# ---- serial_add_sub ----
Fig. 1: serial_add_sub, where the registers sit
The bar under the picture is 20 um long. Other sequential cells in the stronger grey, the rest of the logic in the fainter grey.
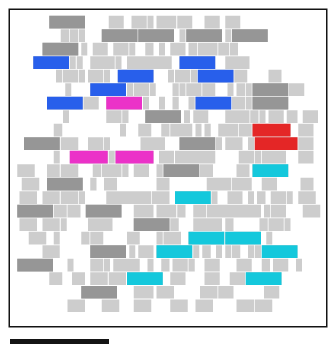

--- config.mk ---
export PLATFORM = sky130hd
export DESIGN_NAME = serial_add_sub
export DESIGN_NICKNAME = d
export VERILOG_FILES = /design/src/rtl/serial_add_sub_pkg.sv /design/src/rtl/fa_cell.sv /design/src/rtl/serial_add_sub.sv
export SDC_FILE = /design/constraint.sdc
export NUM_CORES = 1
export LEC_CHECK = 0
export CORE_UTILIZATION = 45
export DETAILED_ROUTE_END_ITERATION = 10
export GPL_TIMING_DRIVEN = 0
export HOLD_SLACK_MARGIN = 0.12
export PLACE_DENSITY = 0.71
export SLEW_MARGIN = 20
export SYNTH_ARGS = -nofsm -noshare
export SYNTH_HDL_FRONTEND = slang
export SYNTH_SLANG_ARGS = --single-unit
--- constraint.sdc ---
create_clock -name clk -period 1.29 [get_ports clk]
set_input_delay 0.1935 -clock clk [delete_from_list [all_inputs] [get_ports clk]]
set_output_delay 0.1935 -clock clk [all_outputs]
set_load 0.01 [all_outputs]
--- src/rtl/serial_add_sub_pkg.sv ---
// Shared types and constants for the bit-serial adder/subtractor.
// The state encoding is also visible on the top-level debug port.
package serial_add_sub_pkg;

  typedef enum logic [1:0] {
    IDLE = 2'd0,
    RUN  = 2'd1,
    DONE = 2'd2
  } state_e;

  localparam logic MODE_ADD = 1'b0;
  localparam logic MODE_SUB = 1'b1;

endpackage

--- src/rtl/fa_cell.sv ---
// One-bit full adder; the only arithmetic element of the serial datapath.
module fa_cell (
  input  logic a,
  input  logic b,
  input  logic cin,
  output logic s,
  output logic cout
);

  assign s    = a ^ b ^ cin;
  assign cout = (a & b) | (cin & (a ^ b));

endmodule

--- src/rtl/serial_add_sub.sv ---
// Bit-serial two's-complement add/subtract, LSB first, one bit per clock.
// Handshake: start is accepted whenever busy=0 (IDLE or DONE); done is high for exactly one cycle when sum/carry/overflow update.
module serial_add_sub
  import serial_add_sub_pkg::*;
#(
  parameter int WIDTH = 8
) (
  input  logic             clk,
  input  logic             rst,
  input  logic             start,
  input  logic             sub,
  input  logic [WIDTH-1:0] a,
  input  logic [WIDTH-1:0] b,
  output logic             busy,
  output logic             done,
  output logic [WIDTH-1:0] sum,
  output logic             carry,
  output logic             overflow,
  output logic [1:0]       state_dbg
);

  localparam int CNT_W = $clog2(WIDTH);
  localparam logic [CNT_W-1:0] LAST_BIT = CNT_W'(WIDTH - 1);

  state_e             state_q, state_d;
  logic [WIDTH-1:0]   a_q, b_q, ps_q;
  logic               c_q;
  logic [CNT_W-1:0]   cnt_q;
  logic [WIDTH-1:0]   sum_q;
  logic               carry_q, ovf_q;

  logic               accept, last_bit, msb_cin;
  logic               fa_s, fa_cout;

  fa_cell u_fa (
    .a    (a_q[0]),
    .b    (b_q[0]),
    .cin  (c_q),
    .s    (fa_s),
    .cout (fa_cout)
  );

  assign accept   = start && (state_q != RUN);
  assign last_bit = (state_q == RUN) && (cnt_q == LAST_BIT);
  // Carry entering the MSB is simply the running carry on the last bit.
  assign msb_cin  = c_q;

  always_comb begin
    state_d = state_q;
    case (state_q)
      IDLE:    if (start) state_d = RUN;
      RUN:     if (last_bit) state_d = DONE;
      DONE:    state_d = start ? RUN : IDLE;
      default: state_d = IDLE;
    endcase
  end

  always_ff @(posedge clk) begin
    if (rst) state_q <= IDLE;
    else     state_q <= state_d;
  end

  // Operand shifters, running carry, bit counter and partial sum.
  always_ff @(posedge clk) begin
    if (rst) begin
      a_q   <= '0;
      b_q   <= '0;
      c_q   <= 1'b0;
      cnt_q <= '0;
      ps_q  <= '0;
    end else if (accept) begin
      a_q   <= a;
      b_q   <= (sub == MODE_ADD) ? b : ~b;
      c_q   <= (sub == MODE_SUB);
      cnt_q <= '0;
      ps_q  <= '0;
    end else if (state_q == RUN) begin
      a_q   <= a_q >> 1;
      b_q   <= b_q >> 1;
      c_q   <= fa_cout;
      cnt_q <= cnt_q + CNT_W'(1);
      ps_q  <= {fa_s, ps_q[WIDTH-1:1]};
    end
  end

  always_ff @(posedge clk) begin
    if (rst) begin
      sum_q   <= '0;
      carry_q <= 1'b0;
      ovf_q   <= 1'b0;
    end else if (last_bit) begin
      sum_q   <= {fa_s, ps_q[WIDTH-1:1]};
      carry_q <= fa_cout;
      ovf_q   <= msb_cin ^ fa_cout;
    end
  end

  assign busy      = (state_q == RUN);
  assign done      = (state_q == DONE);
  assign sum       = sum_q;
  assign carry     = carry_q;
  assign overflow  = ovf_q;
  assign state_dbg = state_q;

endmodule

# ---- uart_tx_sched_flat ----
File: src/rtl/uart_sched_pkg.sv
// Shared types and constants for the UART transmit scheduler.
package uart_sched_pkg;

  localparam int BYTE_W = 8;

  typedef logic [1:0] state_t;

  localparam state_t IDLE   = 2'd0;
  localparam state_t LAUNCH = 2'd1;
  localparam state_t SEND   = 2'd2;

  // Ceiling log2 with a floor of one bit, used to size counters.
  function automatic int clog2(input int value);
    int r;
    r = 1;
    for (int i = 0; i < 31; i++) begin
      r = ((32'sd1 <<< i) < value) ? (i + 1) : r;
    end
    return r;
  endfunction

endpackage

File: src/rtl/uart_tx_sched_if.sv
// Requester and uart_tx handshake bundle for the transmit scheduler.
interface uart_tx_sched_if #(
  parameter int NREQ = 2,
  parameter int IDW  = 3
);

  logic [NREQ-1:0]   req_valid;
  logic [8*NREQ-1:0] req_data;
  logic [NREQ-1:0]   req_ready;
  logic [NREQ-1:0]   req_done;
  logic [7:0]        uart_txdata;
  logic              uart_txbegin;
  logic              uart_txbusy;
  logic              busy;
  logic [IDW-1:0]    grant_id;
  logic              launch_err;

  modport slave (
    input  req_valid, req_data, uart_txbusy,
    output req_ready, req_done, uart_txdata, uart_txbegin, busy, grant_id, launch_err
  );

  modport master (
    output req_valid, req_data, uart_txbusy,
    input  req_ready, req_done, uart_txdata, uart_txbegin, busy, grant_id, launch_err
  );

endinterface

File: src/rtl/uart_tx_sched_rr_pick.sv
// Combinational round-robin picker: first set request at or after ptr, wrapping.
module rr_pick #(
  parameter int NREQ = 2,
  parameter int IDW  = 3
) (
  input  logic [NREQ-1:0] req,
  input  logic [IDW-1:0]  ptr,
  output logic            found,
  output logic [IDW-1:0]  winner
);

  logic [2*NREQ-1:0] dbl_s;
  logic [2*NREQ-1:0] rot_s;

  assign dbl_s = {req, req};
  assign rot_s = dbl_s >> ptr;

  // Scan from the farthest offset down so the nearest request wins.
  always_comb begin
    found  = 1'b0;
    winner = '0;
    for (int k = NREQ - 1; k >= 0; k--) begin
      found  = rot_s[k] ? 1'b1 : found;
      winner = rot_s[k] ? IDW'((int'(ptr) + k) % NREQ) : winner;
    end
  end

endmodule

File: src/rtl/uart_tx_sched.sv
// Round-robin scheduler sharing one uart_tx between NREQ single-byte holding slots.
module uart_tx_sched
  import uart_sched_pkg::*;
#(
  parameter int NREQ           = 2,
  parameter int LAUNCH_TIMEOUT = 1024,
  parameter int IDW            = 3
) (
  input  logic         clk,
  input  logic         rst,
  uart_tx_sched_if.slave bus
);

  localparam int               CNT_W    = clog2(LAUNCH_TIMEOUT);
  localparam logic [CNT_W-1:0] CNT_LAST = CNT_W'(LAUNCH_TIMEOUT - 1);

  state_t            state_r;
  logic [NREQ-1:0]   slot_full_r;
  logic [BYTE_W-1:0] slot_data_r [NREQ];
  logic [IDW-1:0]    rr_ptr_r;
  logic [IDW-1:0]    grant_id_r;
  logic [CNT_W-1:0]  cnt_r;
  logic [NREQ-1:0]   req_done_r;
  logic [BYTE_W-1:0] txdata_r;
  logic              txbegin_r;
  logic              launch_err_r;

  logic              found_s;
  logic              grant_s;
  logic [IDW-1:0]    win_s;
  logic [BYTE_W-1:0] win_data_s;
  logic [NREQ-1:0]   gid_onehot_s;

  rr_pick #(
    .NREQ (NREQ),
    .IDW  (IDW)
  ) u_pick (
    .req    (slot_full_r),
    .ptr    (rr_ptr_r),
    .found  (found_s),
    .winner (win_s)
  );

  assign grant_s = (state_r == IDLE) & found_s;

  // Select the winning slot's byte and decode the current owner to one-hot.
  always_comb begin
    win_data_s   = '0;
    gid_onehot_s = '0;
    for (int i = 0; i < NREQ; i++) begin
      win_data_s      = (win_s == IDW'(i)) ? slot_data_r[i] : win_data_s;
      gid_onehot_s[i] = (grant_id_r == IDW'(i));
    end
  end

  // Holding slots: a grant empties a slot, an accepted offer fills an empty one.
  always_ff @(posedge clk or posedge rst) begin
    if (rst) begin
      slot_full_r <= '0;
      for (int i = 0; i < NREQ; i++) begin
        slot_data_r[i] <= '0;
      end
    end else begin
      for (int i = 0; i < NREQ; i++) begin
        if (grant_s && (win_s == IDW'(i))) begin
          slot_full_r[i] <= 1'b0;
        end else if (bus.req_valid[i] && !slot_full_r[i]) begin
          slot_full_r[i] <= 1'b1;
          slot_data_r[i] <= bus.req_data[BYTE_W*i +: BYTE_W];
        end
      end
    end
  end

  // Scheduler FSM, launch timeout and registered uart_tx controls.
  always_ff @(posedge clk or posedge rst) begin
    if (rst) begin
      state_r      <= IDLE;
      rr_ptr_r     <= '0;
      grant_id_r   <= '0;
      cnt_r        <= '0;
      txdata_r     <= '0;
      txbegin_r    <= 1'b0;
      req_done_r   <= '0;
      launch_err_r <= 1'b0;
    end else begin
      req_done_r   <= '0;
      launch_err_r <= 1'b0;
      case (state_r)
        IDLE: begin
          if (found_s) begin
            txdata_r   <= win_data_s;
            grant_id_r <= win_s;
            rr_ptr_r   <= (win_s == IDW'(NREQ - 1)) ? '0 : (win_s + IDW'(1));
            txbegin_r  <= 1'b1;
            cnt_r      <= '0;
            state_r    <= LAUNCH;
          end
        end
        LAUNCH: begin
          if (bus.uart_txbusy) begin
            txbegin_r <= 1'b0;
            state_r   <= SEND;
          end else if (cnt_r == CNT_LAST) begin
            // uart_tx never acknowledged: drop the byte without a done pulse
            txbegin_r    <= 1'b0;
            launch_err_r <= 1'b1;
            state_r      <= IDLE;
          end else begin
            cnt_r <= cnt_r + CNT_W'(1);
          end
        end
        SEND: begin
          if (!bus.uart_txbusy) begin
            req_done_r <= gid_onehot_s;
            state_r    <= IDLE;
          end
        end
        default: begin
          txbegin_r <= 1'b0;
          state_r   <= IDLE;
        end
      endcase
    end
  end

  assign bus.req_ready    = ~slot_full_r;
  assign bus.req_done     = req_done_r;
  assign bus.uart_txdata  = txdata_r;
  assign bus.uart_txbegin = txbegin_r;
  assign bus.grant_id     = grant_id_r;
  assign bus.launch_err   = launch_err_r;
  assign bus.busy         = (state_r != IDLE) | (|slot_full_r);

endmodule
File: src/flat_wrapper.sv
// flat-port wrapper written by rule: the top's interface ports become plain ports
module uart_tx_sched_flat import uart_sched_pkg::*;
#(
  parameter int NREQ           = 2,
  parameter int LAUNCH_TIMEOUT = 1024,
  parameter int IDW            = 3
)
  (clk, rst, bus_req_valid, bus_req_data, bus_uart_txbusy, bus_req_ready, bus_req_done, bus_uart_txdata, bus_uart_txbegin, bus_busy, bus_grant_id, bus_launch_err);
  uart_tx_sched_if #(.NREQ(NREQ), .IDW(IDW)) bus_i ();
  input  logic clk;
  input  logic rst;
  input wire logic [$bits(bus_i.req_valid)-1:0] bus_req_valid;
  input wire logic [$bits(bus_i.req_data)-1:0] bus_req_data;
  input wire logic [$bits(bus_i.uart_txbusy)-1:0] bus_uart_txbusy;
  output wire logic [$bits(bus_i.req_ready)-1:0] bus_req_ready;
  output wire logic [$bits(bus_i.req_done)-1:0] bus_req_done;
  output wire logic [$bits(bus_i.uart_txdata)-1:0] bus_uart_txdata;
  output wire logic [$bits(bus_i.uart_txbegin)-1:0] bus_uart_txbegin;
  output wire logic [$bits(bus_i.busy)-1:0] bus_busy;
  output wire logic [$bits(bus_i.grant_id)-1:0] bus_grant_id;
  output wire logic [$bits(bus_i.launch_err)-1:0] bus_launch_err;
  assign bus_i.req_valid = bus_req_valid;
  assign bus_i.req_data = bus_req_data;
  assign bus_i.uart_txbusy = bus_uart_txbusy;
  assign bus_req_ready = bus_i.req_ready;
  assign bus_req_done = bus_i.req_done;
  assign bus_uart_txdata = bus_i.uart_txdata;
  assign bus_uart_txbegin = bus_i.uart_txbegin;
  assign bus_busy = bus_i.busy;
  assign bus_grant_id = bus_i.grant_id;
  assign bus_launch_err = bus_i.launch_err;
  uart_tx_sched #(.NREQ(NREQ), .LAUNCH_TIMEOUT(LAUNCH_TIMEOUT), .IDW(IDW)) u_core (.clk(clk), .rst(rst), .bus(bus_i));
endmodule
File: config.mk
export PLATFORM = sky130hd
export DESIGN_NAME = uart_tx_sched_flat
export DESIGN_NICKNAME = d
export VERILOG_FILES = /design/src/rtl/uart_sched_pkg.sv /design/src/rtl/uart_tx_sched_if.sv /design/src/rtl/uart_tx_sched_rr_pick.sv /design/src/rtl/uart_tx_sched.sv /design/src/flat_wrapper.sv
export SDC_FILE = /design/constraint.sdc
export NUM_CORES = 1
export LEC_CHECK = 0
export CAP_MARGIN = 5
export CORE_UTILIZATION = 35
export DETAILED_ROUTE_END_ITERATION = 7
export GPL_TIMING_DRIVEN = 0
export HOLD_SLACK_MARGIN = 0.03
export SETUP_SLACK_MARGIN = 0.1
export SYNTH_ARGS = -nofsm -noshare
export SYNTH_HDL_FRONTEND = slang
export SYNTH_SLANG_ARGS = --single-unit
File: constraint.sdc
create_clock -name clk -period 1.75 [get_ports clk]
set_clock_uncertainty 0.15 [all_clocks]
set_input_delay 0.525 -clock clk [delete_from_list [all_inputs] [get_ports clk]]
set_output_delay 0.525 -clock clk [all_outputs]
set_load 0.01 [all_outputs]
# ---- alu_req_scheduler ----
==> config.mk <==
export PLATFORM = sky130hd
export DESIGN_NAME = alu_req_scheduler
export DESIGN_NICKNAME = d
export VERILOG_FILES = /design/src/rtl/alu_sched_pkg.sv /design/src/rtl/alu_req_scheduler_arb.sv /design/src/rtl/alu_req_scheduler.sv
export SDC_FILE = /design/constraint.sdc
export NUM_CORES = 1
export LEC_CHECK = 0
export ABC_AREA = 1
export ABC_CLOCK_PERIOD_IN_PS = 3290
export CAP_MARGIN = 40
export CORE_AREA = 2 2 71 73
export CTS_CLUSTER_DIAMETER = 200
export DETAILED_ROUTE_END_ITERATION = 8
export DIE_AREA = 0 0 73 75
export GPL_TIMING_DRIVEN = 0
export PLACE_DENSITY = 0.95
export SETUP_SLACK_MARGIN = 0.05
export SYNTH_ARGS = -nofsm -noshare
export SYNTH_HDL_FRONTEND = slang
export SYNTH_SLANG_ARGS = --single-unit
==> constraint.sdc <==
create_clock -name clk -period 3.29 [get_ports clk]
set_input_delay 0.658 -clock clk [delete_from_list [all_inputs] [get_ports clk]]
set_output_delay 0.658 -clock clk [all_outputs]
set_load 0.005 [all_outputs]
==> src/rtl/alu_sched_pkg.sv <==
// Shared types and constants for the ALU request scheduler.
package alu_sched_pkg;

  // ISSUE is folded into the IDLE grant edge; the encoding is kept for debug visibility.
  typedef enum logic [1:0] {
    IDLE  = 2'd0,
    ISSUE = 2'd1,
    WAIT  = 2'd2,
    RESP  = 2'd3
  } state_e;

  typedef struct packed {
    logic [7:0] a;
    logic [7:0] b;
    logic [2:0] op;
    logic [3:0] shift;
  } alu_req_t;

  localparam int FLAG_ZERO  = 0;
  localparam int FLAG_CARRY = 1;
  localparam int FLAG_OVF   = 2;

endpackage

==> src/rtl/alu_req_scheduler_arb.sv <==
// Combinational round-robin picker: lowest requesting index at or after ptr, wrapping.
module rr_arbiter #(
  parameter int N = 2,
  parameter int W = (N > 1) ? $clog2(N) : 1
) (
  input  logic [N-1:0] req,
  input  logic [W-1:0] ptr,
  output logic [N-1:0] grant_onehot,
  output logic [W-1:0] grant_idx,
  output logic         any
);

  int j;

  always_comb begin
    grant_onehot = '0;
    grant_idx    = '0;
    any          = 1'b0;
    j            = 0;
    for (int i = 0; i < N; i++) begin
      j = int'(ptr) + i;
      if (j >= N) j = j - N;
      if (!any && req[j]) begin
        any             = 1'b1;
        grant_onehot[j] = 1'b1;
        grant_idx       = W'(j);
      end
    end
  end

endmodule

==> src/rtl/alu_req_scheduler.sv <==
// Round-robin scheduler sharing one 8-bit ALU between NREQ requesters, one op in flight.
// Optional ALU_SCHED_STICKY_FLAGS_EN adds sticky_clr / sticky_flags accumulation of captured flags.
module alu_req_scheduler
  import alu_sched_pkg::*;
#(
  parameter  int NREQ    = 2,
  parameter  int ALU_LAT = 1,
  localparam int IDW     = (NREQ > 1) ? $clog2(NREQ) : 1
) (
  input  logic              clk,
  input  logic              rst,
  input  logic [NREQ-1:0]   req_valid,
  output logic [NREQ-1:0]   req_ready,
  input  logic [NREQ*8-1:0] req_a,
  input  logic [NREQ*8-1:0] req_b,
  input  logic [NREQ*3-1:0] req_op,
  input  logic [NREQ*4-1:0] req_shift,
  output logic [7:0]        alu_a,
  output logic [7:0]        alu_b,
  output logic [2:0]        alu_s,
  output logic [3:0]        alu_shift,
  input  logic [7:0]        alu_y,
  input  logic              alu_zero,
  input  logic              alu_carry,
  input  logic              alu_ovf,
  output logic              rsp_valid,
  input  logic              rsp_ready,
  output logic [IDW-1:0]    rsp_id,
  output logic [7:0]        rsp_y,
  output logic [2:0]        rsp_flags,
  output logic              busy
`ifdef ALU_SCHED_STICKY_FLAGS_EN
  ,
  input  logic              sticky_clr,
  output logic [2:0]        sticky_flags
`endif
);

  state_e          state_q, state_d;
  logic [IDW-1:0]  ptr_q;
  logic [2:0]      cnt_q;
  alu_req_t        alu_q, win;
  logic [IDW-1:0]  rsp_id_q;
  logic [7:0]      rsp_y_q;
  logic [2:0]      rsp_flags_q, cap_flags;
  logic            rsp_valid_q;

  logic [NREQ-1:0] gnt_oh;
  logic [IDW-1:0]  gnt_idx;
  logic            gnt_any;
  logic            capture;

  rr_arbiter #(.N(NREQ), .W(IDW)) u_arb (
    .req          (req_valid),
    .ptr          (ptr_q),
    .grant_onehot (gnt_oh),
    .grant_idx    (gnt_idx),
    .any          (gnt_any)
  );

  always_comb begin
    win.a     = req_a[8*int'(gnt_idx) +: 8];
    win.b     = req_b[8*int'(gnt_idx) +: 8];
    win.op    = req_op[3*int'(gnt_idx) +: 3];
    win.shift = req_shift[4*int'(gnt_idx) +: 4];
  end

  always_comb begin
    cap_flags             = '0;
    cap_flags[FLAG_ZERO]  = alu_zero;
    cap_flags[FLAG_CARRY] = alu_carry;
    cap_flags[FLAG_OVF]   = alu_ovf;
  end

  assign capture = (state_q == WAIT) && (cnt_q == 3'd0);

  always_ff @(posedge clk) begin
    if (rst) state_q <= IDLE;
    else     state_q <= state_d;
  end

  always_comb begin
    state_d = state_q;
    case (state_q)
      IDLE:    if (gnt_any) state_d = WAIT;
      ISSUE:   state_d = WAIT;
      WAIT:    if (cnt_q == 3'd0) state_d = RESP;
      RESP:    if (rsp_ready) state_d = IDLE;
      default: state_d = IDLE;
    endcase
  end

  always_comb begin
    req_ready = (state_q == IDLE) ? gnt_oh : '0;
    busy      = (state_q != IDLE);
  end

  // Datapath: operands latch only on the grant edge and then hold until the next grant.
  always_ff @(posedge clk) begin
    if (rst) begin
      ptr_q       <= '0;
      cnt_q       <= '0;
      alu_q       <= '0;
      rsp_id_q    <= '0;
      rsp_y_q     <= '0;
      rsp_flags_q <= '0;
      rsp_valid_q <= 1'b0;
    end else begin
      case (state_q)
        IDLE: if (gnt_any) begin
          alu_q    <= win;
          rsp_id_q <= gnt_idx;
          ptr_q    <= (gnt_idx == IDW'(NREQ-1)) ? '0 : gnt_idx + IDW'(1);
          cnt_q    <= 3'(ALU_LAT-1);
        end
        WAIT: begin
          if (cnt_q == 3'd0) begin
            rsp_y_q     <= alu_y;
            rsp_flags_q <= cap_flags;
            rsp_valid_q <= 1'b1;
          end else begin
            cnt_q <= cnt_q - 3'd1;
          end
        end
        RESP: if (rsp_ready) rsp_valid_q <= 1'b0;
        default: ;
      endcase
    end
  end

  assign alu_a     = alu_q.a;
  assign alu_b     = alu_q.b;
  assign alu_s     = alu_q.op;
  assign alu_shift = alu_q.shift;
  assign rsp_valid = rsp_valid_q;
  assign rsp_id    = rsp_id_q;
  assign rsp_y     = rsp_y_q;
  assign rsp_flags = rsp_flags_q;

`ifdef ALU_SCHED_STICKY_FLAGS_EN
  logic [2:0] sticky_q;

  // Clear applies first so a same-cycle capture still sets its own bits.
  always_ff @(posedge clk) begin
    if (rst) sticky_q <= '0;
    else     sticky_q <= (sticky_clr ? 3'b000 : sticky_q) | (capture ? cap_flags : 3'b000);
  end

  assign sticky_flags = sticky_q;
`else
  logic unused_capture;
  assign unused_capture = capture;
`endif

endmodule

Fig. 2: uart_tx_sched_flat, routing congestion map
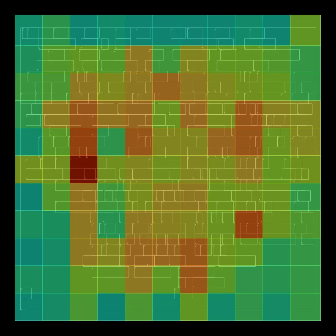
GRT met1 Usage: 0.222
final core area utilization: 0.543
all-layer global routing usage: 0.160
Routed wire per std cell: 13.9 um

==> flow_metrics.tcl, uart_tx_sched_flat <==
# place-and-route summary
set metrics [dict create \
    synth.logic.top_family "simple AND/OR/NAND/NOR gates" \
    tritoncts.num_buffers 5 \
    grt_use_met2 0.236 \
    synth_largest_type_area_fraction 0.565 \
    crit_family "simple AND/OR/NAND/NOR gates" \
    p_r_area_growth_vs_syn_pct 45.9 \
    synth.yosys.chip_area_um2 1950 \
    ys_sh_mux 0.134 \
    detailedPlace.worstSlack_ns -0.662 \
    failed_checks "negative setup slack" \
    post_synth_ao_oa_area_fraction 0.116 \
    detailedRoute.firstPassIterationCount 4 \
    route.final.wire_length_um 4340 \
    drtIter0Drc 68 \
    inv_count 6 \
    setup_failing_eps_final 6 \
    worst_setup_path_start_kind "primary input" \
    seq_area_share 0.389 \
    synth.avg_cell_area_um2 11.5 \
    ant_nets 0 \
    critPathCapture "u_core.cnt_r[1]" \
    outcome "finished with violations" \
    flip_flop_count_of_the_largest_register_after_layout 16 \
    post-route-worst-setup-slack_ns -0.0700 \
    drc 0 \
    die_area_um2 5870 \
    synth_top_cell_by_count "sky130_fd_sc_hd__dfrtp_1" \
]
Fig. 3: serial_add_sub, sizing map
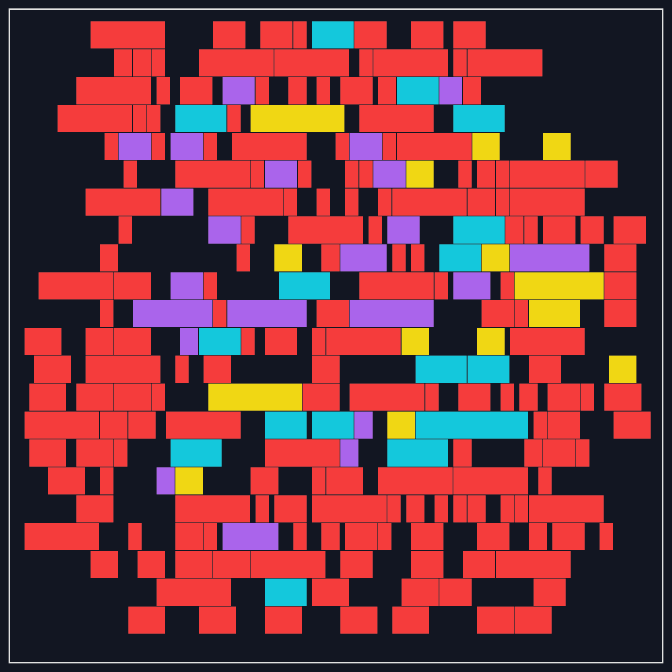
[cyan] x6 and larger | cells: 16 | most used: buf_6
[red] x1 and smaller | cells: 183 | most used: nand2_1
[purple] x2 | cells: 22 | most used: a21oi_2
[yellow] x3 and x4 | cells: 14 | most used: buf_4
Post-Layout Inst Area: 2310 um2
P&R area growth vs syn: 35.4%
final worst setup slack: 0.0126 ns
Non-clk bufs: 52

About Fig. 1:
[magenta] cnt_q | sequential cells: 3
[blue] ps_q | sequential cells: 7
[cyan] b_q | sequential cells: 8
[red] state_dbg | sequential cells: 2
not coloured: 19
sequential group power: 1.30 mW
Seq area share: 0.341

==> flow_metrics.tcl, serial_add_sub <==
# place-and-route summary
set metrics [dict create \
    inv_count 2 \
    comb_area_frac 0.372 \
    worstSkewPairLatency_ns 0.29 \
    setup_failing_eps_final 0 \
    hold_ws_ns 0.286 \
    synth-warning-count 0 \
    final_hold_viol_count 0 \
    antennaDiodeCount 0 \
    detailedRoute.firstPassIterationCount 4 \
    timing_worst_setup_path_type "reg -> reg" \
    via_count 1432 \
    fin_total_pwr_mw 2.74 \
    pwr_density_cell_nw_per_um2 1180 \
    fp_density 0.467 \
    grt_first_pass_wirelength_um 6360 \
    synth_top_cell_by_count "sky130_fd_sc_hd__nand2_1" \
    post_synth_and_or_nand_nor_area_fraction 0.158 \
    log.warning_count 28 \
    dominant-cell-class "combinational gates" \
    largestPowerGroup "sequential cells" \
    dpl-instance-area_um2 2080 \
    slew_violations 0 \
    worst_path_most_repeated_cell "sky130_fd_sc_hd__ha_4" \
    outcome "finished clean" \
    drc 0 \
    post-route-min-period_ns 1.28 \
    clock_sinks 39 \
]
Fig. 4: alu_req_scheduler, sizing map
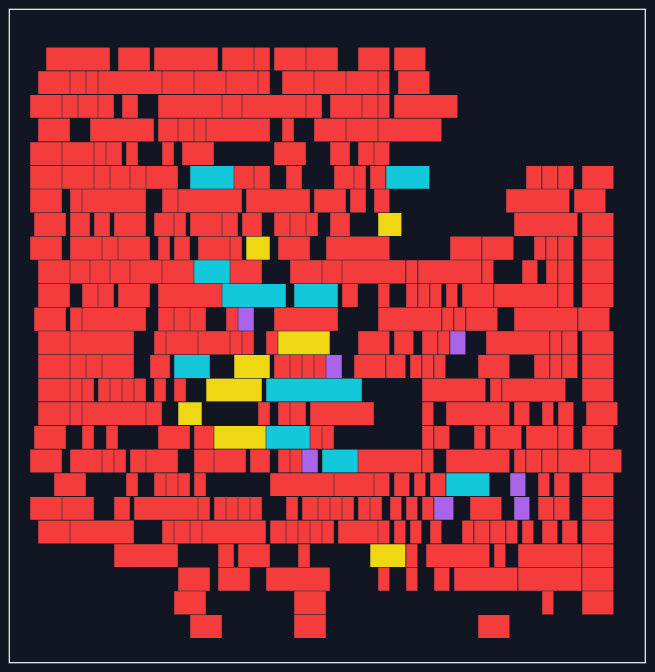
[yellow] x3 and x4 | cells: 8
[red] x1 and smaller | cells: 342 | most used: clkdlybuf4s50_1
[cyan] x6 and larger | cells: 10 | most used: clkbuf_8
[purple] x2 | cells: 7 | most used: buf_2
final worst setup slack: 0.219 ns
Post-Layout Inst Area: 3100 um2

Fig. 5: alu_req_scheduler, logic cells by family
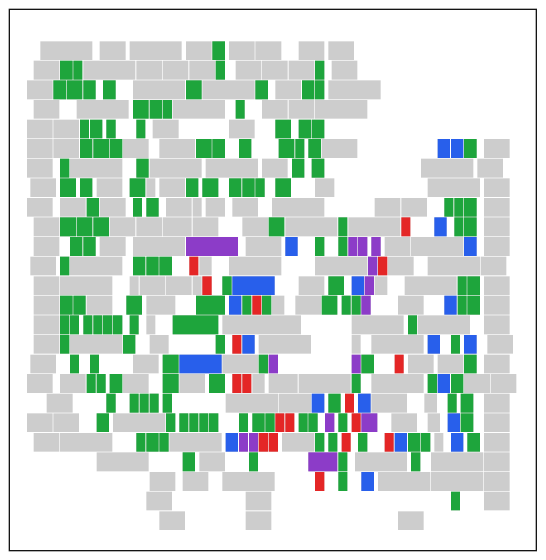
[green] nand cells | cells: 146
[blue] aoi and oai cells | cells: 21
[red] inv cells | cells: 18
[purple] nor cells | cells: 14
Final Instance Count excl. Fillers: 421
fraction of standard cell area in multi-input logic: 0.296
most frequent logic cell in the layout: sky130_fd_sc_hd__clkdlybuf4s50_1

==> flow_metrics.tcl, alu_req_scheduler <==
# place-and-route summary
set metrics [dict create \
    outcome "finished clean" \
    cp.buffers_inverters 4 \
    fin_total_pwr_mw 1.40 \
    critical_path.slowest_cell "sky130_fd_sc_hd__clkdlybuf4s50_1" \
    drtIter0Drc 78 \
    met1_length_um 2260 \
    ant_nets 0 \
    well_tap_count 54 \
    grt_use_met3 0.0803 \
    final_core_utilization 0.664 \
    synth.avg_cell_area_um2 7.41 \
    avgRoutedWirePerCell_um 13.4 \
    seq_area_share 0.272 \
    grt_pass1_vias 2044 \
    cts_root_cell "sky130_fd_sc_hd__clkbuf_8" \
    r2r.worst_path.cells 4 \
    switching_power_mw 0.395 \
    grt_first_pass_wirelength_um 8930 \
    placed_cells_incl_taps 413 \
    post_cts_resized 0 \
    ys_dominant_reg_cell "sky130_fd_sc_hd__dfxtp_1" \
    synth.yosys.chip_area_um2 1930 \
    finClkSkew_ns 0.0101 \
    grtUsageTotal 0.210 \
    ys_sh_mux 0 \
    synth_largest_type_area_fraction 0.436 \
    cp_cell_sequence "clkdlybuf4s50_1 > inv_1 > nand2_1 > nand2_1 > buf_6 > a21oi_4 > clkdlybuf4s50_1" \
    die_h_um 75 \
    setup_failing_eps_final 0 \
]

==> notes/layouts.md <==
Pictures saved along the way, in no particular order.

Metal layers overlaid.
Two of the layers only.
(a)
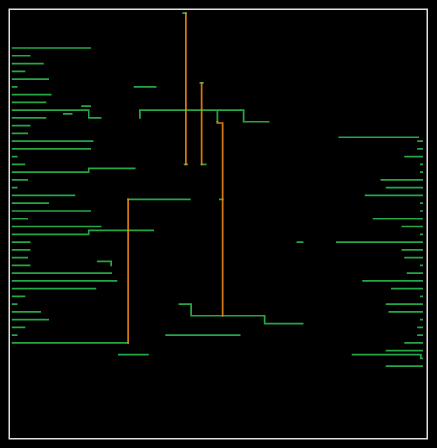
(b)
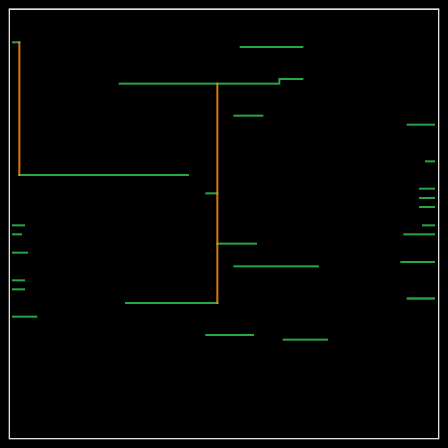
(c)
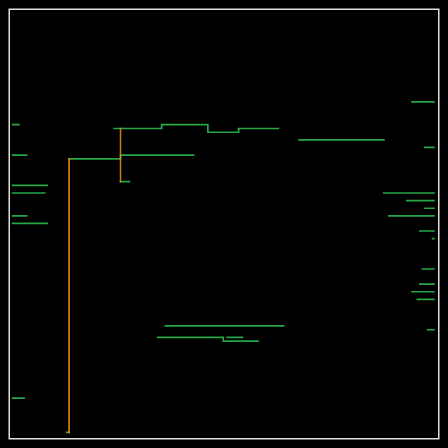
(b) -> serial_add_sub
(c) -> uart_tx_sched_flat
(a) -> alu_req_scheduler
The one with the most wire is (a).
The one with the least wire is (b).


# ---- mem_arbiter ----
Fig. 6: mem_arbiter, signal wires on met4
The bar under the picture is 20 um long.
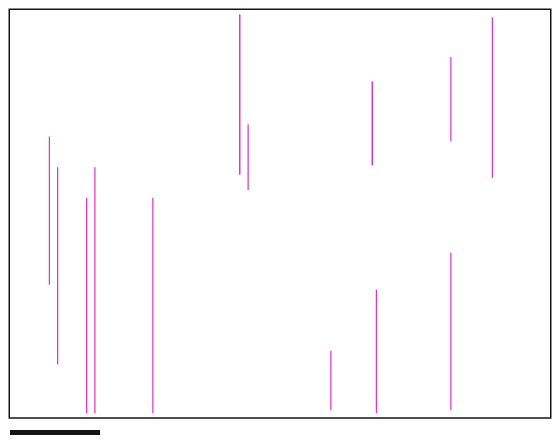

$ cat src/rtl/mem_arbiter_pkg.sv
// Shared types and defaults for the two-port memory arbiter.
package mem_arbiter_pkg;

   localparam int unsigned LAT_DEFAULT        = 2;
   localparam int unsigned STARVE_MAX_DEFAULT = 4;

   typedef enum logic [1:0] {
      StIdle,
      StWait,
      StResp
   } state_e;

   typedef enum logic {
      OWN_IF,
      OWN_D
   } owner_e;

endpackage

$ cat src/rtl/mem_arbiter_lat_timer.sv
// Memory latency countdown: loaded on grant, done on the last WAIT cycle.
module lat_timer
   import mem_arbiter_pkg::*;
#(
   parameter int unsigned LAT = LAT_DEFAULT
) (
   input  logic clk_i,
   input  logic rst_i,
   input  logic load_i,
   output logic done_o
);

   logic [2:0] cnt_q;

   always_ff @(posedge clk_i or posedge rst_i) begin
      if (rst_i) begin
         cnt_q <= 3'd0;
      end else if (load_i) begin
         cnt_q <= 3'(LAT);
      end else if (cnt_q != 3'd0) begin
         cnt_q <= cnt_q - 3'd1;
      end
   end

   // WAIT cycle k (1-based) sees cnt_q == LAT-k+1, so the last one sees 1.
   assign done_o = (cnt_q == 3'd1);

endmodule

$ cat src/rtl/mem_arbiter.sv
// Two-port (fetch/data) single-outstanding memory arbiter with fetch anti-starvation.
module mem_arbiter
   import mem_arbiter_pkg::*;
#(
   parameter int unsigned LAT        = LAT_DEFAULT,
   parameter int unsigned STARVE_MAX = STARVE_MAX_DEFAULT
) (
   input  logic        CLK,
   input  logic        RST_X,
   input  logic        if_req,
   input  logic [31:0] if_addr,
   output logic        if_gnt,
   output logic        if_rvalid,
   output logic [31:0] if_rdata,
   input  logic        d_req,
   input  logic        d_we,
   input  logic [31:0] d_addr,
   input  logic [31:0] d_wdata,
   input  logic [3:0]  d_be,
   output logic        d_gnt,
   output logic        d_rvalid,
   output logic [31:0] d_rdata,
   output logic        mem_en,
   output logic        mem_we,
   output logic [31:0] mem_addr,
   output logic [31:0] mem_wdata,
   output logic [3:0]  mem_be,
   input  logic [31:0] mem_rdata,
   output logic        busy
);

   state_e      state_q;
   owner_e      owner_q;
   logic        we_q;
   logic [3:0]  starve_q;
   logic [31:0] if_rdata_q;
   logic [31:0] d_rdata_q;
   logic        grant;
   logic        fetch_wins;
   logic        lat_done;

   assign fetch_wins = if_req && (!d_req || (starve_q == 4'(STARVE_MAX)));
   assign grant      = (state_q == StIdle) && (if_req || d_req);
   assign if_gnt     = grant && fetch_wins;
   assign d_gnt      = grant && !fetch_wins;
   assign mem_en     = grant;

   always_comb begin
      mem_we    = 1'b0;
      mem_addr  = 32'd0;
      mem_wdata = 32'd0;
      mem_be    = 4'd0;
      if (if_gnt) begin
         mem_addr = if_addr;
         mem_be   = 4'b1111;
      end else if (d_gnt) begin
         mem_we    = d_we;
         mem_addr  = d_addr;
         mem_wdata = d_wdata;
         mem_be    = d_be;
      end
   end

   lat_timer #(
      .LAT (LAT)
   ) u_lat_timer (
      .clk_i  (CLK),
      .rst_i  (RST_X),
      .load_i (grant),
      .done_o (lat_done)
   );

   always_ff @(posedge CLK or posedge RST_X) begin
      if (RST_X) begin
         state_q    <= StIdle;
         owner_q    <= OWN_IF;
         we_q       <= 1'b0;
         starve_q   <= 4'd0;
         if_rdata_q <= 32'd0;
         d_rdata_q  <= 32'd0;
      end else begin
         unique case (state_q)
            StIdle: begin
               if (grant) begin
                  state_q <= StWait;
                  owner_q <= fetch_wins ? OWN_IF : OWN_D;
                  we_q    <= !fetch_wins && d_we;
                  if (fetch_wins) begin
                     starve_q <= 4'd0;
                  end else if (if_req && (starve_q != 4'(STARVE_MAX))) begin
                     starve_q <= starve_q + 4'd1;
                  end
               end
            end
            StWait: begin
               if (lat_done) begin
                  state_q <= StResp;
                  if (owner_q == OWN_IF) begin
                     if_rdata_q <= mem_rdata;
                  end else begin
                     // Stores complete with zero data rather than whatever the bus returns.
                     d_rdata_q <= we_q ? 32'd0 : mem_rdata;
                  end
               end
            end
            StResp: begin
               state_q <= StIdle;
            end
            default: begin
               state_q <= StIdle;
            end
         endcase
      end
   end

   assign if_rvalid = (state_q == StResp) && (owner_q == OWN_IF);
   assign d_rvalid  = (state_q == StResp) && (owner_q == OWN_D);
   assign if_rdata  = if_rdata_q;
   assign d_rdata   = d_rdata_q;
   assign busy      = (state_q != StIdle);

endmodule

$ cat config.mk
export PLATFORM = sky130hd
export DESIGN_NAME = mem_arbiter
export DESIGN_NICKNAME = d
export VERILOG_FILES = /design/src/rtl/mem_arbiter_pkg.sv /design/src/rtl/mem_arbiter_lat_timer.sv /design/src/rtl/mem_arbiter.sv
export SDC_FILE = /design/constraint.sdc
export NUM_CORES = 1
export LEC_CHECK = 0
export CORE_ASPECT_RATIO = 0.75
export CORE_UTILIZATION = 39
export CTS_CLUSTER_DIAMETER = 50
export DETAILED_ROUTE_END_ITERATION = 16
export HOLD_SLACK_MARGIN = 0.03
export MAX_ROUTING_LAYER = met4
export PLACE_DENSITY = 0.91
export SETUP_SLACK_MARGIN = 0.05
export SYNTH_ARGS = -nofsm -noshare
export SYNTH_HDL_FRONTEND = slang
export SYNTH_SLANG_ARGS = --single-unit
$ cat constraint.sdc
create_clock -name CLK -period 3.7 [get_ports CLK]
set_input_delay 0.37 -clock CLK [delete_from_list [all_inputs] [get_ports CLK]]
set_output_delay 0.37 -clock CLK [all_outputs]
set_load 0.01 [all_outputs]
# ---- led_pattern_gen ----
## src/rtl/led_pkg.sv

```systemverilog
// Shared definitions for the LED pattern generator: pattern mode encoding
// and the width of the step-period configuration field.
package led_pkg;

    typedef enum logic [1:0] {
        MODE_OFF     = 2'd0,
        MODE_BLINK   = 2'd1,
        MODE_CHASE   = 2'd2,
        MODE_BREATHE = 2'd3
    } mode_t;

    localparam int PERIOD_W = 16;

endpackage

```

## src/rtl/led_prescaler.sv

```systemverilog
// Tick prescaler: counts 0..TICK_DIV-1 while enabled and pulses tick on the wrap.
// A clear restarts the count from zero and suppresses the tick on that cycle.
module led_prescaler
    import led_pkg::*;
#(
    parameter int TICK_DIV = 50000
) (
    input  logic clk,
    input  logic rst,
    input  logic en,
    input  logic clr,
    output logic tick
);

    localparam int CW = (TICK_DIV > 1) ? $clog2(TICK_DIV) : 1;
    localparam logic [CW-1:0] LAST = CW'(TICK_DIV - 1);

    logic [CW-1:0] cnt;

    assign tick = en && !clr && (cnt == LAST);

    always_ff @(posedge clk) begin
        if (rst || clr) begin
            cnt <= '0;
        end else if (en) begin
            cnt <= (cnt == LAST) ? '0 : cnt + 1'b1;
        end
    end

endmodule

```

## src/rtl/led_pattern_gen.sv

```systemverilog
// LED pattern generator: OFF / BLINK / CHASE / BREATHE driven by a tick-based step
// counter with a ready/valid period load. BREATHE needs macro LED_BREATHE_EN, else mode 3 is OFF.
module led_pattern_gen
    import led_pkg::*;
#(
    parameter int                  N_LED      = 4,
    parameter int                  TICK_DIV   = 50000,
    parameter int                  PWM_W      = 8,
    parameter logic [PERIOD_W-1:0] PERIOD_RST = 16'd100
) (
    input  logic                clk,
    input  logic                rst,
    input  logic                en,
    input  logic [1:0]          mode,
    input  logic                cfg_valid,
    input  logic [PERIOD_W-1:0] cfg_period,
    output logic                cfg_ready,
    output logic [N_LED-1:0]    led,
    output logic                step
);

    mode_t               mode_q;
    mode_t               mode_in;
    logic [PERIOD_W-1:0] period_q;
    logic [PERIOD_W-1:0] scnt_q;
    logic [PERIOD_W-1:0] pmax;
    logic                acc;
    logic                clr;
    logic                tick;
    logic                step_evt;

    assign mode_in  = mode_t'(mode);
    assign acc      = cfg_valid && cfg_ready;
    // Accept and mode change share one restart so both landing together restart once.
    assign clr      = acc || (mode_in != mode_q);
    assign pmax     = (period_q == '0) ? '0 : period_q - 1'b1;
    assign step_evt = tick && (scnt_q == pmax);

    led_prescaler #(.TICK_DIV(TICK_DIV)) u_prescaler (
        .clk  (clk),
        .rst  (rst),
        .en   (en),
        .clr  (clr),
        .tick (tick)
    );

    always_ff @(posedge clk) begin
        if (rst) begin
            mode_q    <= MODE_OFF;
            period_q  <= PERIOD_RST;
            cfg_ready <= 1'b1;
            scnt_q    <= '0;
            step      <= 1'b0;
        end else begin
            mode_q    <= mode_in;
            cfg_ready <= !acc;
            step      <= step_evt;
            if (acc) begin
                period_q <= cfg_period;
            end
            if (clr) begin
                scnt_q <= '0;
            end else if (tick) begin
                scnt_q <= step_evt ? '0 : scnt_q + 1'b1;
            end
        end
    end

    logic             blink_q;
    logic             blink_n;
    logic [N_LED-1:0] chase_q;
    logic [N_LED-1:0] chase_n;
    logic [N_LED-1:0] breathe_led;
    logic [N_LED-1:0] led_n;

`ifdef LED_BREATHE_EN
    localparam logic [PWM_W-1:0] DUTY_MAX = {PWM_W{1'b1}};

    logic [PWM_W-1:0] duty_q;
    logic [PWM_W-1:0] duty_n;
    logic             up_q;
    logic             up_n;
    logic [PWM_W-1:0] pwm_q;
    logic [PWM_W-1:0] pwm_n;

    assign pwm_n = pwm_q + 1'b1;

    // Triangle ramp turns around at the extremes without repeating the end value.
    always_comb begin
        duty_n = duty_q;
        up_n   = up_q;
        if (clr) begin
            duty_n = '0;
            up_n   = 1'b1;
        end else if (step_evt) begin
            if (up_q) begin
                if (duty_q == DUTY_MAX) begin
                    duty_n = duty_q - 1'b1;
                    up_n   = 1'b0;
                end else begin
                    duty_n = duty_q + 1'b1;
                end
            end else begin
                if (duty_q == '0) begin
                    duty_n = duty_q + 1'b1;
                    up_n   = 1'b1;
                end else begin
                    duty_n = duty_q - 1'b1;
                end
            end
        end
    end

    assign breathe_led = {N_LED{pwm_n < duty_n}};

    always_ff @(posedge clk) begin
        if (rst) begin
            duty_q <= '0;
            up_q   <= 1'b1;
            pwm_q  <= '0;
        end else begin
            duty_q <= duty_n;
            up_q   <= up_n;
            pwm_q  <= pwm_n;
        end
    end
`else
    assign breathe_led = '0;
`endif

    // led is computed from next-state values so the register tracks mode_q and pattern state.
    always_comb begin
        blink_n = blink_q;
        chase_n = chase_q;
        if (clr) begin
            blink_n = 1'b0;
            chase_n = N_LED'(1);
        end else if (step_evt) begin
            blink_n = !blink_q;
            chase_n = {chase_q[N_LED-2:0], chase_q[N_LED-1]};
        end
        case (mode_in)
            MODE_BLINK:   led_n = {N_LED{blink_n}};
            MODE_CHASE:   led_n = chase_n;
            MODE_BREATHE: led_n = breathe_led;
            default:      led_n = '0;
        endcase
    end

    always_ff @(posedge clk) begin
        if (rst) begin
            blink_q <= 1'b0;
            chase_q <= N_LED'(1);
            led     <= '0;
        end else begin
            blink_q <= blink_n;
            chase_q <= chase_n;
            led     <= led_n;
        end
    end

endmodule

```

## config.mk

```make
export PLATFORM = sky130hd
export DESIGN_NAME = led_pattern_gen
export DESIGN_NICKNAME = d
export VERILOG_FILES = /design/src/rtl/led_pkg.sv /design/src/rtl/led_prescaler.sv /design/src/rtl/led_pattern_gen.sv
export SDC_FILE = /design/constraint.sdc
export NUM_CORES = 1
export LEC_CHECK = 0
export CORE_MARGIN = 2
export CORE_UTILIZATION = 35
export CTS_BUF_LIST = sky130_fd_sc_hd__clkbuf_8
export DETAILED_ROUTE_END_ITERATION = 10
export GPL_TIMING_DRIVEN = 0
export PLACE_DENSITY = 0.56
export SLEW_MARGIN = 10
export SYNTH_ARGS = -nofsm -noshare
export SYNTH_HDL_FRONTEND = slang
export SYNTH_SLANG_ARGS = --single-unit
```

## constraint.sdc

```tcl
create_clock -name clk -period 3.5 [get_ports clk]
set_input_delay 0.525 -clock clk [delete_from_list [all_inputs] [get_ports clk]]
set_output_delay 0.525 -clock clk [all_outputs]
set_load 0.01 [all_outputs]
```

# ---- fetch_sequencer_flat ----
**src/rtl/fetch_sequencer_if.sv**
```systemverilog
// fetch_sequencer_if: instruction-memory read channel.
//
// Carries the request/valid handshake between the fetch sequencer
// (master) and instruction memory (slave).
//   req   master -> slave  read request, held until valid
//   addr  master -> slave  read address, stable while req is high
//   valid slave -> master  rdata is valid this cycle
//   rdata slave -> master  read data
interface fetch_sequencer_if #(
    parameter int IW = 9,
    parameter int AW = 8
);
    logic          req;
    logic [AW-1:0] addr;
    logic          valid;
    logic [IW-1:0] rdata;

    modport master (output req, output addr, input valid, input rdata);
    modport slave  (input req, input addr, output valid, output rdata);
endinterface

```
**src/rtl/fetch_sequencer.sv**
```systemverilog
// fetch_sequencer: fetch-side controller for a simple program counter.
//
// Reads instruction memory at the current PC, waits out variable read
// latency, latches the word, decodes branch/halt and releases the PC
// for exactly one cycle per executed instruction.
//
// Ports:
//   clk, reset   clock; synchronous active-high reset
//   pc_addr      current PC from the program counter
//   pc_halt      1 = PC holds; 0 = PC updates at this edge
//   pc_branch    1 = PC loads pc + pc_offset instead of pc + 1
//   pc_offset    sign-extended branch displacement
//   imem         instruction-memory read channel (master side)
//   zero_flag    condition flag from execute, used by BRZ
//   instr        latched instruction register
//   instr_valid  one-cycle strobe while instr executes
//   done         sticky, a HALT has executed
//   fetch_err    sticky, memory did not answer within MAX_WAIT cycles
//
// state | meaning
// IDLE  | post-reset, PC held, about to start the first fetch
// FETCH | imem_req high at pc_addr, waiting for imem_valid
// EXEC  | one cycle, instr_valid high, PC released unless HALT
// STOP  | halted or fetch error; only reset leaves
module fetch_sequencer #(
    parameter int IW       = 9,
    parameter int AW       = 8,
    parameter int MAX_WAIT = 15
) (
    input  logic                   clk,
    input  logic                   reset,
    input  logic [AW-1:0]          pc_addr,
    output logic                   pc_halt,
    output logic                   pc_branch,
    output logic [AW-1:0]          pc_offset,
    fetch_sequencer_if.master      imem,
    input  logic                   zero_flag,
    output logic [IW-1:0]          instr,
    output logic                   instr_valid,
    output logic                   done,
    output logic                   fetch_err
);

    localparam int CW = $clog2(MAX_WAIT + 1);
    // Down-counter is loaded outside FETCH; terminal count on the
    // MAX_WAIT-th cycle without valid.
    localparam logic [CW-1:0] WAIT_LOAD = CW'(MAX_WAIT - 1);

    localparam logic [2:0] OP_BR   = 3'b110;
    localparam logic [2:0] OP_BRZ  = 3'b101;
    localparam logic [2:0] OP_HALT = 3'b111;

    typedef enum logic [1:0] {IDLE, FETCH, EXEC, STOP} state_t;

    state_t         state, state_nxt;
    logic [IW-1:0]  ir, ir_nxt;
    logic [CW-1:0]  wait_cnt, wait_nxt;
    logic           done_nxt, err_nxt;

    logic [2:0]     opcode;
    logic [AW-1:0]  imm_sext;

    assign opcode    = ir[IW-1:IW-3];
    assign imm_sext  = {{(AW-6){ir[5]}}, ir[5:0]};
    assign imem.addr = pc_addr;
    assign instr     = ir;

    always_ff @(posedge clk) begin
        if (reset) begin
            state     <= IDLE;
            ir        <= '0;
            wait_cnt  <= '0;
            done      <= 1'b0;
            fetch_err <= 1'b0;
        end else begin
            state     <= state_nxt;
            ir        <= ir_nxt;
            wait_cnt  <= wait_nxt;
            done      <= done_nxt;
            fetch_err <= err_nxt;
        end
    end

    always_comb begin
        state_nxt   = state;
        ir_nxt      = ir;
        wait_nxt    = WAIT_LOAD;
        done_nxt    = done;
        err_nxt     = fetch_err;
        pc_halt     = 1'b1;
        pc_branch   = 1'b0;
        pc_offset   = '0;
        imem.req    = 1'b0;
        instr_valid = 1'b0;

        case (state)
            IDLE: begin
                state_nxt = FETCH;
            end
            FETCH: begin
                imem.req = 1'b1;
                if (imem.valid) begin
                    ir_nxt    = imem.rdata;
                    state_nxt = EXEC;
                end else if (wait_cnt == '0) begin
                    err_nxt   = 1'b1;
                    state_nxt = STOP;
                end else begin
                    wait_nxt = wait_cnt - CW'(1);
                end
            end
            EXEC: begin
                instr_valid = 1'b1;
                state_nxt   = FETCH;
                pc_halt     = 1'b0;
                case (opcode)
                    OP_BR: begin
                        pc_branch = 1'b1;
                        pc_offset = imm_sext;
                    end
                    OP_BRZ: begin
                        pc_branch = zero_flag;
                        pc_offset = imm_sext;
                    end
                    OP_HALT: begin
                        // Only the all-ones immediate halts; other 111
                        // encodings fall through as plain instructions.
                        if (ir[5:0] == 6'h3F) begin
                            pc_halt   = 1'b1;
                            done_nxt  = 1'b1;
                            state_nxt = STOP;
                        end
                    end
                    default: ;
                endcase
            end
            STOP: ;
            default: state_nxt = IDLE;
        endcase
    end

endmodule
```
**src/flat_wrapper.sv**
```systemverilog
// flat-port wrapper written by rule: the top's interface ports become plain ports
module fetch_sequencer_flat 
#(
    parameter int IW       = 9,
    parameter int AW       = 8,
    parameter int MAX_WAIT = 15
)
  (clk, reset, pc_addr, pc_halt, pc_branch, pc_offset, zero_flag, instr, instr_valid, done, fetch_err, imem_req, imem_addr, imem_valid, imem_rdata);
  fetch_sequencer_if #(.IW(IW), .AW(AW)) imem_i ();
  input  logic clk;
  input  logic reset;
  input  logic [AW-1:0] pc_addr;
  output logic pc_halt;
  output logic pc_branch;
  output logic [AW-1:0] pc_offset;
  input  logic zero_flag;
  output logic [IW-1:0] instr;
  output logic instr_valid;
  output logic done;
  output logic fetch_err;
  output wire logic [$bits(imem_i.req)-1:0] imem_req;
  output wire logic [$bits(imem_i.addr)-1:0] imem_addr;
  input wire logic [$bits(imem_i.valid)-1:0] imem_valid;
  input wire logic [$bits(imem_i.rdata)-1:0] imem_rdata;
  assign imem_req = imem_i.req;
  assign imem_addr = imem_i.addr;
  assign imem_i.valid = imem_valid;
  assign imem_i.rdata = imem_rdata;
  fetch_sequencer #(.IW(IW), .AW(AW), .MAX_WAIT(MAX_WAIT)) u_core (.clk(clk), .reset(reset), .pc_addr(pc_addr), .pc_halt(pc_halt), .pc_branch(pc_branch), .pc_offset(pc_offset), .imem(imem_i), .zero_flag(zero_flag), .instr(instr), .instr_valid(instr_valid), .done(done), .fetch_err(fetch_err));
endmodule
```
**config.mk**
```make
export PLATFORM = sky130hd
export DESIGN_NAME = fetch_sequencer_flat
export DESIGN_NICKNAME = d
export VERILOG_FILES = /design/src/rtl/fetch_sequencer_if.sv /design/src/rtl/fetch_sequencer.sv /design/src/flat_wrapper.sv
export SDC_FILE = /design/constraint.sdc
export NUM_CORES = 1
export LEC_CHECK = 0
export CORE_MARGIN = 10
export CORE_UTILIZATION = 30
export CTS_CLUSTER_SIZE = 16
export DETAILED_ROUTE_END_ITERATION = 6
export PLACE_DENSITY = 0.73
export SYNTH_ARGS = -nofsm -noshare
export SYNTH_HDL_FRONTEND = slang
export SYNTH_SLANG_ARGS = --single-unit
```
**constraint.sdc**
```tcl
create_clock -name clk -period 1.4 [get_ports clk]
set_input_delay 0.35 -clock clk [delete_from_list [all_inputs] [get_ports clk]]
set_output_delay 0.35 -clock clk [all_outputs]
set_load 0.02 [all_outputs]
```

==> notes/layouts.md <==
Pictures saved along the way, in no particular order.

Metal layers overlaid.
Two of the layers only.
image #1
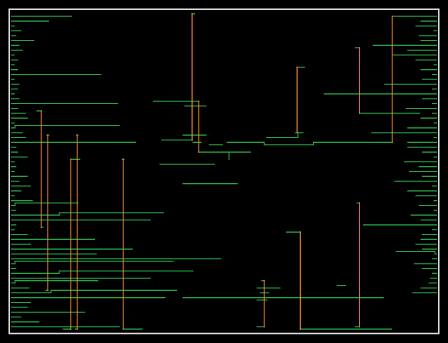
image #2
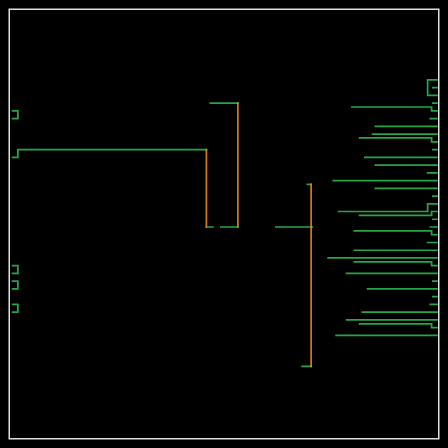
image #3
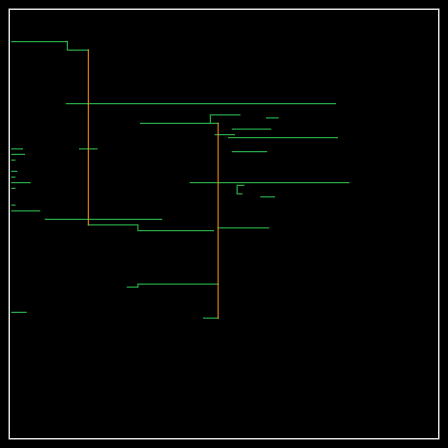
- image #2 = fetch_sequencer_flat
- image #3 = led_pattern_gen
- image #1 = mem_arbiter
The one with the least wire is image #2.
The one with the most wire is image #1.

Key to image #3:
[green] M3 | wire length: 336 um
[orange] M4 | wire length: 89.1 um

Fig. 7: fetch_sequencer_flat, where the registers sit
The bar under the picture is 20 um long. Other sequential cells in the stronger grey, the rest of the logic in the fainter grey.
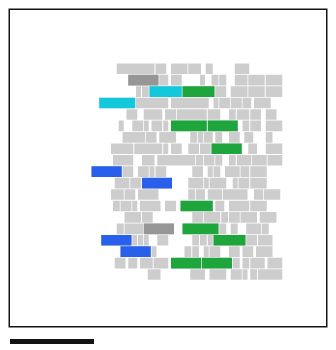
[blue] u_core.wait_cnt | sequential cells: 4
[cyan] u_core.state | sequential cells: 2
[green] u_core.instr | sequential cells: 9
not coloured: 2
Seq area share: 0.213
footprint of the flip-flops and latches: 357 um2

==> flow_metrics.tcl, fetch_sequencer_flat <==
# place-and-route summary
set metrics [dict create \
    outcome "finished with violations" \
    failed_checks "negative setup slack" \
    finalNonFillerCells 201 \
    cts.path.max_buffers 2 \
    layout_top_cells "29 x sky130_fd_sc_hd__buf_4, 16 x sky130_fd_sc_hd__buf_6, 12 x sky130_fd_sc_hd__a21oi_1, 12 x sky130_fd_sc_hd__clkdlybuf4s50_1" \
    share_of_synthesized_cell_area_in_full_adder_half_adder_and_majority_cells 0.0548 \
    rsz0062_at_grt "true" \
    core_area_um2 2830 \
    highest-signal-layer "met4" \
    met3RoutedLength_um 373 \
    grt_use_met3 0.0394 \
    synth_largest_type_area_fraction 0.373 \
    synth.logic.top_family "simple AND/OR/NAND/NOR gates" \
    synthXorXnorAreaFrac 0.00959 \
    setup_failing_eps_final 14 \
    synth.net_count 137 \
    worst_r2r_startpoint "u_core.state[1]" \
    detail_route.vias_per_cell 5.00 \
    dominant-cell-class "buffers" \
    ys_dominant_reg_cell "sky130_fd_sc_hd__dfxtp_1" \
    drtIter0Drc 52 \
    critical_path_depth 6 \
    net_count_of_the_finished_layout 196 \
    post-route-worst-setup-slack_ns -0.315 \
    critical_path.slowest_cell "sky130_fd_sc_hd__dfxtp_2" \
    layout.comb_gates.multi_input 74 \
    timing_worst_setup_path_type "reg -> out" \
]
Fig. 8: mem_arbiter, routing congestion map
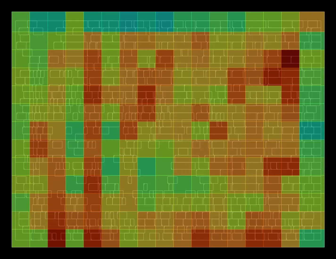
final core area utilization: 0.727
global-route track usage on met2: 0.493
all-layer global routing usage: 0.304

About Fig. 6:
nets with wire on the layer: 12
wire length on this layer: 422 um
main direction: vertical
share of all routed wire: 2.6%
DRT Wirelength: 16000 um
Vias: 4033

==> flow_metrics.tcl, mem_arbiter <==
# place-and-route summary
set metrics [dict create \
    worst_r2r_startpoint "u_lat_timer.cnt_q[0]" \
    comb_pwr_mw 2.72 \
    placementRows 31 \
    synth_area_leader_cell "sky130_fd_sc_hd__dfrtp_1" \
    post_cts_resized 0 \
    log.warning_count 29 \
    met1_length_um 6420 \
    power.internal_mw 3.30 \
    grt_antenna_before_repair 1 \
    outcome "finished clean" \
    synth.area.top_cells "sky130_fd_sc_hd__dfrtp_1 46%, sky130_fd_sc_hd__mux2_2 17%, sky130_fd_sc_hd__nand2_1 6.7%" \
    critical-path-max-stage-delay_ns 0.63 \
    detailedRoute.firstPassIterationCount 4 \
    synth-warning-count 0 \
    highest-signal-layer "met4" \
    relSlewSlack 0.201 \
    dpl-instance-area_um2 6900 \
    comb_area_frac 0.279 \
    path_clk_slew_ns 0.06 \
    postCtsSetupRepairBufs 0 \
    ys_ff 75 \
    worstSkewPairLatency_ns 0.33 \
    standby_leakage_power_nw 2.99 \
    worstHoldPathType "reg -> reg" \
]
Fig. 9: led_pattern_gen, sizing map
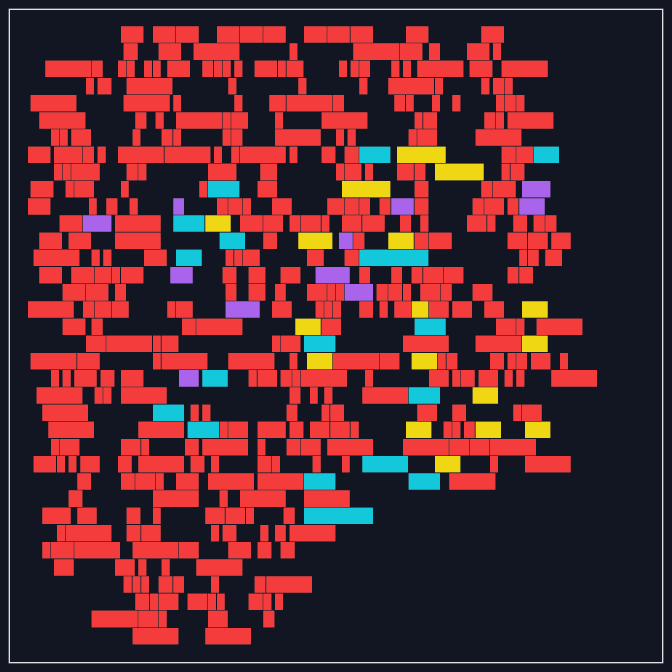
[yellow] x3 and x4 | cells: 17 | most used: nor2_4
[red] x1 and smaller | cells: 405 | most used: dfxtp_1
[purple] x2 | cells: 11
[cyan] x6 and larger | cells: 17 | most used: clkbuf_8
final worst setup slack: 0.271 ns
Non-clk bufs: 47

Fig. 10: led_pattern_gen, logic cells by family
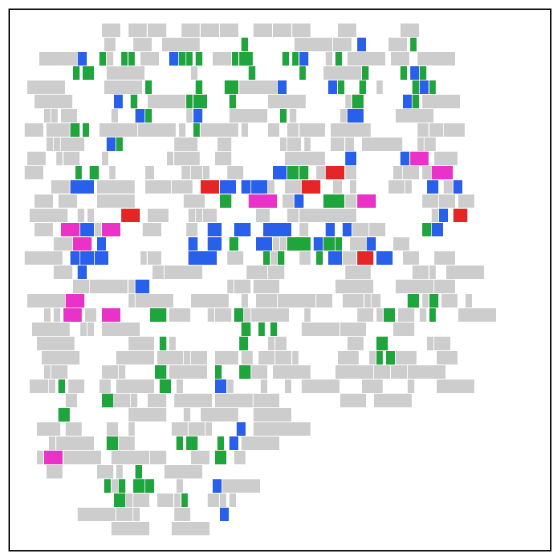
[green] nand cells | cells: 86
[blue] aoi and oai cells | cells: 51
[magenta] mux cells | cells: 11
[red] non-inverting ao/oa cells | cells: 6
Final Instance Count excl. Fillers: 583
most frequent logic cell in the layout: sky130_fd_sc_hd__dfxtp_1
fraction of standard cell area in multi-input logic: 0.498

==> flow_metrics.tcl, led_pattern_gen <==
# place-and-route summary
set metrics [dict create \
    route.final.wire_length_um 7740 \
    slew_violations 0 \
    worst_pin_slew_ns 0.540 \
    dominant-cell-class "combinational gates" \
    antennaDiodeCount 0 \
    comb_pwr_mw 0.178 \
    outcome "finished clean" \
    place_hpwl_um 5720 \
    drtIter0Drc 133 \
    synth-async-reset-ratio 0 \
    final_design_area_no_fill_um2 4100 \
    synth_area_leader_cell "sky130_fd_sc_hd__dfxtp_1" \
    crit_family "simple AND/OR/NAND/NOR gates" \
    highest-signal-layer "met4" \
    worstHoldPathType "reg -> reg" \
    post_cts_resized 0 \
    clock_power_share 0.436 \
    fillers 1023 \
    r2r.worst_path.cells 14 \
]

# ---- mac_pipe_arbiter ----
Fig. 11: mac_pipe_arbiter, signal wires on met4
The bar under the picture is 20 um long.
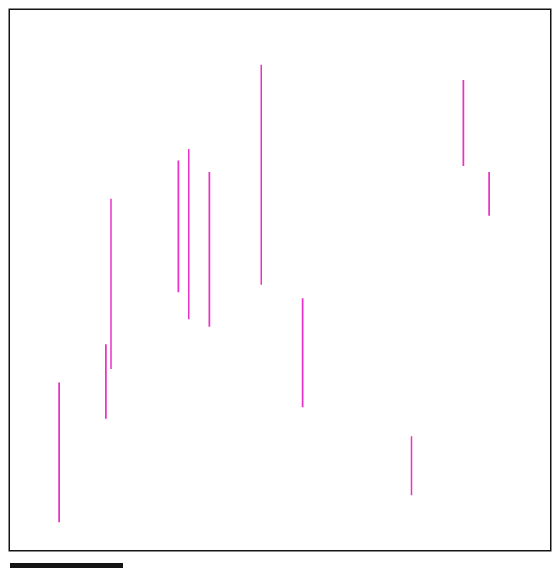

File: src/rtl/mac_pipe_arbiter.sv
// Two-requester round-robin front end feeding a 3-stage signed ((x*a)+b)*c pipeline.
// Latency 3 enabled edges, one op per enabled cycle; en=0 freezes everything and drops both readies.
module mac_pipe_arbiter #(
  parameter int WLx = 8,
  parameter int WLa = 3,
  parameter int WLb = 4,
  parameter int WLc = 5,
  localparam int WLregm = WLx + WLa,
  localparam int WLrega = ((WLregm > WLb) ? WLregm : WLb) + 1,
  localparam int WLout  = WLrega + WLc,
  localparam int WLop   = WLx + WLa + WLb + WLc
) (
  input  logic                    CLK,
  input  logic                    RST,
  input  logic                    en,
  input  logic                    req0_valid,
  input  logic                    req1_valid,
  input  logic [WLop-1:0]         req0_op,
  input  logic [WLop-1:0]         req1_op,
  output logic                    req0_ready,
  output logic                    req1_ready,
  output logic                    res0_valid,
  output logic                    res1_valid,
  output logic signed [WLout-1:0] res_data,
  output logic                    busy
);

  logic                     last_grant;
  logic                     take;
  logic [WLop-1:0]          op_sel;
  logic signed [WLx-1:0]    xs;
  logic signed [WLa-1:0]    as;
  logic signed [WLb-1:0]    bs;
  logic signed [WLc-1:0]    cs;

  logic                     v1, t1, v2, t2;
  logic signed [WLregm-1:0] regm;
  logic signed [WLb-1:0]    b1;
  logic signed [WLc-1:0]    c1, c2;
  logic signed [WLrega-1:0] rega;

  // last_grant resets to 1 so requester 0 wins the first contested cycle
  assign req0_ready = en & ~RST & req0_valid & (~req1_valid | last_grant);
  assign req1_ready = en & ~RST & req1_valid & (~req0_valid | ~last_grant);
  assign take       = req0_ready | req1_ready;
  assign op_sel     = req1_ready ? req1_op : req0_op;

  assign xs = op_sel[WLop-1 -: WLx];
  assign as = op_sel[WLb+WLc +: WLa];
  assign bs = op_sel[WLc +: WLb];
  assign cs = op_sel[0 +: WLc];

  always_ff @(posedge CLK) begin
    if (RST) begin
      last_grant <= 1'b1;
      v1         <= 1'b0;
      t1         <= 1'b0;
      v2         <= 1'b0;
      t2         <= 1'b0;
      regm       <= '0;
      b1         <= '0;
      c1         <= '0;
      rega       <= '0;
      c2         <= '0;
      res_data   <= '0;
      res0_valid <= 1'b0;
      res1_valid <= 1'b0;
      busy       <= 1'b0;
    end else if (en) begin
      v1 <= take;
      t1 <= req1_ready;
      if (take) begin
        regm       <= WLregm'(xs) * WLregm'(as);
        b1         <= bs;
        c1         <= cs;
        last_grant <= req1_ready;
      end
      v2 <= v1;
      t2 <= t1;
      if (v1) begin
        rega <= WLrega'(regm) + WLrega'(b1);
        c2   <= c1;
      end
      // res_data only moves on a real result so it holds across bubbles
      res0_valid <= v2 & ~t2;
      res1_valid <= v2 & t2;
      if (v2) res_data <= WLout'(rega) * WLout'(c2);
      busy <= take | v1 | v2;
    end else begin
      res0_valid <= 1'b0;
      res1_valid <= 1'b0;
    end
  end

endmodule

File: config.mk
export PLATFORM = sky130hd
export DESIGN_NAME = mac_pipe_arbiter
export DESIGN_NICKNAME = d
export VERILOG_FILES = /design/src/rtl/mac_pipe_arbiter.sv
export SDC_FILE = /design/constraint.sdc
export NUM_CORES = 1
export LEC_CHECK = 0
export CORE_UTILIZATION = 65
export DETAILED_ROUTE_END_ITERATION = 7
export DONT_BUFFER_PORTS = 1
export PLACE_DENSITY = 0.8
export SETUP_SLACK_MARGIN = 0.15
export SYNTH_ARGS = -nofsm -noshare
export SYNTH_HDL_FRONTEND = slang
export SYNTH_SLANG_ARGS = --single-unit
File: constraint.sdc
create_clock -name CLK -period 7.01 [get_ports CLK]
set_input_delay 2.103 -clock CLK [delete_from_list [all_inputs] [get_ports CLK]]
set_output_delay 2.103 -clock CLK [all_outputs]
set_load 0.005 [all_outputs]
# ---- mod_cascade_counter ----
File: src/rtl/mod_cascade_counter_pkg.sv
// Shared definitions for the cascaded modulo counter: digit width helper, direction
// constants and the per-digit terminal value.
package mod_cascade_counter_pkg;

  localparam logic DIR_UP   = 1'b1;
  localparam logic DIR_DOWN = 1'b0;

  // Bits needed to hold 0..modulus-1; at least one bit.
  function automatic int unsigned calc_w(input int unsigned modulus);
    return (modulus <= 2) ? 1 : $clog2(modulus);
  endfunction

  function automatic int unsigned term_val(input logic up, input int unsigned modulus);
    return (up == DIR_UP) ? (modulus - 1) : 0;
  endfunction

endpackage

File: src/rtl/mod_cascade_counter_digit.sv
// One modulo-MODULUS digit: synchronous reset, clamped parallel load, up/down step.
module mod_digit
  import mod_cascade_counter_pkg::*;
#(
  parameter int unsigned MODULUS = 12,
  parameter int unsigned W       = calc_w(MODULUS)
) (
  input  logic         clock,
  input  logic         reset,
  input  logic         step,
  input  logic         up,
  input  logic         load,
  input  logic [W-1:0] load_val,
  output logic [W-1:0] value,
  output logic         is_term
);

  localparam logic [W-1:0] MaxVal = W'(MODULUS - 1);

  logic [W-1:0] value_d, value_q;

  always_comb begin
    value_d = value_q;
    if (load) begin
      value_d = (load_val > MaxVal) ? MaxVal : load_val;
    end else if (step) begin
      if (up == DIR_UP) begin
        value_d = (value_q == MaxVal) ? '0 : value_q + W'(1);
      end else begin
        value_d = (value_q == '0) ? MaxVal : value_q - W'(1);
      end
    end
  end

  always_ff @(posedge clock) begin
    if (reset) begin
      value_q <= '0;
    end else begin
      value_q <= value_d;
    end
  end

  assign value   = value_q;
  assign is_term = (value_q == W'(term_val(up, MODULUS)));

endmodule

File: src/rtl/mod_cascade_counter.sv
// Multi-digit cascaded modulo counter with up/down, enable, load and carry out.
// Optional macro COUNTER_SATURATE_EN makes the counter hold at its terminal state.
module mod_cascade_counter
  import mod_cascade_counter_pkg::*;
#(
  parameter int unsigned MODULUS = 12,
  parameter int unsigned DIGITS  = 2,
  localparam int unsigned W      = calc_w(MODULUS)
) (
  input  logic              clock,
  input  logic              reset,
  input  logic              en,
  input  logic              up,
  input  logic              load,
  input  logic [DIGITS*W-1:0] load_val,
  output logic [DIGITS*W-1:0] out,
  output logic              tc,
  output logic              overflow
);

  logic [DIGITS-1:0] is_term;
  logic [DIGITS-1:0] step;
  logic [DIGITS:0]   carry;
  logic              count_ok;

  assign tc       = &is_term;
  assign overflow = tc & en & ~load;

`ifdef COUNTER_SATURATE_EN
  // Terminal state blocks the step so the counter parks instead of wrapping.
  assign count_ok = en & ~load & ~tc;
`else
  assign count_ok = en & ~load;
`endif

  assign carry[0] = 1'b1;

  for (genvar i = 0; i < DIGITS; i++) begin : g_digit
    assign carry[i+1] = carry[i] & is_term[i];
    assign step[i]    = count_ok & carry[i];

    mod_digit #(
      .MODULUS (MODULUS),
      .W       (W)
    ) u_digit (
      .clock    (clock),
      .reset    (reset),
      .step     (step[i]),
      .up       (up),
      .load     (load),
      .load_val (load_val[i*W +: W]),
      .value    (out[i*W +: W]),
      .is_term  (is_term[i])
    );
  end

endmodule

File: config.mk
export PLATFORM = sky130hd
export DESIGN_NAME = mod_cascade_counter
export DESIGN_NICKNAME = d
export VERILOG_FILES = /design/src/rtl/mod_cascade_counter_pkg.sv /design/src/rtl/mod_cascade_counter_digit.sv /design/src/rtl/mod_cascade_counter.sv
export SDC_FILE = /design/constraint.sdc
export NUM_CORES = 1
export LEC_CHECK = 0
export ABC_CLOCK_PERIOD_IN_PS = 2500
export CAP_MARGIN = 20
export CORE_UTILIZATION = 40
export DETAILED_ROUTE_END_ITERATION = 8
export GPL_TIMING_DRIVEN = 0
export PLACE_DENSITY = 0.79
export SETUP_SLACK_MARGIN = 0.1
export SYNTH_ARGS = -nofsm -noshare
export SYNTH_HDL_FRONTEND = slang
export SYNTH_SLANG_ARGS = --single-unit
File: constraint.sdc
create_clock -name clock -period 2.5 [get_ports clock]
set_input_delay 0.75 -clock clock [delete_from_list [all_inputs] [get_ports clock]]
set_output_delay 0.75 -clock clock [all_outputs]
set_load 0.02 [all_outputs]

==> gallery <==
Metal layers overlaid.
Two of the layers only.
picture 1
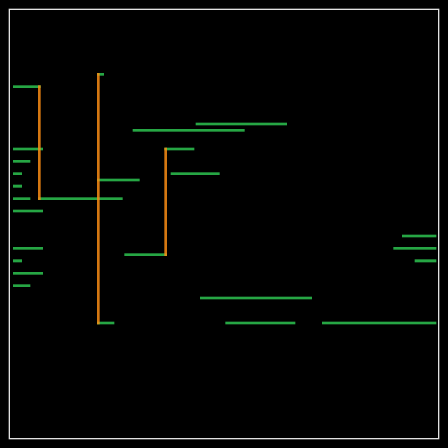
picture 2
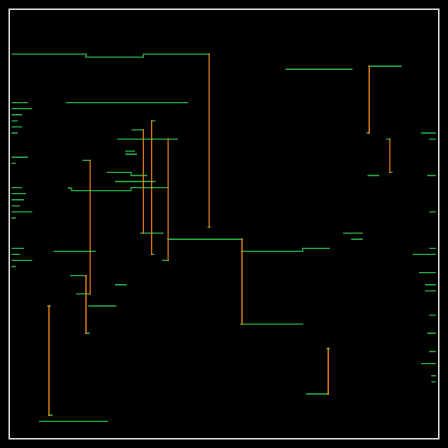
Of these, most wire: picture 2
Picture 2 is mac_pipe_arbiter.
Picture 1 is mod_cascade_counter.

Key to picture 1:
[orange] M4 | wire length: 51.0 um
[green] M3 | wire length: 112 um

Fig. 12: mac_pipe_arbiter, where the registers sit
The bar under the picture is 20 um long. Other sequential cells in the stronger grey, the rest of the logic in the fainter grey.
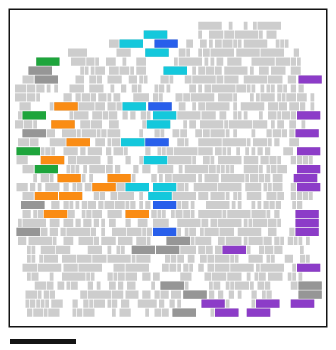
[purple] res_data | sequential cells: 17
[cyan] rega | sequential cells: 12
[green] b1 | sequential cells: 4
[blue] c2 | sequential cells: 5
[orange] regm | sequential cells: 11 | where: left middle
not coloured: 13
sequential group power: 0.379 mW
final core area utilization: 0.707
footprint of the flip-flops and latches: 1240 um2
Seq area share: 0.210

About Fig. 11:
share of all routed wire: 2.2%
main direction: vertical
wire length on this layer: 238 um
DRT Wirelength: 11100 um
Vias: 4496

==> flow_metrics.tcl, mac_pipe_arbiter <==
# place-and-route summary
set metrics [dict create \
    most_congested_layer_reported_by_global_routing "met2" \
    outcome "finished clean" \
    io-pin-count 67 \
    worst_r2r_startpoint "c2[4]" \
    cts_htree_levels 3 \
    drc 0 \
    grtUsageTotal 0.267 \
    post_route_cells_drive_above_1_share 0.0399 \
    ys_dominant_reg_cell "sky130_fd_sc_hd__dfxtp_1" \
    finalNonFillerCells 782 \
    switching_power_mw 0.252 \
    cp_cell_sequence "nor2b_4 > nand2_1 > a21oi_4 > buf_4 > mux2i_1 > nand2_1 > fa_1 > fa_1 > inv_1 > ha_1 > fa_1 > a21o_1 > a21oi_1 > nor2b_1 > o21ai_0 > or4_1 > nand3_1" \
    core_area_um2 8380 \
    placementRows 33 \
    post_cts_resized 0 \
    synthTopCellsByCount "84 x sky130_fd_sc_hd__inv_1, 70 x sky130_fd_sc_hd__nand2_1, 62 x sky130_fd_sc_hd__dfxtp_1" \
    cts-hold-fix-buffers 0 \
    hold_worst_path_end "res_data[10]" \
    worst_setup_path_start_kind "primary input" \
]
Fig. 13: mod_cascade_counter, routing congestion map
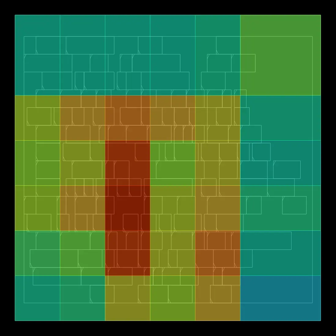
most congested layer reported by global routing: met2
Routed wire per std cell: 13.1 um
global-route track usage on met2: 0.311

Fig. 14: mod_cascade_counter, logic cells by family
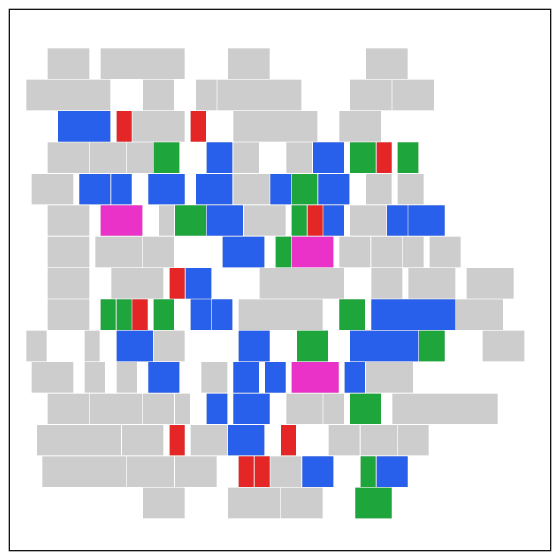
[green] nand cells | cells: 16
[blue] aoi and oai cells | cells: 30
[magenta] mux cells | cells: 3
[red] inv cells | cells: 10
most frequent logic cell in the layout: sky130_fd_sc_hd__clkdlybuf4s50_1
Final Instance Count excl. Fillers: 155
fraction of standard cell area in multi-input logic: 0.511

==> flow_metrics.tcl, mod_cascade_counter <==
# place-and-route summary
set metrics [dict create \
    outcome "finished with violations" \
    failed_checks "negative setup slack" \
    critical_path_depth 5 \
    cts_root_cell "sky130_fd_sc_hd__clkbuf_4" \
    critical_path.slowest_cell "sky130_fd_sc_hd__or4_4" \
    cp.buffers_inverters 2 \
    cts-hold-fix-buffers 0 \
    cts_htree_levels 1 \
    min_delay_path_depth 2 \
    synth.avg_cell_area_um2 7.88 \
    worst_pin_slew_ns 0.361 \
    die_h_um 46.8 \
    fp_density 0.446 \
    post-route-worst-setup-slack_ns -0.0951 \
    path_clk_slew_ns 0.05 \
    synthesis.instances 102 \
    net_count_of_the_finished_layout 149 \
    hold_ws_ns 0.738 \
    inv_count 10 \
    setup_failing_eps_final 2 \
]

# ---- act_bus_unit ----
Fig. 15: act_bus_unit, routing congestion map
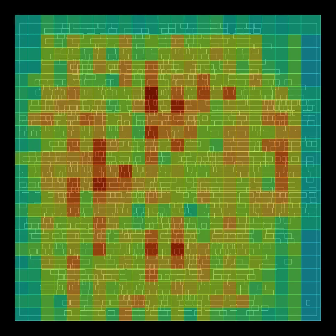

[src/rtl/act_pkg.sv]
// Shared types for the activation bus unit: activation modes and config FSM states.
package act_pkg;

  typedef enum logic [1:0] {
    ACT_BYPASS = 2'd0,
    ACT_RELU   = 2'd1,
    ACT_CLIP   = 2'd2,
    ACT_LEAKY  = 2'd3
  } act_mode_e;

  typedef enum logic [1:0] {
    IDLE  = 2'd0,
    RUN   = 2'd1,
    DRAIN = 2'd2
  } act_state_e;

endpackage

[src/rtl/act_lane.sv]
// Single-lane activation (bypass / relu / clip / leaky) with lane masking.
// Latency: combinational.
// Backpressure: none, pure function of its inputs.
module act_lane
  import act_pkg::*;
#(
  parameter int IDATA_BIT = 8,
  parameter int SHIFT_BIT = 3
) (
  input  logic [IDATA_BIT-1:0] x,
  input  logic [1:0]           mode,
  input  logic [IDATA_BIT-2:0] clip,
  input  logic [SHIFT_BIT-1:0] shift,
  input  logic                 mask,
  output logic [IDATA_BIT-1:0] y,
  output logic                 is_zero
);

  logic signed [IDATA_BIT-1:0] xs;
  logic signed [IDATA_BIT-1:0] clip_s;
  logic signed [IDATA_BIT-1:0] res;

  assign xs     = $signed(x);
  assign clip_s = $signed({1'b0, clip});

  always_comb begin
    res = xs;
    case (act_mode_e'(mode))
      ACT_BYPASS: res = xs;
      ACT_RELU:   res = xs[IDATA_BIT-1] ? '0 : xs;
      ACT_CLIP: begin
        if (xs[IDATA_BIT-1])   res = '0;
        else if (xs > clip_s)  res = clip_s;
        else                   res = xs;
      end
      // Arithmetic shift floors, so small negatives settle at -1 rather than 0.
      ACT_LEAKY:  res = xs[IDATA_BIT-1] ? (xs >>> shift) : xs;
    endcase
  end

  assign y       = mask ? res : '0;
  assign is_zero = mask && (res == '0);

endmodule

[src/rtl/act_bus_unit.sv]
// Multi-lane activation unit with runtime mode, shadowed config and zero-output counter.
// Latency: 2 cycles (S1 compute register, S2 output register), 1 beat/cycle.
// Backpressure: valid/ready both sides; in_ready follows out_ready combinationally, held low while draining for a config change.
module act_bus_unit
  import act_pkg::*;
#(
  parameter int BUS_NUM   = 4,
  parameter int IDATA_BIT = 8,
  parameter int SHIFT_BIT = 3,
  parameter int CNT_BIT   = 16
) (
  input  logic                           clk,
  input  logic                           rstn,
  input  logic [1:0]                     cfg_mode,
  input  logic [IDATA_BIT-2:0]           cfg_clip,
  input  logic [SHIFT_BIT-1:0]           cfg_shift,
  input  logic                           cfg_load,
  output logic                           cfg_pending,
  input  logic [BUS_NUM*IDATA_BIT-1:0]   in_data,
  input  logic [BUS_NUM-1:0]             in_mask,
  input  logic                           in_valid,
  output logic                           in_ready,
  output logic [BUS_NUM*IDATA_BIT-1:0]   out_data,
  output logic [BUS_NUM-1:0]             out_mask,
  output logic                           out_valid,
  input  logic                           out_ready,
  input  logic                           cnt_clr,
  output logic [CNT_BIT-1:0]             zero_cnt
);

  localparam int DW = BUS_NUM * IDATA_BIT;

  act_state_e state;

  logic [1:0]           sh_mode,  cap_mode,  eff_mode;
  logic [IDATA_BIT-2:0] sh_clip,  cap_clip,  eff_clip;
  logic [SHIFT_BIT-1:0] sh_shift, cap_shift, eff_shift;

  logic               s1_valid;
  logic [DW-1:0]      s1_data;
  logic [BUS_NUM-1:0] s1_mask;
  logic [BUS_NUM-1:0] s1_zero;
  logic [BUS_NUM-1:0] s2_zero;

  logic               s2_load, s1_adv, accept, apply_now, pipe_empty;
  logic [DW-1:0]      lane_y;
  logic [BUS_NUM-1:0] lane_zero;
  logic [CNT_BIT:0]   zsum;

  assign s2_load    = !out_valid || out_ready;
  assign s1_adv     = !s1_valid || s2_load;
  assign in_ready   = s1_adv && (state != DRAIN);
  assign accept     = in_valid && in_ready;
  assign pipe_empty = !s1_valid && !out_valid;

  // A load in IDLE takes effect for a beat accepted in the same cycle.
  assign apply_now = (state == IDLE) && cfg_load;
  assign eff_mode  = apply_now ? cfg_mode  : sh_mode;
  assign eff_clip  = apply_now ? cfg_clip  : sh_clip;
  assign eff_shift = apply_now ? cfg_shift : sh_shift;

  generate
    for (genvar i = 0; i < BUS_NUM; i++) begin : g_lane
      act_lane #(
        .IDATA_BIT (IDATA_BIT),
        .SHIFT_BIT (SHIFT_BIT)
      ) u_lane (
        .x       (in_data[i*IDATA_BIT +: IDATA_BIT]),
        .mode    (eff_mode),
        .clip    (eff_clip),
        .shift   (eff_shift),
        .mask    (in_mask[i]),
        .y       (lane_y[i*IDATA_BIT +: IDATA_BIT]),
        .is_zero (lane_zero[i])
      );
    end
  endgenerate

  always_ff @(posedge clk or negedge rstn) begin
    if (!rstn) begin
      s1_valid  <= 1'b0;
      s1_data   <= '0;
      s1_mask   <= '0;
      s1_zero   <= '0;
      out_valid <= 1'b0;
      out_data  <= '0;
      out_mask  <= '0;
      s2_zero   <= '0;
    end else begin
      if (s1_adv) begin
        s1_valid <= accept;
        if (accept) begin
          s1_data <= lane_y;
          s1_mask <= in_mask;
          s1_zero <= lane_zero;
        end
      end
      if (s2_load) begin
        out_valid <= s1_valid;
        if (s1_valid) begin
          out_data <= s1_data;
          out_mask <= s1_mask;
          s2_zero  <= s1_zero;
        end
      end
    end
  end

  // Headroom of one extra bit is enough as long as BUS_NUM < 2**CNT_BIT.
  always_comb begin
    zsum = {1'b0, zero_cnt};
    for (int i = 0; i < BUS_NUM; i++) begin
      zsum = zsum + (CNT_BIT+1)'(s2_zero[i]);
    end
  end

  always_ff @(posedge clk or negedge rstn) begin
    if (!rstn) begin
      zero_cnt <= '0;
    end else if (cnt_clr) begin
      zero_cnt <= '0;
    end else if (out_valid && out_ready) begin
      zero_cnt <= zsum[CNT_BIT] ? '1 : zsum[CNT_BIT-1:0];
    end
  end

  always_ff @(posedge clk or negedge rstn) begin
    if (!rstn) begin
      state       <= IDLE;
      cfg_pending <= 1'b0;
      sh_mode     <= '0;
      sh_clip     <= '0;
      sh_shift    <= '0;
      cap_mode    <= '0;
      cap_clip    <= '0;
      cap_shift   <= '0;
    end else begin
      case (state)
        IDLE: begin
          if (cfg_load) begin
            sh_mode  <= cfg_mode;
            sh_clip  <= cfg_clip;
            sh_shift <= cfg_shift;
          end
          if (accept) state <= RUN;
        end
        RUN: begin
          if (cfg_load) begin
            cap_mode    <= cfg_mode;
            cap_clip    <= cfg_clip;
            cap_shift   <= cfg_shift;
            cfg_pending <= 1'b1;
            state       <= DRAIN;
          end else if (pipe_empty && !accept) begin
            state <= IDLE;
          end
        end
        DRAIN: begin
          if (pipe_empty) begin
            // A load arriving on the drain-complete cycle is the latest request.
            sh_mode     <= cfg_load ? cfg_mode  : cap_mode;
            sh_clip     <= cfg_load ? cfg_clip  : cap_clip;
            sh_shift    <= cfg_load ? cfg_shift : cap_shift;
            cfg_pending <= 1'b0;
            state       <= IDLE;
          end else if (cfg_load) begin
            cap_mode  <= cfg_mode;
            cap_clip  <= cfg_clip;
            cap_shift <= cfg_shift;
          end
        end
        default: state <= IDLE;
      endcase
    end
  end

endmodule

[config.mk]
export PLATFORM = sky130hd
export DESIGN_NAME = act_bus_unit
export DESIGN_NICKNAME = d
export VERILOG_FILES = /design/src/rtl/act_pkg.sv /design/src/rtl/act_lane.sv /design/src/rtl/act_bus_unit.sv
export SDC_FILE = /design/constraint.sdc
export NUM_CORES = 1
export LEC_CHECK = 0
export CORE_MARGIN = 2
export CORE_UTILIZATION = 35
export CTS_CLUSTER_DIAMETER = 150
export DETAILED_ROUTE_END_ITERATION = 7
export PLACE_DENSITY_LB_ADDON = 0.1
export RECOVER_POWER = 25
export SLEW_MARGIN = 20
export SYNTH_ARGS = -nofsm -noshare
export SYNTH_HDL_FRONTEND = slang
export SYNTH_HIERARCHICAL = 1
export SYNTH_SLANG_ARGS = --single-unit
[constraint.sdc]
create_clock -name clk -period 4.08 [get_ports clk]
set_input_delay 1.224 -clock clk [delete_from_list [all_inputs] [get_ports clk]]
set_output_delay 1.224 -clock clk [all_outputs]
set_load 0.1 [all_outputs]
# ---- dnn_train_scheduler_flat ----
[src/rtl/dnn_sched_pkg.sv]
// Shared types and helpers for the DNN training scheduler: FSM state, width helper, LFSR taps.
package dnn_sched_pkg;

    typedef enum logic [1:0] {IDLE, RUN, DRAIN, DONE} state_e;

    // Width of a counter holding 0..v-1, never narrower than one bit.
    function automatic int clog2c(input int v);
        return (v <= 2) ? 1 : $clog2(v);
    endfunction

    // Fibonacci feedback masks for maximal-length LFSRs, indexed by register width.
    function automatic logic [15:0] lfsr_taps(input int w);
        case (w)
            2:       return 16'h0003;
            3:       return 16'h0006;
            4:       return 16'h000C;
            5:       return 16'h0014;
            6:       return 16'h0030;
            7:       return 16'h0060;
            8:       return 16'h00B8;
            9:       return 16'h0110;
            10:      return 16'h0240;
            default: return 16'h0001;
        endcase
    endfunction

endpackage

[src/rtl/dnn_train_scheduler_if.sv]
// Handshake/status bundle between the training scheduler and its sample memory / datapath.
interface dnn_train_scheduler_if
    import dnn_sched_pkg::*;
#(
    parameter int CPC       = 6,
    parameter int SAMPLES   = 8,
    parameter int EPOCHS    = 2,
    parameter int N_OUT     = 4,
    parameter int FRAC_BITS = 7
);
    localparam int CW  = clog2c(CPC);
    localparam int AW  = clog2c(SAMPLES);
    localparam int EW  = clog2c(EPOCHS + 1);
    localparam int ETW = clog2c(FRAC_BITS + 1);
    localparam int SCW = clog2c(SAMPLES * EPOCHS + 1);

    logic             start;
    logic             abort;
    logic             mem_rd;
    logic [AW-1:0]    mem_addr;
    logic [CW-1:0]    mem_chunk;
    logic [N_OUT-1:0] label_in;
    logic [N_OUT-1:0] a_out_alln;
    logic             cycle_clk;
    logic [CW-1:0]    cycle_index;
    logic [ETW-1:0]   eta1pos;
    logic             sample_valid;
    logic [EW-1:0]    epoch;
    logic [SCW-1:0]   correct_count;
    logic             busy;
    logic             done;

    modport slave (
        input  start, abort, label_in, a_out_alln,
        output mem_rd, mem_addr, mem_chunk, cycle_clk, cycle_index, eta1pos,
               sample_valid, epoch, correct_count, busy, done
    );

    modport master (
        output start, abort, label_in, a_out_alln,
        input  mem_rd, mem_addr, mem_chunk, cycle_clk, cycle_index, eta1pos,
               sample_valid, epoch, correct_count, busy, done
    );

endinterface

[src/rtl/dnn_label_delay.sv]
// Tagged label delay line {valid, label}; advances one entry per shift_en, tail is the oldest.
module dnn_label_delay
    import dnn_sched_pkg::*;
#(
    parameter int DEPTH = 3,
    parameter int W     = 4
) (
    input  logic         clk,
    input  logic         reset,
    input  logic         shift_en,
    input  logic [W:0]   din,
    output logic [W:0]   tail
);
    logic [DEPTH-1:0][W:0] line_q;

    always_ff @(posedge clk) begin
        if (!reset) begin
            line_q <= '0;
        end else if (shift_en) begin
            line_q[0] <= din;
            for (int i = 1; i < DEPTH; i++) line_q[i] <= line_q[i-1];
        end
    end

    assign tail = line_q[DEPTH-1];

endmodule

[src/rtl/dnn_train_scheduler.sv]
// Training sequencer: block timing, per-sample issue, eta decay, pipeline drain and scoring.
// Optional build macro SCHED_LFSR_ORDER_EN permutes sample order per epoch (addr = seq ^ LFSR seed).
module dnn_train_scheduler
    import dnn_sched_pkg::*;
#(
    parameter int CPC              = 6,
    parameter int L                = 3,
    parameter int OUT_LAT          = L,
    parameter int N_OUT            = 4,
    parameter int SAMPLES          = 8,
    parameter int EPOCHS           = 2,
    parameter int FRAC_BITS        = 7,
    parameter int ETA1POS_INIT     = 2,
    parameter int ETA_DECAY_EPOCHS = 1
) (
    input logic                  clk,
    input logic                  reset,
    dnn_train_scheduler_if.slave bus
);
    localparam int CW  = clog2c(CPC);
    localparam int AW  = clog2c(SAMPLES);
    localparam int EW  = clog2c(EPOCHS + 1);
    localparam int ETW = clog2c(FRAC_BITS + 1);
    localparam int SCW = clog2c(SAMPLES * EPOCHS + 1);
    localparam int DW  = clog2c(ETA_DECAY_EPOCHS);
    localparam int DRW = clog2c(OUT_LAT);

    state_e         state_q;
    logic [CW-1:0]  cyc_q;
    logic           sv_q, busy_q, done_q, abort_pend_q;
    logic [AW-1:0]  seq_q, seq_d;
    logic [EW-1:0]  epoch_q, epoch_d;
    logic [ETW-1:0] eta_q, eta_d;
    logic [DW-1:0]  decay_q, decay_d;
    logic [DRW-1:0] drain_q;
    logic [SCW-1:0] correct_q, correct_d;
    logic [N_OUT:0] cap_q, tail;
    logic           blk_end, wrap, last, decay_hit, score_hit;

    always_comb begin
        blk_end   = (cyc_q == CW'(CPC - 1));
        wrap      = (seq_q == AW'(SAMPLES - 1));
        last      = wrap && (epoch_q == EW'(EPOCHS - 1));
        seq_d     = wrap ? '0 : seq_q + AW'(1);
        epoch_d   = epoch_q + (wrap ? EW'(1) : EW'(0));
        decay_hit = wrap && (decay_q == DW'(ETA_DECAY_EPOCHS - 1));
        decay_d   = decay_q;
        if (wrap) decay_d = decay_hit ? '0 : decay_q + DW'(1);
        eta_d     = (decay_hit && eta_q != ETW'(FRAC_BITS)) ? eta_q + ETW'(1) : eta_q;
        // Tail entry belongs to the sample issued OUT_LAT blocks ago; bubbles carry valid=0.
        score_hit = busy_q && (cyc_q == '0) && tail[N_OUT] && (bus.a_out_alln == tail[N_OUT-1:0]);
        correct_d = (score_hit && correct_q != '1) ? correct_q + SCW'(1) : correct_q;
    end

    always_ff @(posedge clk) begin
        if (!reset) begin
            state_q      <= IDLE;
            cyc_q        <= '0;
            sv_q         <= 1'b0;
            busy_q       <= 1'b0;
            done_q       <= 1'b0;
            abort_pend_q <= 1'b0;
            seq_q        <= '0;
            epoch_q      <= '0;
            eta_q        <= ETW'(ETA1POS_INIT);
            decay_q      <= '0;
            drain_q      <= '0;
            correct_q    <= '0;
            cap_q        <= '0;
        end else begin
            correct_q <= correct_d;
            if (busy_q) cyc_q <= blk_end ? '0 : cyc_q + CW'(1);
            if (busy_q && cyc_q == CW'(1)) cap_q <= {sv_q, bus.label_in};
            if (state_q == RUN && bus.abort) abort_pend_q <= 1'b1;
            unique case (state_q)
                IDLE, DONE: begin
                    if (bus.start) begin
                        state_q      <= RUN;
                        busy_q       <= 1'b1;
                        done_q       <= 1'b0;
                        cyc_q        <= '0;
                        sv_q         <= 1'b1;
                        seq_q        <= '0;
                        epoch_q      <= '0;
                        eta_q        <= ETW'(ETA1POS_INIT);
                        decay_q      <= '0;
                        correct_q    <= '0;
                        abort_pend_q <= 1'b0;
                    end
                end
                RUN: begin
                    if (blk_end) begin
                        seq_q   <= seq_d;
                        epoch_q <= epoch_d;
                        eta_q   <= eta_d;
                        decay_q <= decay_d;
                        if (last || abort_pend_q || bus.abort) begin
                            state_q      <= DRAIN;
                            sv_q         <= 1'b0;
                            drain_q      <= '0;
                            abort_pend_q <= 1'b0;
                        end
                    end
                end
                DRAIN: begin
                    if (blk_end) begin
                        if (drain_q == DRW'(OUT_LAT - 1)) begin
                            state_q <= DONE;
                            busy_q  <= 1'b0;
                            done_q  <= 1'b1;
                        end else begin
                            drain_q <= drain_q + DRW'(1);
                        end
                    end
                end
                default: state_q <= IDLE;
            endcase
        end
    end

    dnn_label_delay #(.DEPTH(OUT_LAT), .W(N_OUT)) u_label_delay (
        .clk      (clk),
        .reset    (reset),
        .shift_en (blk_end),
        .din      (cap_q),
        .tail     (tail)
    );

`ifdef SCHED_LFSR_ORDER_EN
    localparam logic [AW-1:0] TAPS = AW'(lfsr_taps(AW));
    logic [AW-1:0] seed_q, seed_d;

    always_comb begin
        seed_d = seed_q;
        if (wrap) seed_d = AW'({seed_q, ^(seed_q & TAPS)});
    end

    always_ff @(posedge clk) begin
        if (!reset) begin
            seed_q <= AW'(1);
        end else if ((state_q == IDLE || state_q == DONE) && bus.start) begin
            seed_q <= AW'(1);
        end else if (state_q == RUN && blk_end) begin
            seed_q <= seed_d;
        end
    end

    assign bus.mem_addr = sv_q ? (seq_q ^ seed_q) : '0;
`else
    assign bus.mem_addr = seq_q;
`endif

    assign bus.mem_rd        = sv_q && (cyc_q < CW'(CPC - 2));
    assign bus.mem_chunk     = cyc_q;
    assign bus.cycle_clk     = blk_end;
    assign bus.cycle_index   = cyc_q;
    assign bus.eta1pos       = eta_q;
    assign bus.sample_valid  = sv_q;
    assign bus.epoch         = epoch_q;
    assign bus.correct_count = correct_q;
    assign bus.busy          = busy_q;
    assign bus.done          = done_q;

endmodule

[src/flat_wrapper.sv]
// flat-port wrapper written by rule: the top's interface ports become plain ports
module dnn_train_scheduler_flat import dnn_sched_pkg::*;
#(
    parameter int CPC              = 6,
    parameter int L                = 3,
    parameter int OUT_LAT          = L,
    parameter int N_OUT            = 4,
    parameter int SAMPLES          = 8,
    parameter int EPOCHS           = 2,
    parameter int FRAC_BITS        = 7,
    parameter int ETA1POS_INIT     = 2,
    parameter int ETA_DECAY_EPOCHS = 1
)
  (clk, reset, bus_start, bus_abort, bus_label_in, bus_a_out_alln, bus_mem_rd, bus_mem_addr, bus_mem_chunk, bus_cycle_clk, bus_cycle_index, bus_eta1pos, bus_sample_valid, bus_epoch, bus_correct_count, bus_busy, bus_done);
  dnn_train_scheduler_if #(.CPC(CPC), .SAMPLES(SAMPLES), .EPOCHS(EPOCHS), .N_OUT(N_OUT), .FRAC_BITS(FRAC_BITS)) bus_i ();
  input logic clk;
  input logic reset;
  input wire logic [$bits(bus_i.start)-1:0] bus_start;
  input wire logic [$bits(bus_i.abort)-1:0] bus_abort;
  input wire logic [$bits(bus_i.label_in)-1:0] bus_label_in;
  input wire logic [$bits(bus_i.a_out_alln)-1:0] bus_a_out_alln;
  output wire logic [$bits(bus_i.mem_rd)-1:0] bus_mem_rd;
  output wire logic [$bits(bus_i.mem_addr)-1:0] bus_mem_addr;
  output wire logic [$bits(bus_i.mem_chunk)-1:0] bus_mem_chunk;
  output wire logic [$bits(bus_i.cycle_clk)-1:0] bus_cycle_clk;
  output wire logic [$bits(bus_i.cycle_index)-1:0] bus_cycle_index;
  output wire logic [$bits(bus_i.eta1pos)-1:0] bus_eta1pos;
  output wire logic [$bits(bus_i.sample_valid)-1:0] bus_sample_valid;
  output wire logic [$bits(bus_i.epoch)-1:0] bus_epoch;
  output wire logic [$bits(bus_i.correct_count)-1:0] bus_correct_count;
  output wire logic [$bits(bus_i.busy)-1:0] bus_busy;
  output wire logic [$bits(bus_i.done)-1:0] bus_done;
  assign bus_i.start = bus_start;
  assign bus_i.abort = bus_abort;
  assign bus_i.label_in = bus_label_in;
  assign bus_i.a_out_alln = bus_a_out_alln;
  assign bus_mem_rd = bus_i.mem_rd;
  assign bus_mem_addr = bus_i.mem_addr;
  assign bus_mem_chunk = bus_i.mem_chunk;
  assign bus_cycle_clk = bus_i.cycle_clk;
  assign bus_cycle_index = bus_i.cycle_index;
  assign bus_eta1pos = bus_i.eta1pos;
  assign bus_sample_valid = bus_i.sample_valid;
  assign bus_epoch = bus_i.epoch;
  assign bus_correct_count = bus_i.correct_count;
  assign bus_busy = bus_i.busy;
  assign bus_done = bus_i.done;
  dnn_train_scheduler #(.CPC(CPC), .L(L), .OUT_LAT(OUT_LAT), .N_OUT(N_OUT), .SAMPLES(SAMPLES), .EPOCHS(EPOCHS), .FRAC_BITS(FRAC_BITS), .ETA1POS_INIT(ETA1POS_INIT), .ETA_DECAY_EPOCHS(ETA_DECAY_EPOCHS)) u_core (.clk(clk), .reset(reset), .bus(bus_i));
endmodule
[config.mk]
export PLATFORM = sky130hd
export DESIGN_NAME = dnn_train_scheduler_flat
export DESIGN_NICKNAME = d
export VERILOG_FILES = /design/src/rtl/dnn_sched_pkg.sv /design/src/rtl/dnn_train_scheduler_if.sv /design/src/rtl/dnn_label_delay.sv /design/src/rtl/dnn_train_scheduler.sv /design/src/flat_wrapper.sv
export SDC_FILE = /design/constraint.sdc
export NUM_CORES = 1
export LEC_CHECK = 0
export CAP_MARGIN = 20
export CORE_MARGIN = 2
export CORE_UTILIZATION = 50
export CTS_CLUSTER_SIZE = 10
export DETAILED_ROUTE_END_ITERATION = 6
export PLACE_DENSITY_LB_ADDON = 0.2
export SLEW_MARGIN = 40
export SYNTH_ARGS = -nofsm -noshare
export SYNTH_HDL_FRONTEND = slang
export SYNTH_SLANG_ARGS = --single-unit
[constraint.sdc]
create_clock -name clk -period 2.83 [get_ports clk]
set_input_delay 0.7075 -clock clk [delete_from_list [all_inputs] [get_ports clk]]
set_output_delay 0.7075 -clock clk [all_outputs]
set_load 0.02 [all_outputs]
# ---- alu16_sequencer_flat ----
### config.mk
export PLATFORM = sky130hd
export DESIGN_NAME = alu16_sequencer_flat
export DESIGN_NICKNAME = d
export VERILOG_FILES = /design/src/rtl/alu16_pkg.sv /design/src/rtl/alu16_sequencer_if.sv /design/src/rtl/alu16_core.sv /design/src/rtl/alu16_gates.sv /design/src/rtl/alu16_sequencer.sv /design/src/flat_wrapper.sv
export SDC_FILE = /design/constraint.sdc
export NUM_CORES = 1
export LEC_CHECK = 0
export ABC_AREA = 1
export CAP_MARGIN = 5
export CORE_MARGIN = 2
export CORE_UTILIZATION = 50
export DETAILED_ROUTE_END_ITERATION = 16
export GPL_TIMING_DRIVEN = 0
export PLACE_DENSITY = 0.68
export SETUP_SLACK_MARGIN = 0.1
export SYNTH_ARGS = -nofsm -noshare
export SYNTH_HDL_FRONTEND = slang
export SYNTH_HIERARCHICAL = 1
export SYNTH_SLANG_ARGS = --single-unit
### constraint.sdc
create_clock -name clk -period 4 [get_ports clk]
set_input_delay 0.8 -clock clk [delete_from_list [all_inputs] [get_ports clk]]
set_output_delay 0.8 -clock clk [all_outputs]
set_load 0.03 [all_outputs]
### src/rtl/alu16_pkg.sv
// rtl/alu16_pkg.sv - shared opcodes, FSM state encoding and widths for the ALU16 sequencer
package alu16_pkg;

    localparam int WIDTH = 16;
    localparam int OPW   = 4;

    localparam logic [OPW-1:0] OP_ADD = 4'd0;
    localparam logic [OPW-1:0] OP_SUB = 4'd1;
    localparam logic [OPW-1:0] OP_AND = 4'd2;
    localparam logic [OPW-1:0] OP_OR  = 4'd3;
    localparam logic [OPW-1:0] OP_XOR = 4'd4;
    localparam logic [OPW-1:0] OP_NOT = 4'd5;
    localparam logic [OPW-1:0] OP_SHL = 4'd6;
    localparam logic [OPW-1:0] OP_SHR = 4'd7;
    localparam logic [OPW-1:0] OP_MUL = 4'd8;

    typedef enum logic [1:0] {
        IDLE = 2'd0,
        EXEC = 2'd1,
        DONE = 2'd2
    } state_e;

endpackage

### src/rtl/alu16_sequencer_if.sv
// rtl/alu16_sequencer_if.sv - request/response bus between front end, sequencer and result sink
//   master: drives in_valid/op/a/b/out_ready, receives in_ready/out_valid/result/carry/zero/err
//   slave : the sequencer side of the same signals
interface alu16_sequencer_if #(
    parameter int W  = alu16_pkg::WIDTH,
    parameter int OW = alu16_pkg::OPW
) ();
    logic          in_valid;
    logic          in_ready;
    logic [OW-1:0] op;
    logic [W-1:0]  a;
    logic [W-1:0]  b;
    logic          out_valid;
    logic          out_ready;
    logic [2*W-1:0] result;
    logic          carry;
    logic          zero;
    logic          err;

    modport master (
        output in_valid, op, a, b, out_ready,
        input  in_ready, out_valid, result, carry, zero, err
    );

    modport slave (
        input  in_valid, op, a, b, out_ready,
        output in_ready, out_valid, result, carry, zero, err
    );
endinterface

### src/rtl/alu16_core.sv
// rtl/alu16_core.sv - combinational ALU core (ADD/SUB/AND/OR/XOR/NOT/SHL/SHR), flags illegal ops
//   op in OPW ; a, b in W ; y out W ; carry out 1 ; illegal out 1
//   ALU16_SEQ_MUL_EN: when undefined, opcode MUL is reported illegal here
module alu16_core
    import alu16_pkg::*;
#(
    parameter int W = WIDTH
) (
    input  logic [OPW-1:0] op,
    input  logic [W-1:0]   a,
    input  logic [W-1:0]   b,
    output logic [W-1:0]   y,
    output logic           carry,
    output logic           illegal
);
`ifdef ALU16_SEQ_MUL_EN
    localparam bit MUL_ILLEGAL = 1'b0;
`else
    localparam bit MUL_ILLEGAL = 1'b1;
`endif

    logic [W-1:0] g_and, g_or, g_xor, g_not;
    logic [W:0]   sum, diff;

    alu16_bitwise_gates #(.W(W)) u_gates (
        .a     (a),
        .b     (b),
        .y_and (g_and),
        .y_or  (g_or),
        .y_xor (g_xor),
        .y_not (g_not)
    );

    assign sum  = {1'b0, a} + {1'b0, b};
    // Two's-complement subtract: the carry-out is the no-borrow flag (a >= b).
    assign diff = {1'b0, a} + {1'b0, ~b} + (W+1)'(1);

    always_comb begin
        y       = '0;
        carry   = 1'b0;
        illegal = 1'b0;
        case (op)
            OP_ADD:  {carry, y} = sum;
            OP_SUB:  {carry, y} = diff;
            OP_AND:  y = g_and;
            OP_OR:   y = g_or;
            OP_XOR:  y = g_xor;
            OP_NOT:  y = g_not;
            OP_SHL:  y = a << b[3:0];
            OP_SHR:  y = a >> b[3:0];
            // MUL is executed by the sequencer's shift-add datapath, never by this core.
            OP_MUL:  illegal = MUL_ILLEGAL;
            default: illegal = 1'b1;
        endcase
    end
endmodule

### src/rtl/alu16_gates.sv
// rtl/alu16_gates.sv - bitwise gate helper: AND/OR/XOR of a,b and NOT of a
//   a, b in W ; y_and, y_or, y_xor, y_not out W
module alu16_bitwise_gates #(
    parameter int W = 16
) (
    input  logic [W-1:0] a,
    input  logic [W-1:0] b,
    output logic [W-1:0] y_and,
    output logic [W-1:0] y_or,
    output logic [W-1:0] y_xor,
    output logic [W-1:0] y_not
);
    assign y_and = a & b;
    assign y_or  = a | b;
    assign y_xor = a ^ b;
    assign y_not = ~a;
endmodule

### src/rtl/alu16_sequencer.sv
// rtl/alu16_sequencer.sv - one-at-a-time ALU sequencer: IDLE/EXEC/DONE FSM, result hold, shift-add MUL
//   clk, rst_n (async active-low) ; bus: alu16_sequencer_if.slave ; busy out 1
//   ALU16_SEQ_MUL_EN: builds the 16-iteration shift-add multiplier; otherwise MUL is illegal
module alu16_sequencer
    import alu16_pkg::*;
(
    input  logic               clk,
    input  logic               rst_n,
    alu16_sequencer_if.slave   bus,
    output logic               busy
);
    localparam int W2 = 2 * WIDTH;

    state_e           state_q, state_d;
    logic [OPW-1:0]   op_q, op_d;
    logic [WIDTH-1:0] a_q, a_d, b_q, b_d;
    logic [W2-1:0]    res_q, res_d;
    logic             carry_q, carry_d, zero_q, zero_d, err_q, err_d;

    logic [WIDTH-1:0] core_y;
    logic             core_carry, core_illegal;

`ifdef ALU16_SEQ_MUL_EN
    logic [W2-1:0] mcand_q, mcand_d, acc_q, acc_d, acc_sum;
    logic [4:0]    cnt_q, cnt_d;
`endif

    alu16_core #(.W(WIDTH)) u_core (
        .op      (op_q),
        .a       (a_q),
        .b       (b_q),
        .y       (core_y),
        .carry   (core_carry),
        .illegal (core_illegal)
    );

    always_comb begin
        state_d = state_q;
        op_d    = op_q;
        a_d     = a_q;
        b_d     = b_q;
        res_d   = res_q;
        carry_d = carry_q;
        zero_d  = zero_q;
        err_d   = err_q;
`ifdef ALU16_SEQ_MUL_EN
        mcand_d = mcand_q;
        acc_d   = acc_q;
        cnt_d   = cnt_q;
        acc_sum = acc_q + (b_q[0] ? mcand_q : '0);
`endif
        case (state_q)
            IDLE: begin
                if (bus.in_valid) begin
                    op_d    = bus.op;
                    a_d     = bus.a;
                    b_d     = bus.b;
                    state_d = EXEC;
`ifdef ALU16_SEQ_MUL_EN
                    mcand_d = {{WIDTH{1'b0}}, bus.a};
                    acc_d   = '0;
                    cnt_d   = '0;
`endif
                end
            end
            EXEC: begin
`ifdef ALU16_SEQ_MUL_EN
                if (op_q == OP_MUL) begin
                    // b_q is consumed LSB-first; each step adds the shifted multiplicand.
                    acc_d   = acc_sum;
                    mcand_d = mcand_q << 1;
                    b_d     = b_q >> 1;
                    cnt_d   = cnt_q + 5'd1;
                    if (cnt_q == 5'(WIDTH - 1)) begin
                        res_d   = acc_sum;
                        carry_d = 1'b0;
                        zero_d  = (acc_sum == '0);
                        err_d   = 1'b0;
                        state_d = DONE;
                    end
                end else
`endif
                begin
                    res_d   = {{WIDTH{1'b0}}, core_y};
                    carry_d = core_carry;
                    zero_d  = (core_y == '0);
                    err_d   = core_illegal;
                    state_d = DONE;
                end
            end
            DONE: begin
                if (bus.out_ready) begin
                    state_d = IDLE;
                end
            end
            default: state_d = IDLE;
        endcase
    end

    always_ff @(posedge clk or negedge rst_n) begin
        if (!rst_n) begin
            state_q <= IDLE;
            op_q    <= '0;
            a_q     <= '0;
            b_q     <= '0;
            res_q   <= '0;
            carry_q <= 1'b0;
            zero_q  <= 1'b0;
            err_q   <= 1'b0;
`ifdef ALU16_SEQ_MUL_EN
            mcand_q <= '0;
            acc_q   <= '0;
            cnt_q   <= '0;
`endif
        end else begin
            state_q <= state_d;
            op_q    <= op_d;
            a_q     <= a_d;
            b_q     <= b_d;
            res_q   <= res_d;
            carry_q <= carry_d;
            zero_q  <= zero_d;
            err_q   <= err_d;
`ifdef ALU16_SEQ_MUL_EN
            mcand_q <= mcand_d;
            acc_q   <= acc_d;
            cnt_q   <= cnt_d;
`endif
        end
    end

    assign bus.in_ready  = (state_q == IDLE);
    assign bus.out_valid = (state_q == DONE);
    assign bus.result    = res_q;
    assign bus.carry     = carry_q;
    assign bus.zero      = zero_q;
    assign bus.err       = err_q;
    assign busy          = (state_q != IDLE);
endmodule
### src/flat_wrapper.sv
// flat-port wrapper written by rule: the top's interface ports become plain ports
module alu16_sequencer_flat import alu16_pkg::*;
  (clk, rst_n, busy, bus_in_valid, bus_op, bus_a, bus_b, bus_out_ready, bus_in_ready, bus_out_valid, bus_result, bus_carry, bus_zero, bus_err);
  alu16_sequencer_if bus_i ();
  input  logic clk;
  input  logic rst_n;
  output logic busy;
  input wire logic [$bits(bus_i.in_valid)-1:0] bus_in_valid;
  input wire logic [$bits(bus_i.op)-1:0] bus_op;
  input wire logic [$bits(bus_i.a)-1:0] bus_a;
  input wire logic [$bits(bus_i.b)-1:0] bus_b;
  input wire logic [$bits(bus_i.out_ready)-1:0] bus_out_ready;
  output wire logic [$bits(bus_i.in_ready)-1:0] bus_in_ready;
  output wire logic [$bits(bus_i.out_valid)-1:0] bus_out_valid;
  output wire logic [$bits(bus_i.result)-1:0] bus_result;
  output wire logic [$bits(bus_i.carry)-1:0] bus_carry;
  output wire logic [$bits(bus_i.zero)-1:0] bus_zero;
  output wire logic [$bits(bus_i.err)-1:0] bus_err;
  assign bus_i.in_valid = bus_in_valid;
  assign bus_i.op = bus_op;
  assign bus_i.a = bus_a;
  assign bus_i.b = bus_b;
  assign bus_i.out_ready = bus_out_ready;
  assign bus_in_ready = bus_i.in_ready;
  assign bus_out_valid = bus_i.out_valid;
  assign bus_result = bus_i.result;
  assign bus_carry = bus_i.carry;
  assign bus_zero = bus_i.zero;
  assign bus_err = bus_i.err;
  alu16_sequencer u_core (.clk(clk), .rst_n(rst_n), .bus(bus_i), .busy(busy));
endmodule
Fig. 16: alu16_sequencer_flat, metal layers overlaid
Two of the layers only.
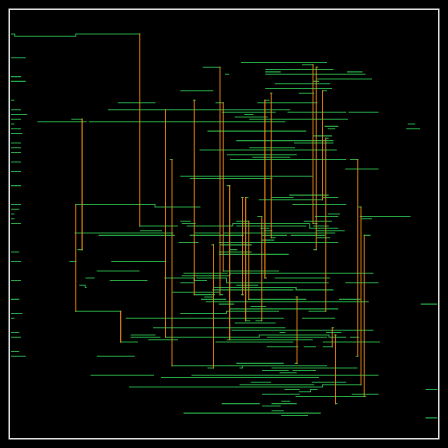
[orange] M4 | wire length: 1090 um
[green] M3 | wire length: 2480 um
all-layer global routing usage: 0.327
DRT Wirelength: 23600 um
Routed wire per std cell: 16.1 um
Vias: 7723

Fig. 17: alu16_sequencer_flat, signal wires on met4
The bar under the picture is 20 um long.
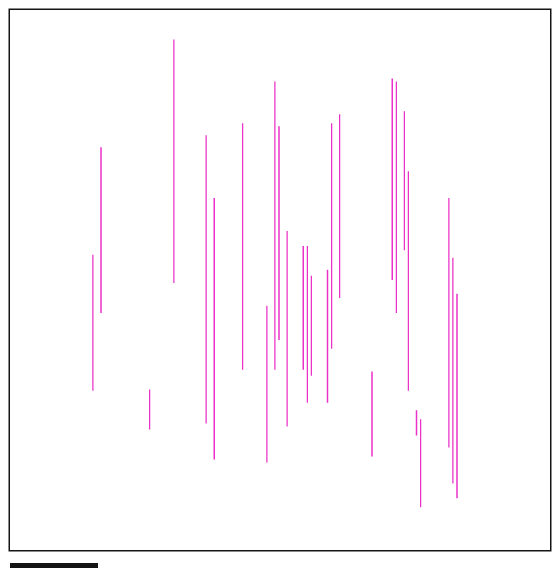
longest straight run: 65.3 um
main direction: vertical

==> flow_metrics.tcl, alu16_sequencer_flat <==
# place-and-route summary
set metrics [dict create \
    outcome "finished clean" \
    io-pin-count 78 \
    min_period_over_period 0.733 \
    post_synth_and_or_nand_nor_area_fraction 0.464 \
    layout.nonclk_buf_frac 0.128 \
    slew_violations 0 \
    seq_area_share 0.172 \
    synth_largest_type_area_fraction 0.262 \
    detail_route.vias_per_cell 5.26 \
    critical_path.slowest_cell "sky130_fd_sc_hd__dfrtp_1" \
    ir_worst_vdd_v 0.000500 \
    synth.yosys.seq_area_share 0.202 \
    critPathCapture "u_core/bus.zero" \
    critical_path_depth 17 \
    final_design_area_no_fill_um2 8290 \
    synthXorXnorAreaFrac 0 \
    rsz0062_at_grt "false" \
    critical-path-max-stage-delay_ns 0.48 \
    synth-cells-yosys 1195 \
    crit_family "simple AND/OR/NAND/NOR gates" \
    synth.logic.top_family "simple AND/OR/NAND/NOR gates" \
    antennaDiodeCount 0 \
    grt_pass1_vias 6875 \
    clockNetworkPower_mw 0.838 \
    worst_path_most_repeated_cell "sky130_fd_sc_hd__nand2_1" \
    path_clk_slew_ns 0.06 \
    post_synth_instance_area_um2 7060 \
]
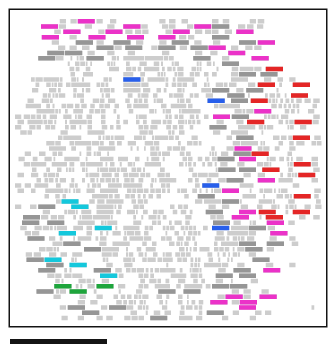
Fig. 18. Where the registers sit (act_bus_unit).
The bar under the picture is 50 um long. Other sequential cells in the stronger grey, the rest of the logic in the fainter grey.
[blue] s1_zero | sequential cells: 4
[green] sh_shift | sequential cells: 3
[magenta] out_data | sequential cells: 32
[red] zero_cnt | sequential cells: 16
[cyan] sh_clip | sequential cells: 7
not coloured: 63
Seq area share: 0.256
final core area utilization: 0.500
footprint of the flip-flops and latches: 3130 um2

Fig. 19: act_bus_unit, metal layers overlaid
Two of the layers only.
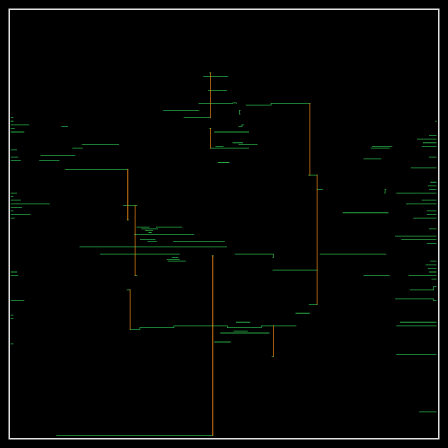
[orange] M4 | wire length: 241 um
[green] M3 | wire length: 941 um
all-layer global routing usage: 0.195
Routed wire per std cell: 17.3 um
Vias: 7669
DRT Wirelength: 24900 um

Notes on Fig. 15 above:
GRT met3 Usage: 0.0358
most congested layer reported by global routing: met2
GRT met1 Usage: 0.275

==> flow_metrics.tcl, act_bus_unit <==
# place-and-route summary
set metrics [dict create \
    fmaxAchievable_ghz 0.247 \
    tritoncts "yes" \
    synth_top_cell_by_count "sky130_fd_sc_hd__dfrtp_1" \
    well_tap_count 324 \
    cp_cell_sequence "dlygate4sd2_1 > nand2b_1 > nor2_1 > buf_6 > buf_12 > mux2_4 > ha_2 > nand4_1 > o21ai_1 > a21oi_2 > a222oi_1 > buf_4 > nand4_1 > nor4b_2 > mux2_4" \
    cap_viol_max_count 1 \
    crit_arrival_ns 4.40 \
    outcome "finished with violations" \
    postCtsSetupRepairBufs 7 \
    ir_worst_vdd_v 0.000379 \
    pg_seq_mw 1.97 \
    layout_top_cell "sky130_fd_sc_hd__buf_4" \
    clock_network_contribution_to_total_cell_area 0.0497 \
    met3RoutedLength_um 940 \
    worst_r2r_startpoint "state[1]" \
    p_r_area_growth_vs_syn_pct 39.6 \
    floorplan.die.width_um 162 \
    path_clk_slew_ns 0.06 \
    cts_htree_levels 4 \
    failed_checks "max-capacitance violations, max-slew violations" \
    synthTopCellsByCount "125 x sky130_fd_sc_hd__dfrtp_1, 124 x sky130_fd_sc_hd__mux2_2, 77 x sky130_fd_sc_hd__nor2_1" \
    rsz0062_at_grt "true" \
    met2_wirelength_um 11700 \
    ys_dominant_reg_cell "sky130_fd_sc_hd__dfrtp_1" \
    post-route-worst-setup-slack_ns 0.0336 \
    fin_total_pwr_mw 9.78 \
    slew_violations 32 \
    synthXorXnorAreaFrac 0 \
]
Fig. 20: dnn_train_scheduler_flat, routing congestion map
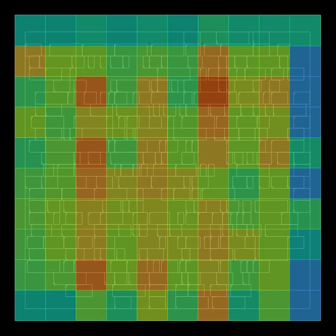
most congested layer reported by global routing: met2
final core area utilization: 0.643

==> flow_metrics.tcl, dnn_train_scheduler_flat <==
# place-and-route summary
set metrics [dict create \
    outcome "finished clean" \
    largestPowerGroup "sequential cells" \
    critical_path.reg2reg.endpoint "u_core.bus.correct_count[3]" \
    crit_arrival_ns 1.68 \
    cp.buffers_inverters 2 \
    layout_top_cells "45 x sky130_fd_sc_hd__nand2_1, 45 x sky130_fd_sc_hd__dfxtp_1, 35 x sky130_fd_sc_hd__clkdlybuf4s50_1" \
    layout.area.comb_um2 1130 \
    worst-r2r-setup-slack_ns 0.61 \
    cts.path.max_buffers 2 \
    antennaDiodeCount 0 \
    critical_path_depth 3 \
    clock_power_share 0.237 \
    grt_use_met2 0.244 \
    setup_failing_eps_final 0 \
    met1_length_um 2010 \
    ys_dominant_reg_cell "sky130_fd_sc_hd__dfxtp_1" \
    worst_pin_slew_ns 0.641 \
    fp_density 0.526 \
    seq_area_share 0.348 \
    critical_path.endpoint_type "primary output" \
    grt_first_pass_wirelength_um 6740 \
    share_of_synthesized_cell_area_in_full_adder_half_adder_and_majority_cells 0.0590 \
    r2r.worst_path.cells 7 \
    critical_path.startpoint "u_core.bus.cycle_index[2]" \
    synth_largest_type_area_fraction 0.425 \
    worstPathMaxFanout 8 \
    finalNonFillerCells 322 \
]

==> notes/layouts.md <==
Pictures saved along the way, in no particular order.

Logic cells by family.
Plate I
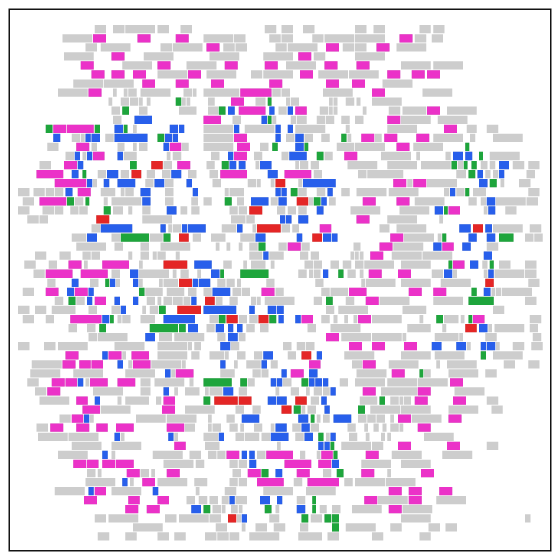
Plate II
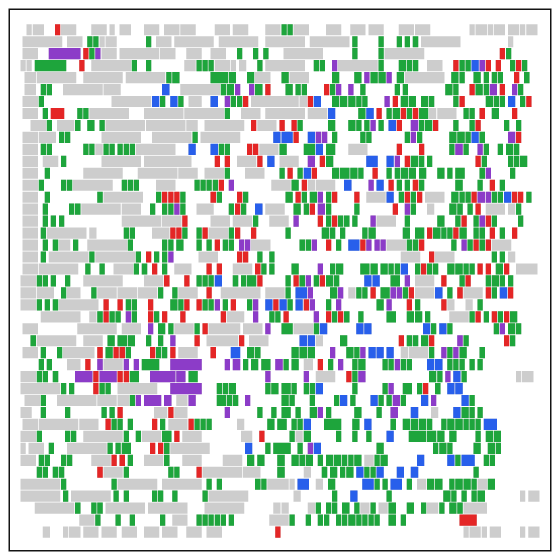
Plate III
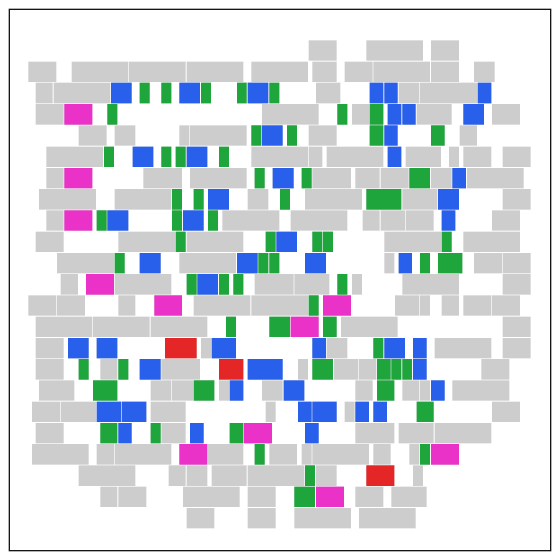
Plate III -> dnn_train_scheduler_flat
Plate II -> alu16_sequencer_flat
Plate I -> act_bus_unit
- fewest cells: Plate III

Key to Plate III:
[red] non-inverting ao/oa cells | cells: 3
[green] nand cells | cells: 62
[blue] aoi and oai cells | cells: 48
[magenta] mux cells | cells: 11



==> gallery <==
Sizing map.
panel A
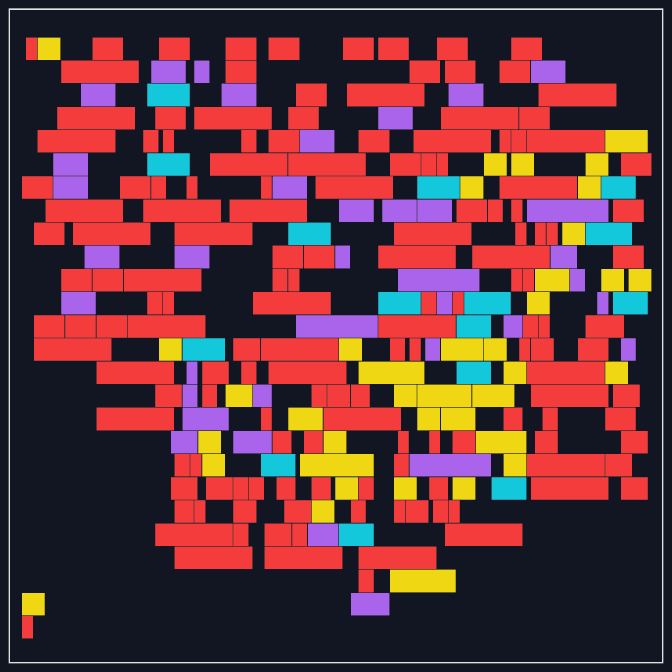
panel B
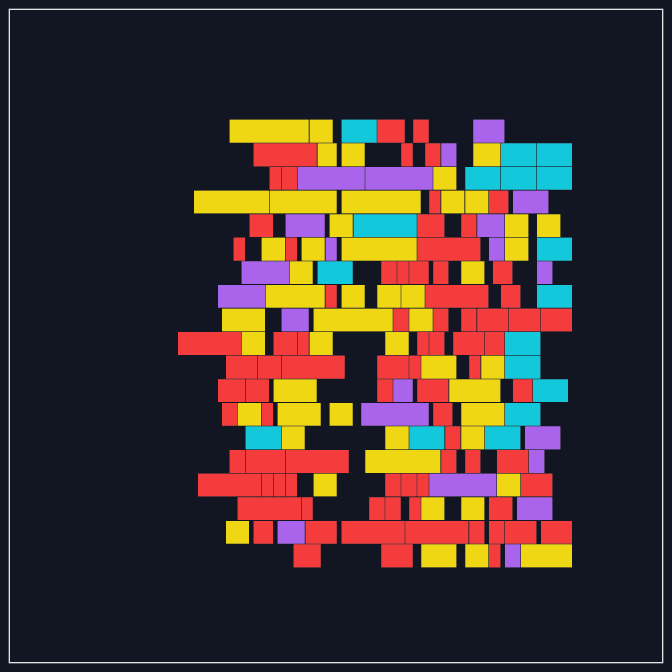
panel C
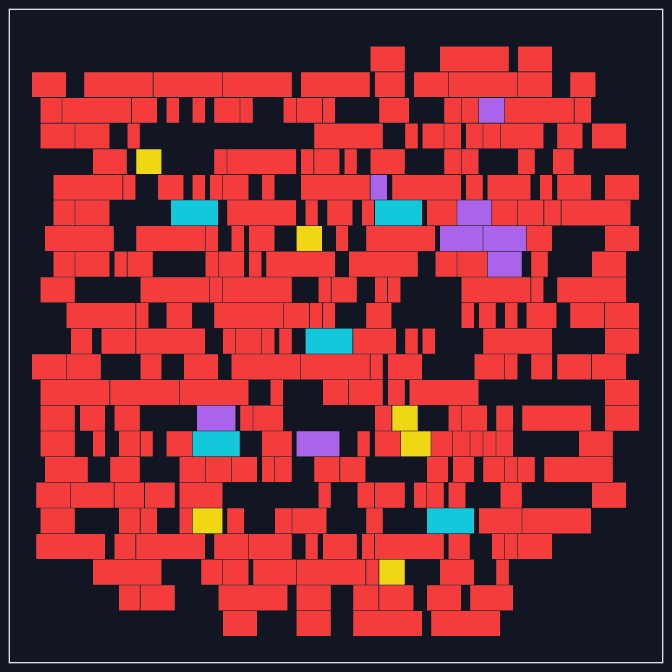
panel D
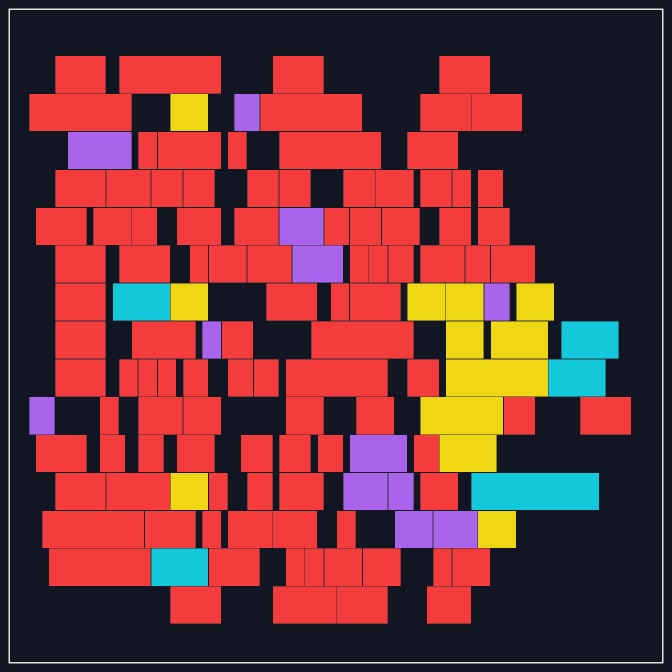
- fewest cells: panel D
panel A -> uart_tx_sched_flat
panel C -> dnn_train_scheduler_flat
panel B -> fetch_sequencer_flat
panel D -> mod_cascade_counter

Key to panel A:
[purple] x2 | cells: 37 | most used: mux2_2
[red] x1 and smaller | cells: 152 | most used: dfrtp_1
[yellow] x3 and x4 | cells: 38 | most used: buf_4
[cyan] x6 and larger | cells: 15 | most used: buf_6


==> gallery <==
Logic cells by family.
shot_01.png
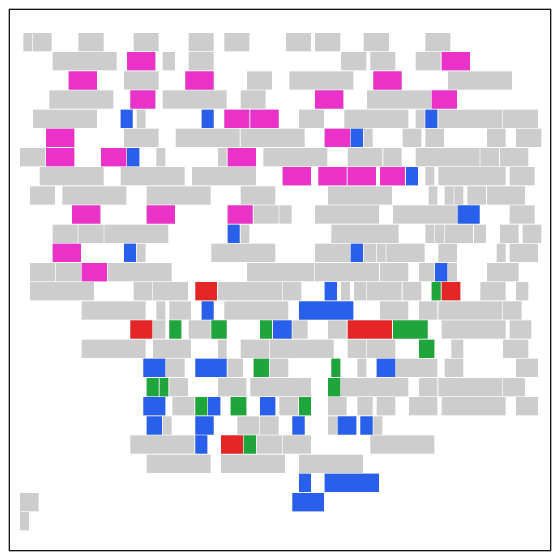
shot_02.png
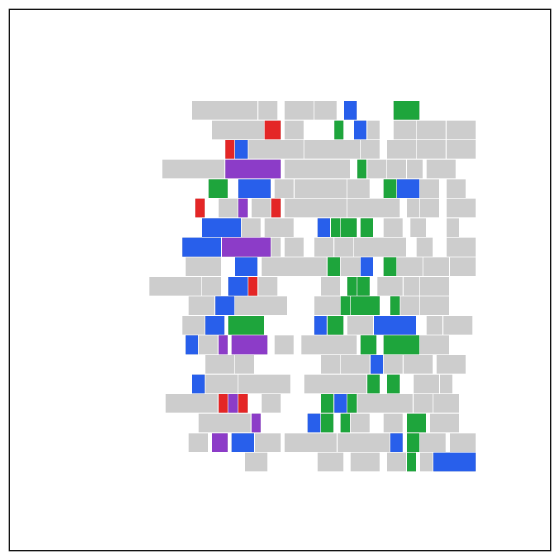
shot_03.png
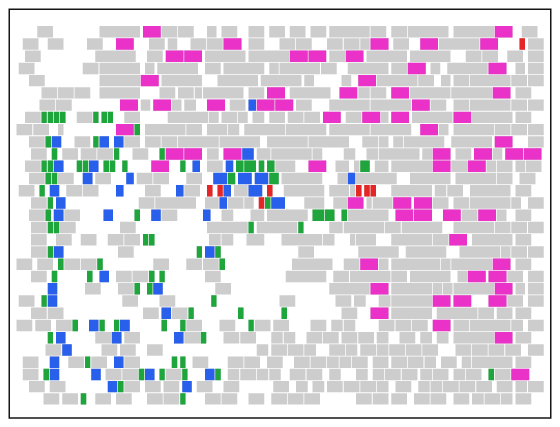
shot_04.png
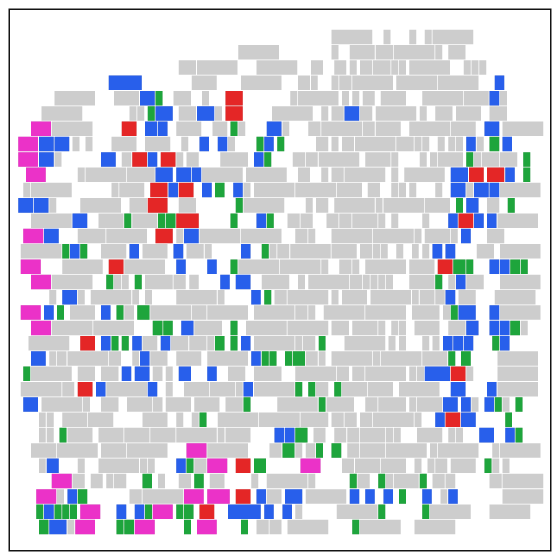
shot_05.png
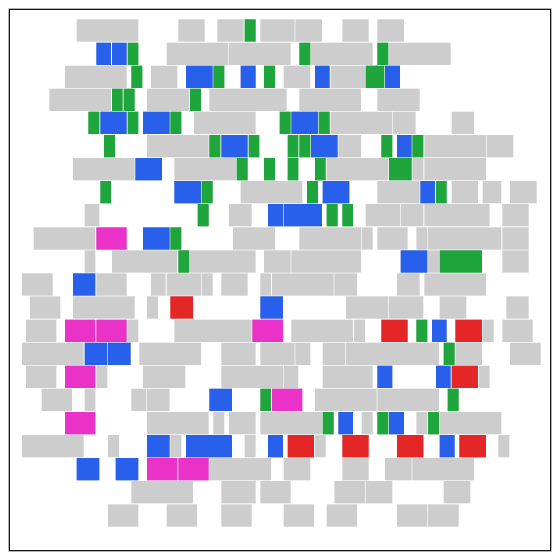
shot_01.png: uart_tx_sched_flat
shot_05.png: serial_add_sub
shot_04.png: mac_pipe_arbiter
shot_02.png: fetch_sequencer_flat
shot_03.png: mem_arbiter

Key to shot_01.png:
[blue] aoi and oai cells | cells: 30
[green] nand cells | cells: 15
[magenta] mux cells | cells: 24
[red] non-inverting ao/oa cells | cells: 5

Power and IR drop assume default switching activity.
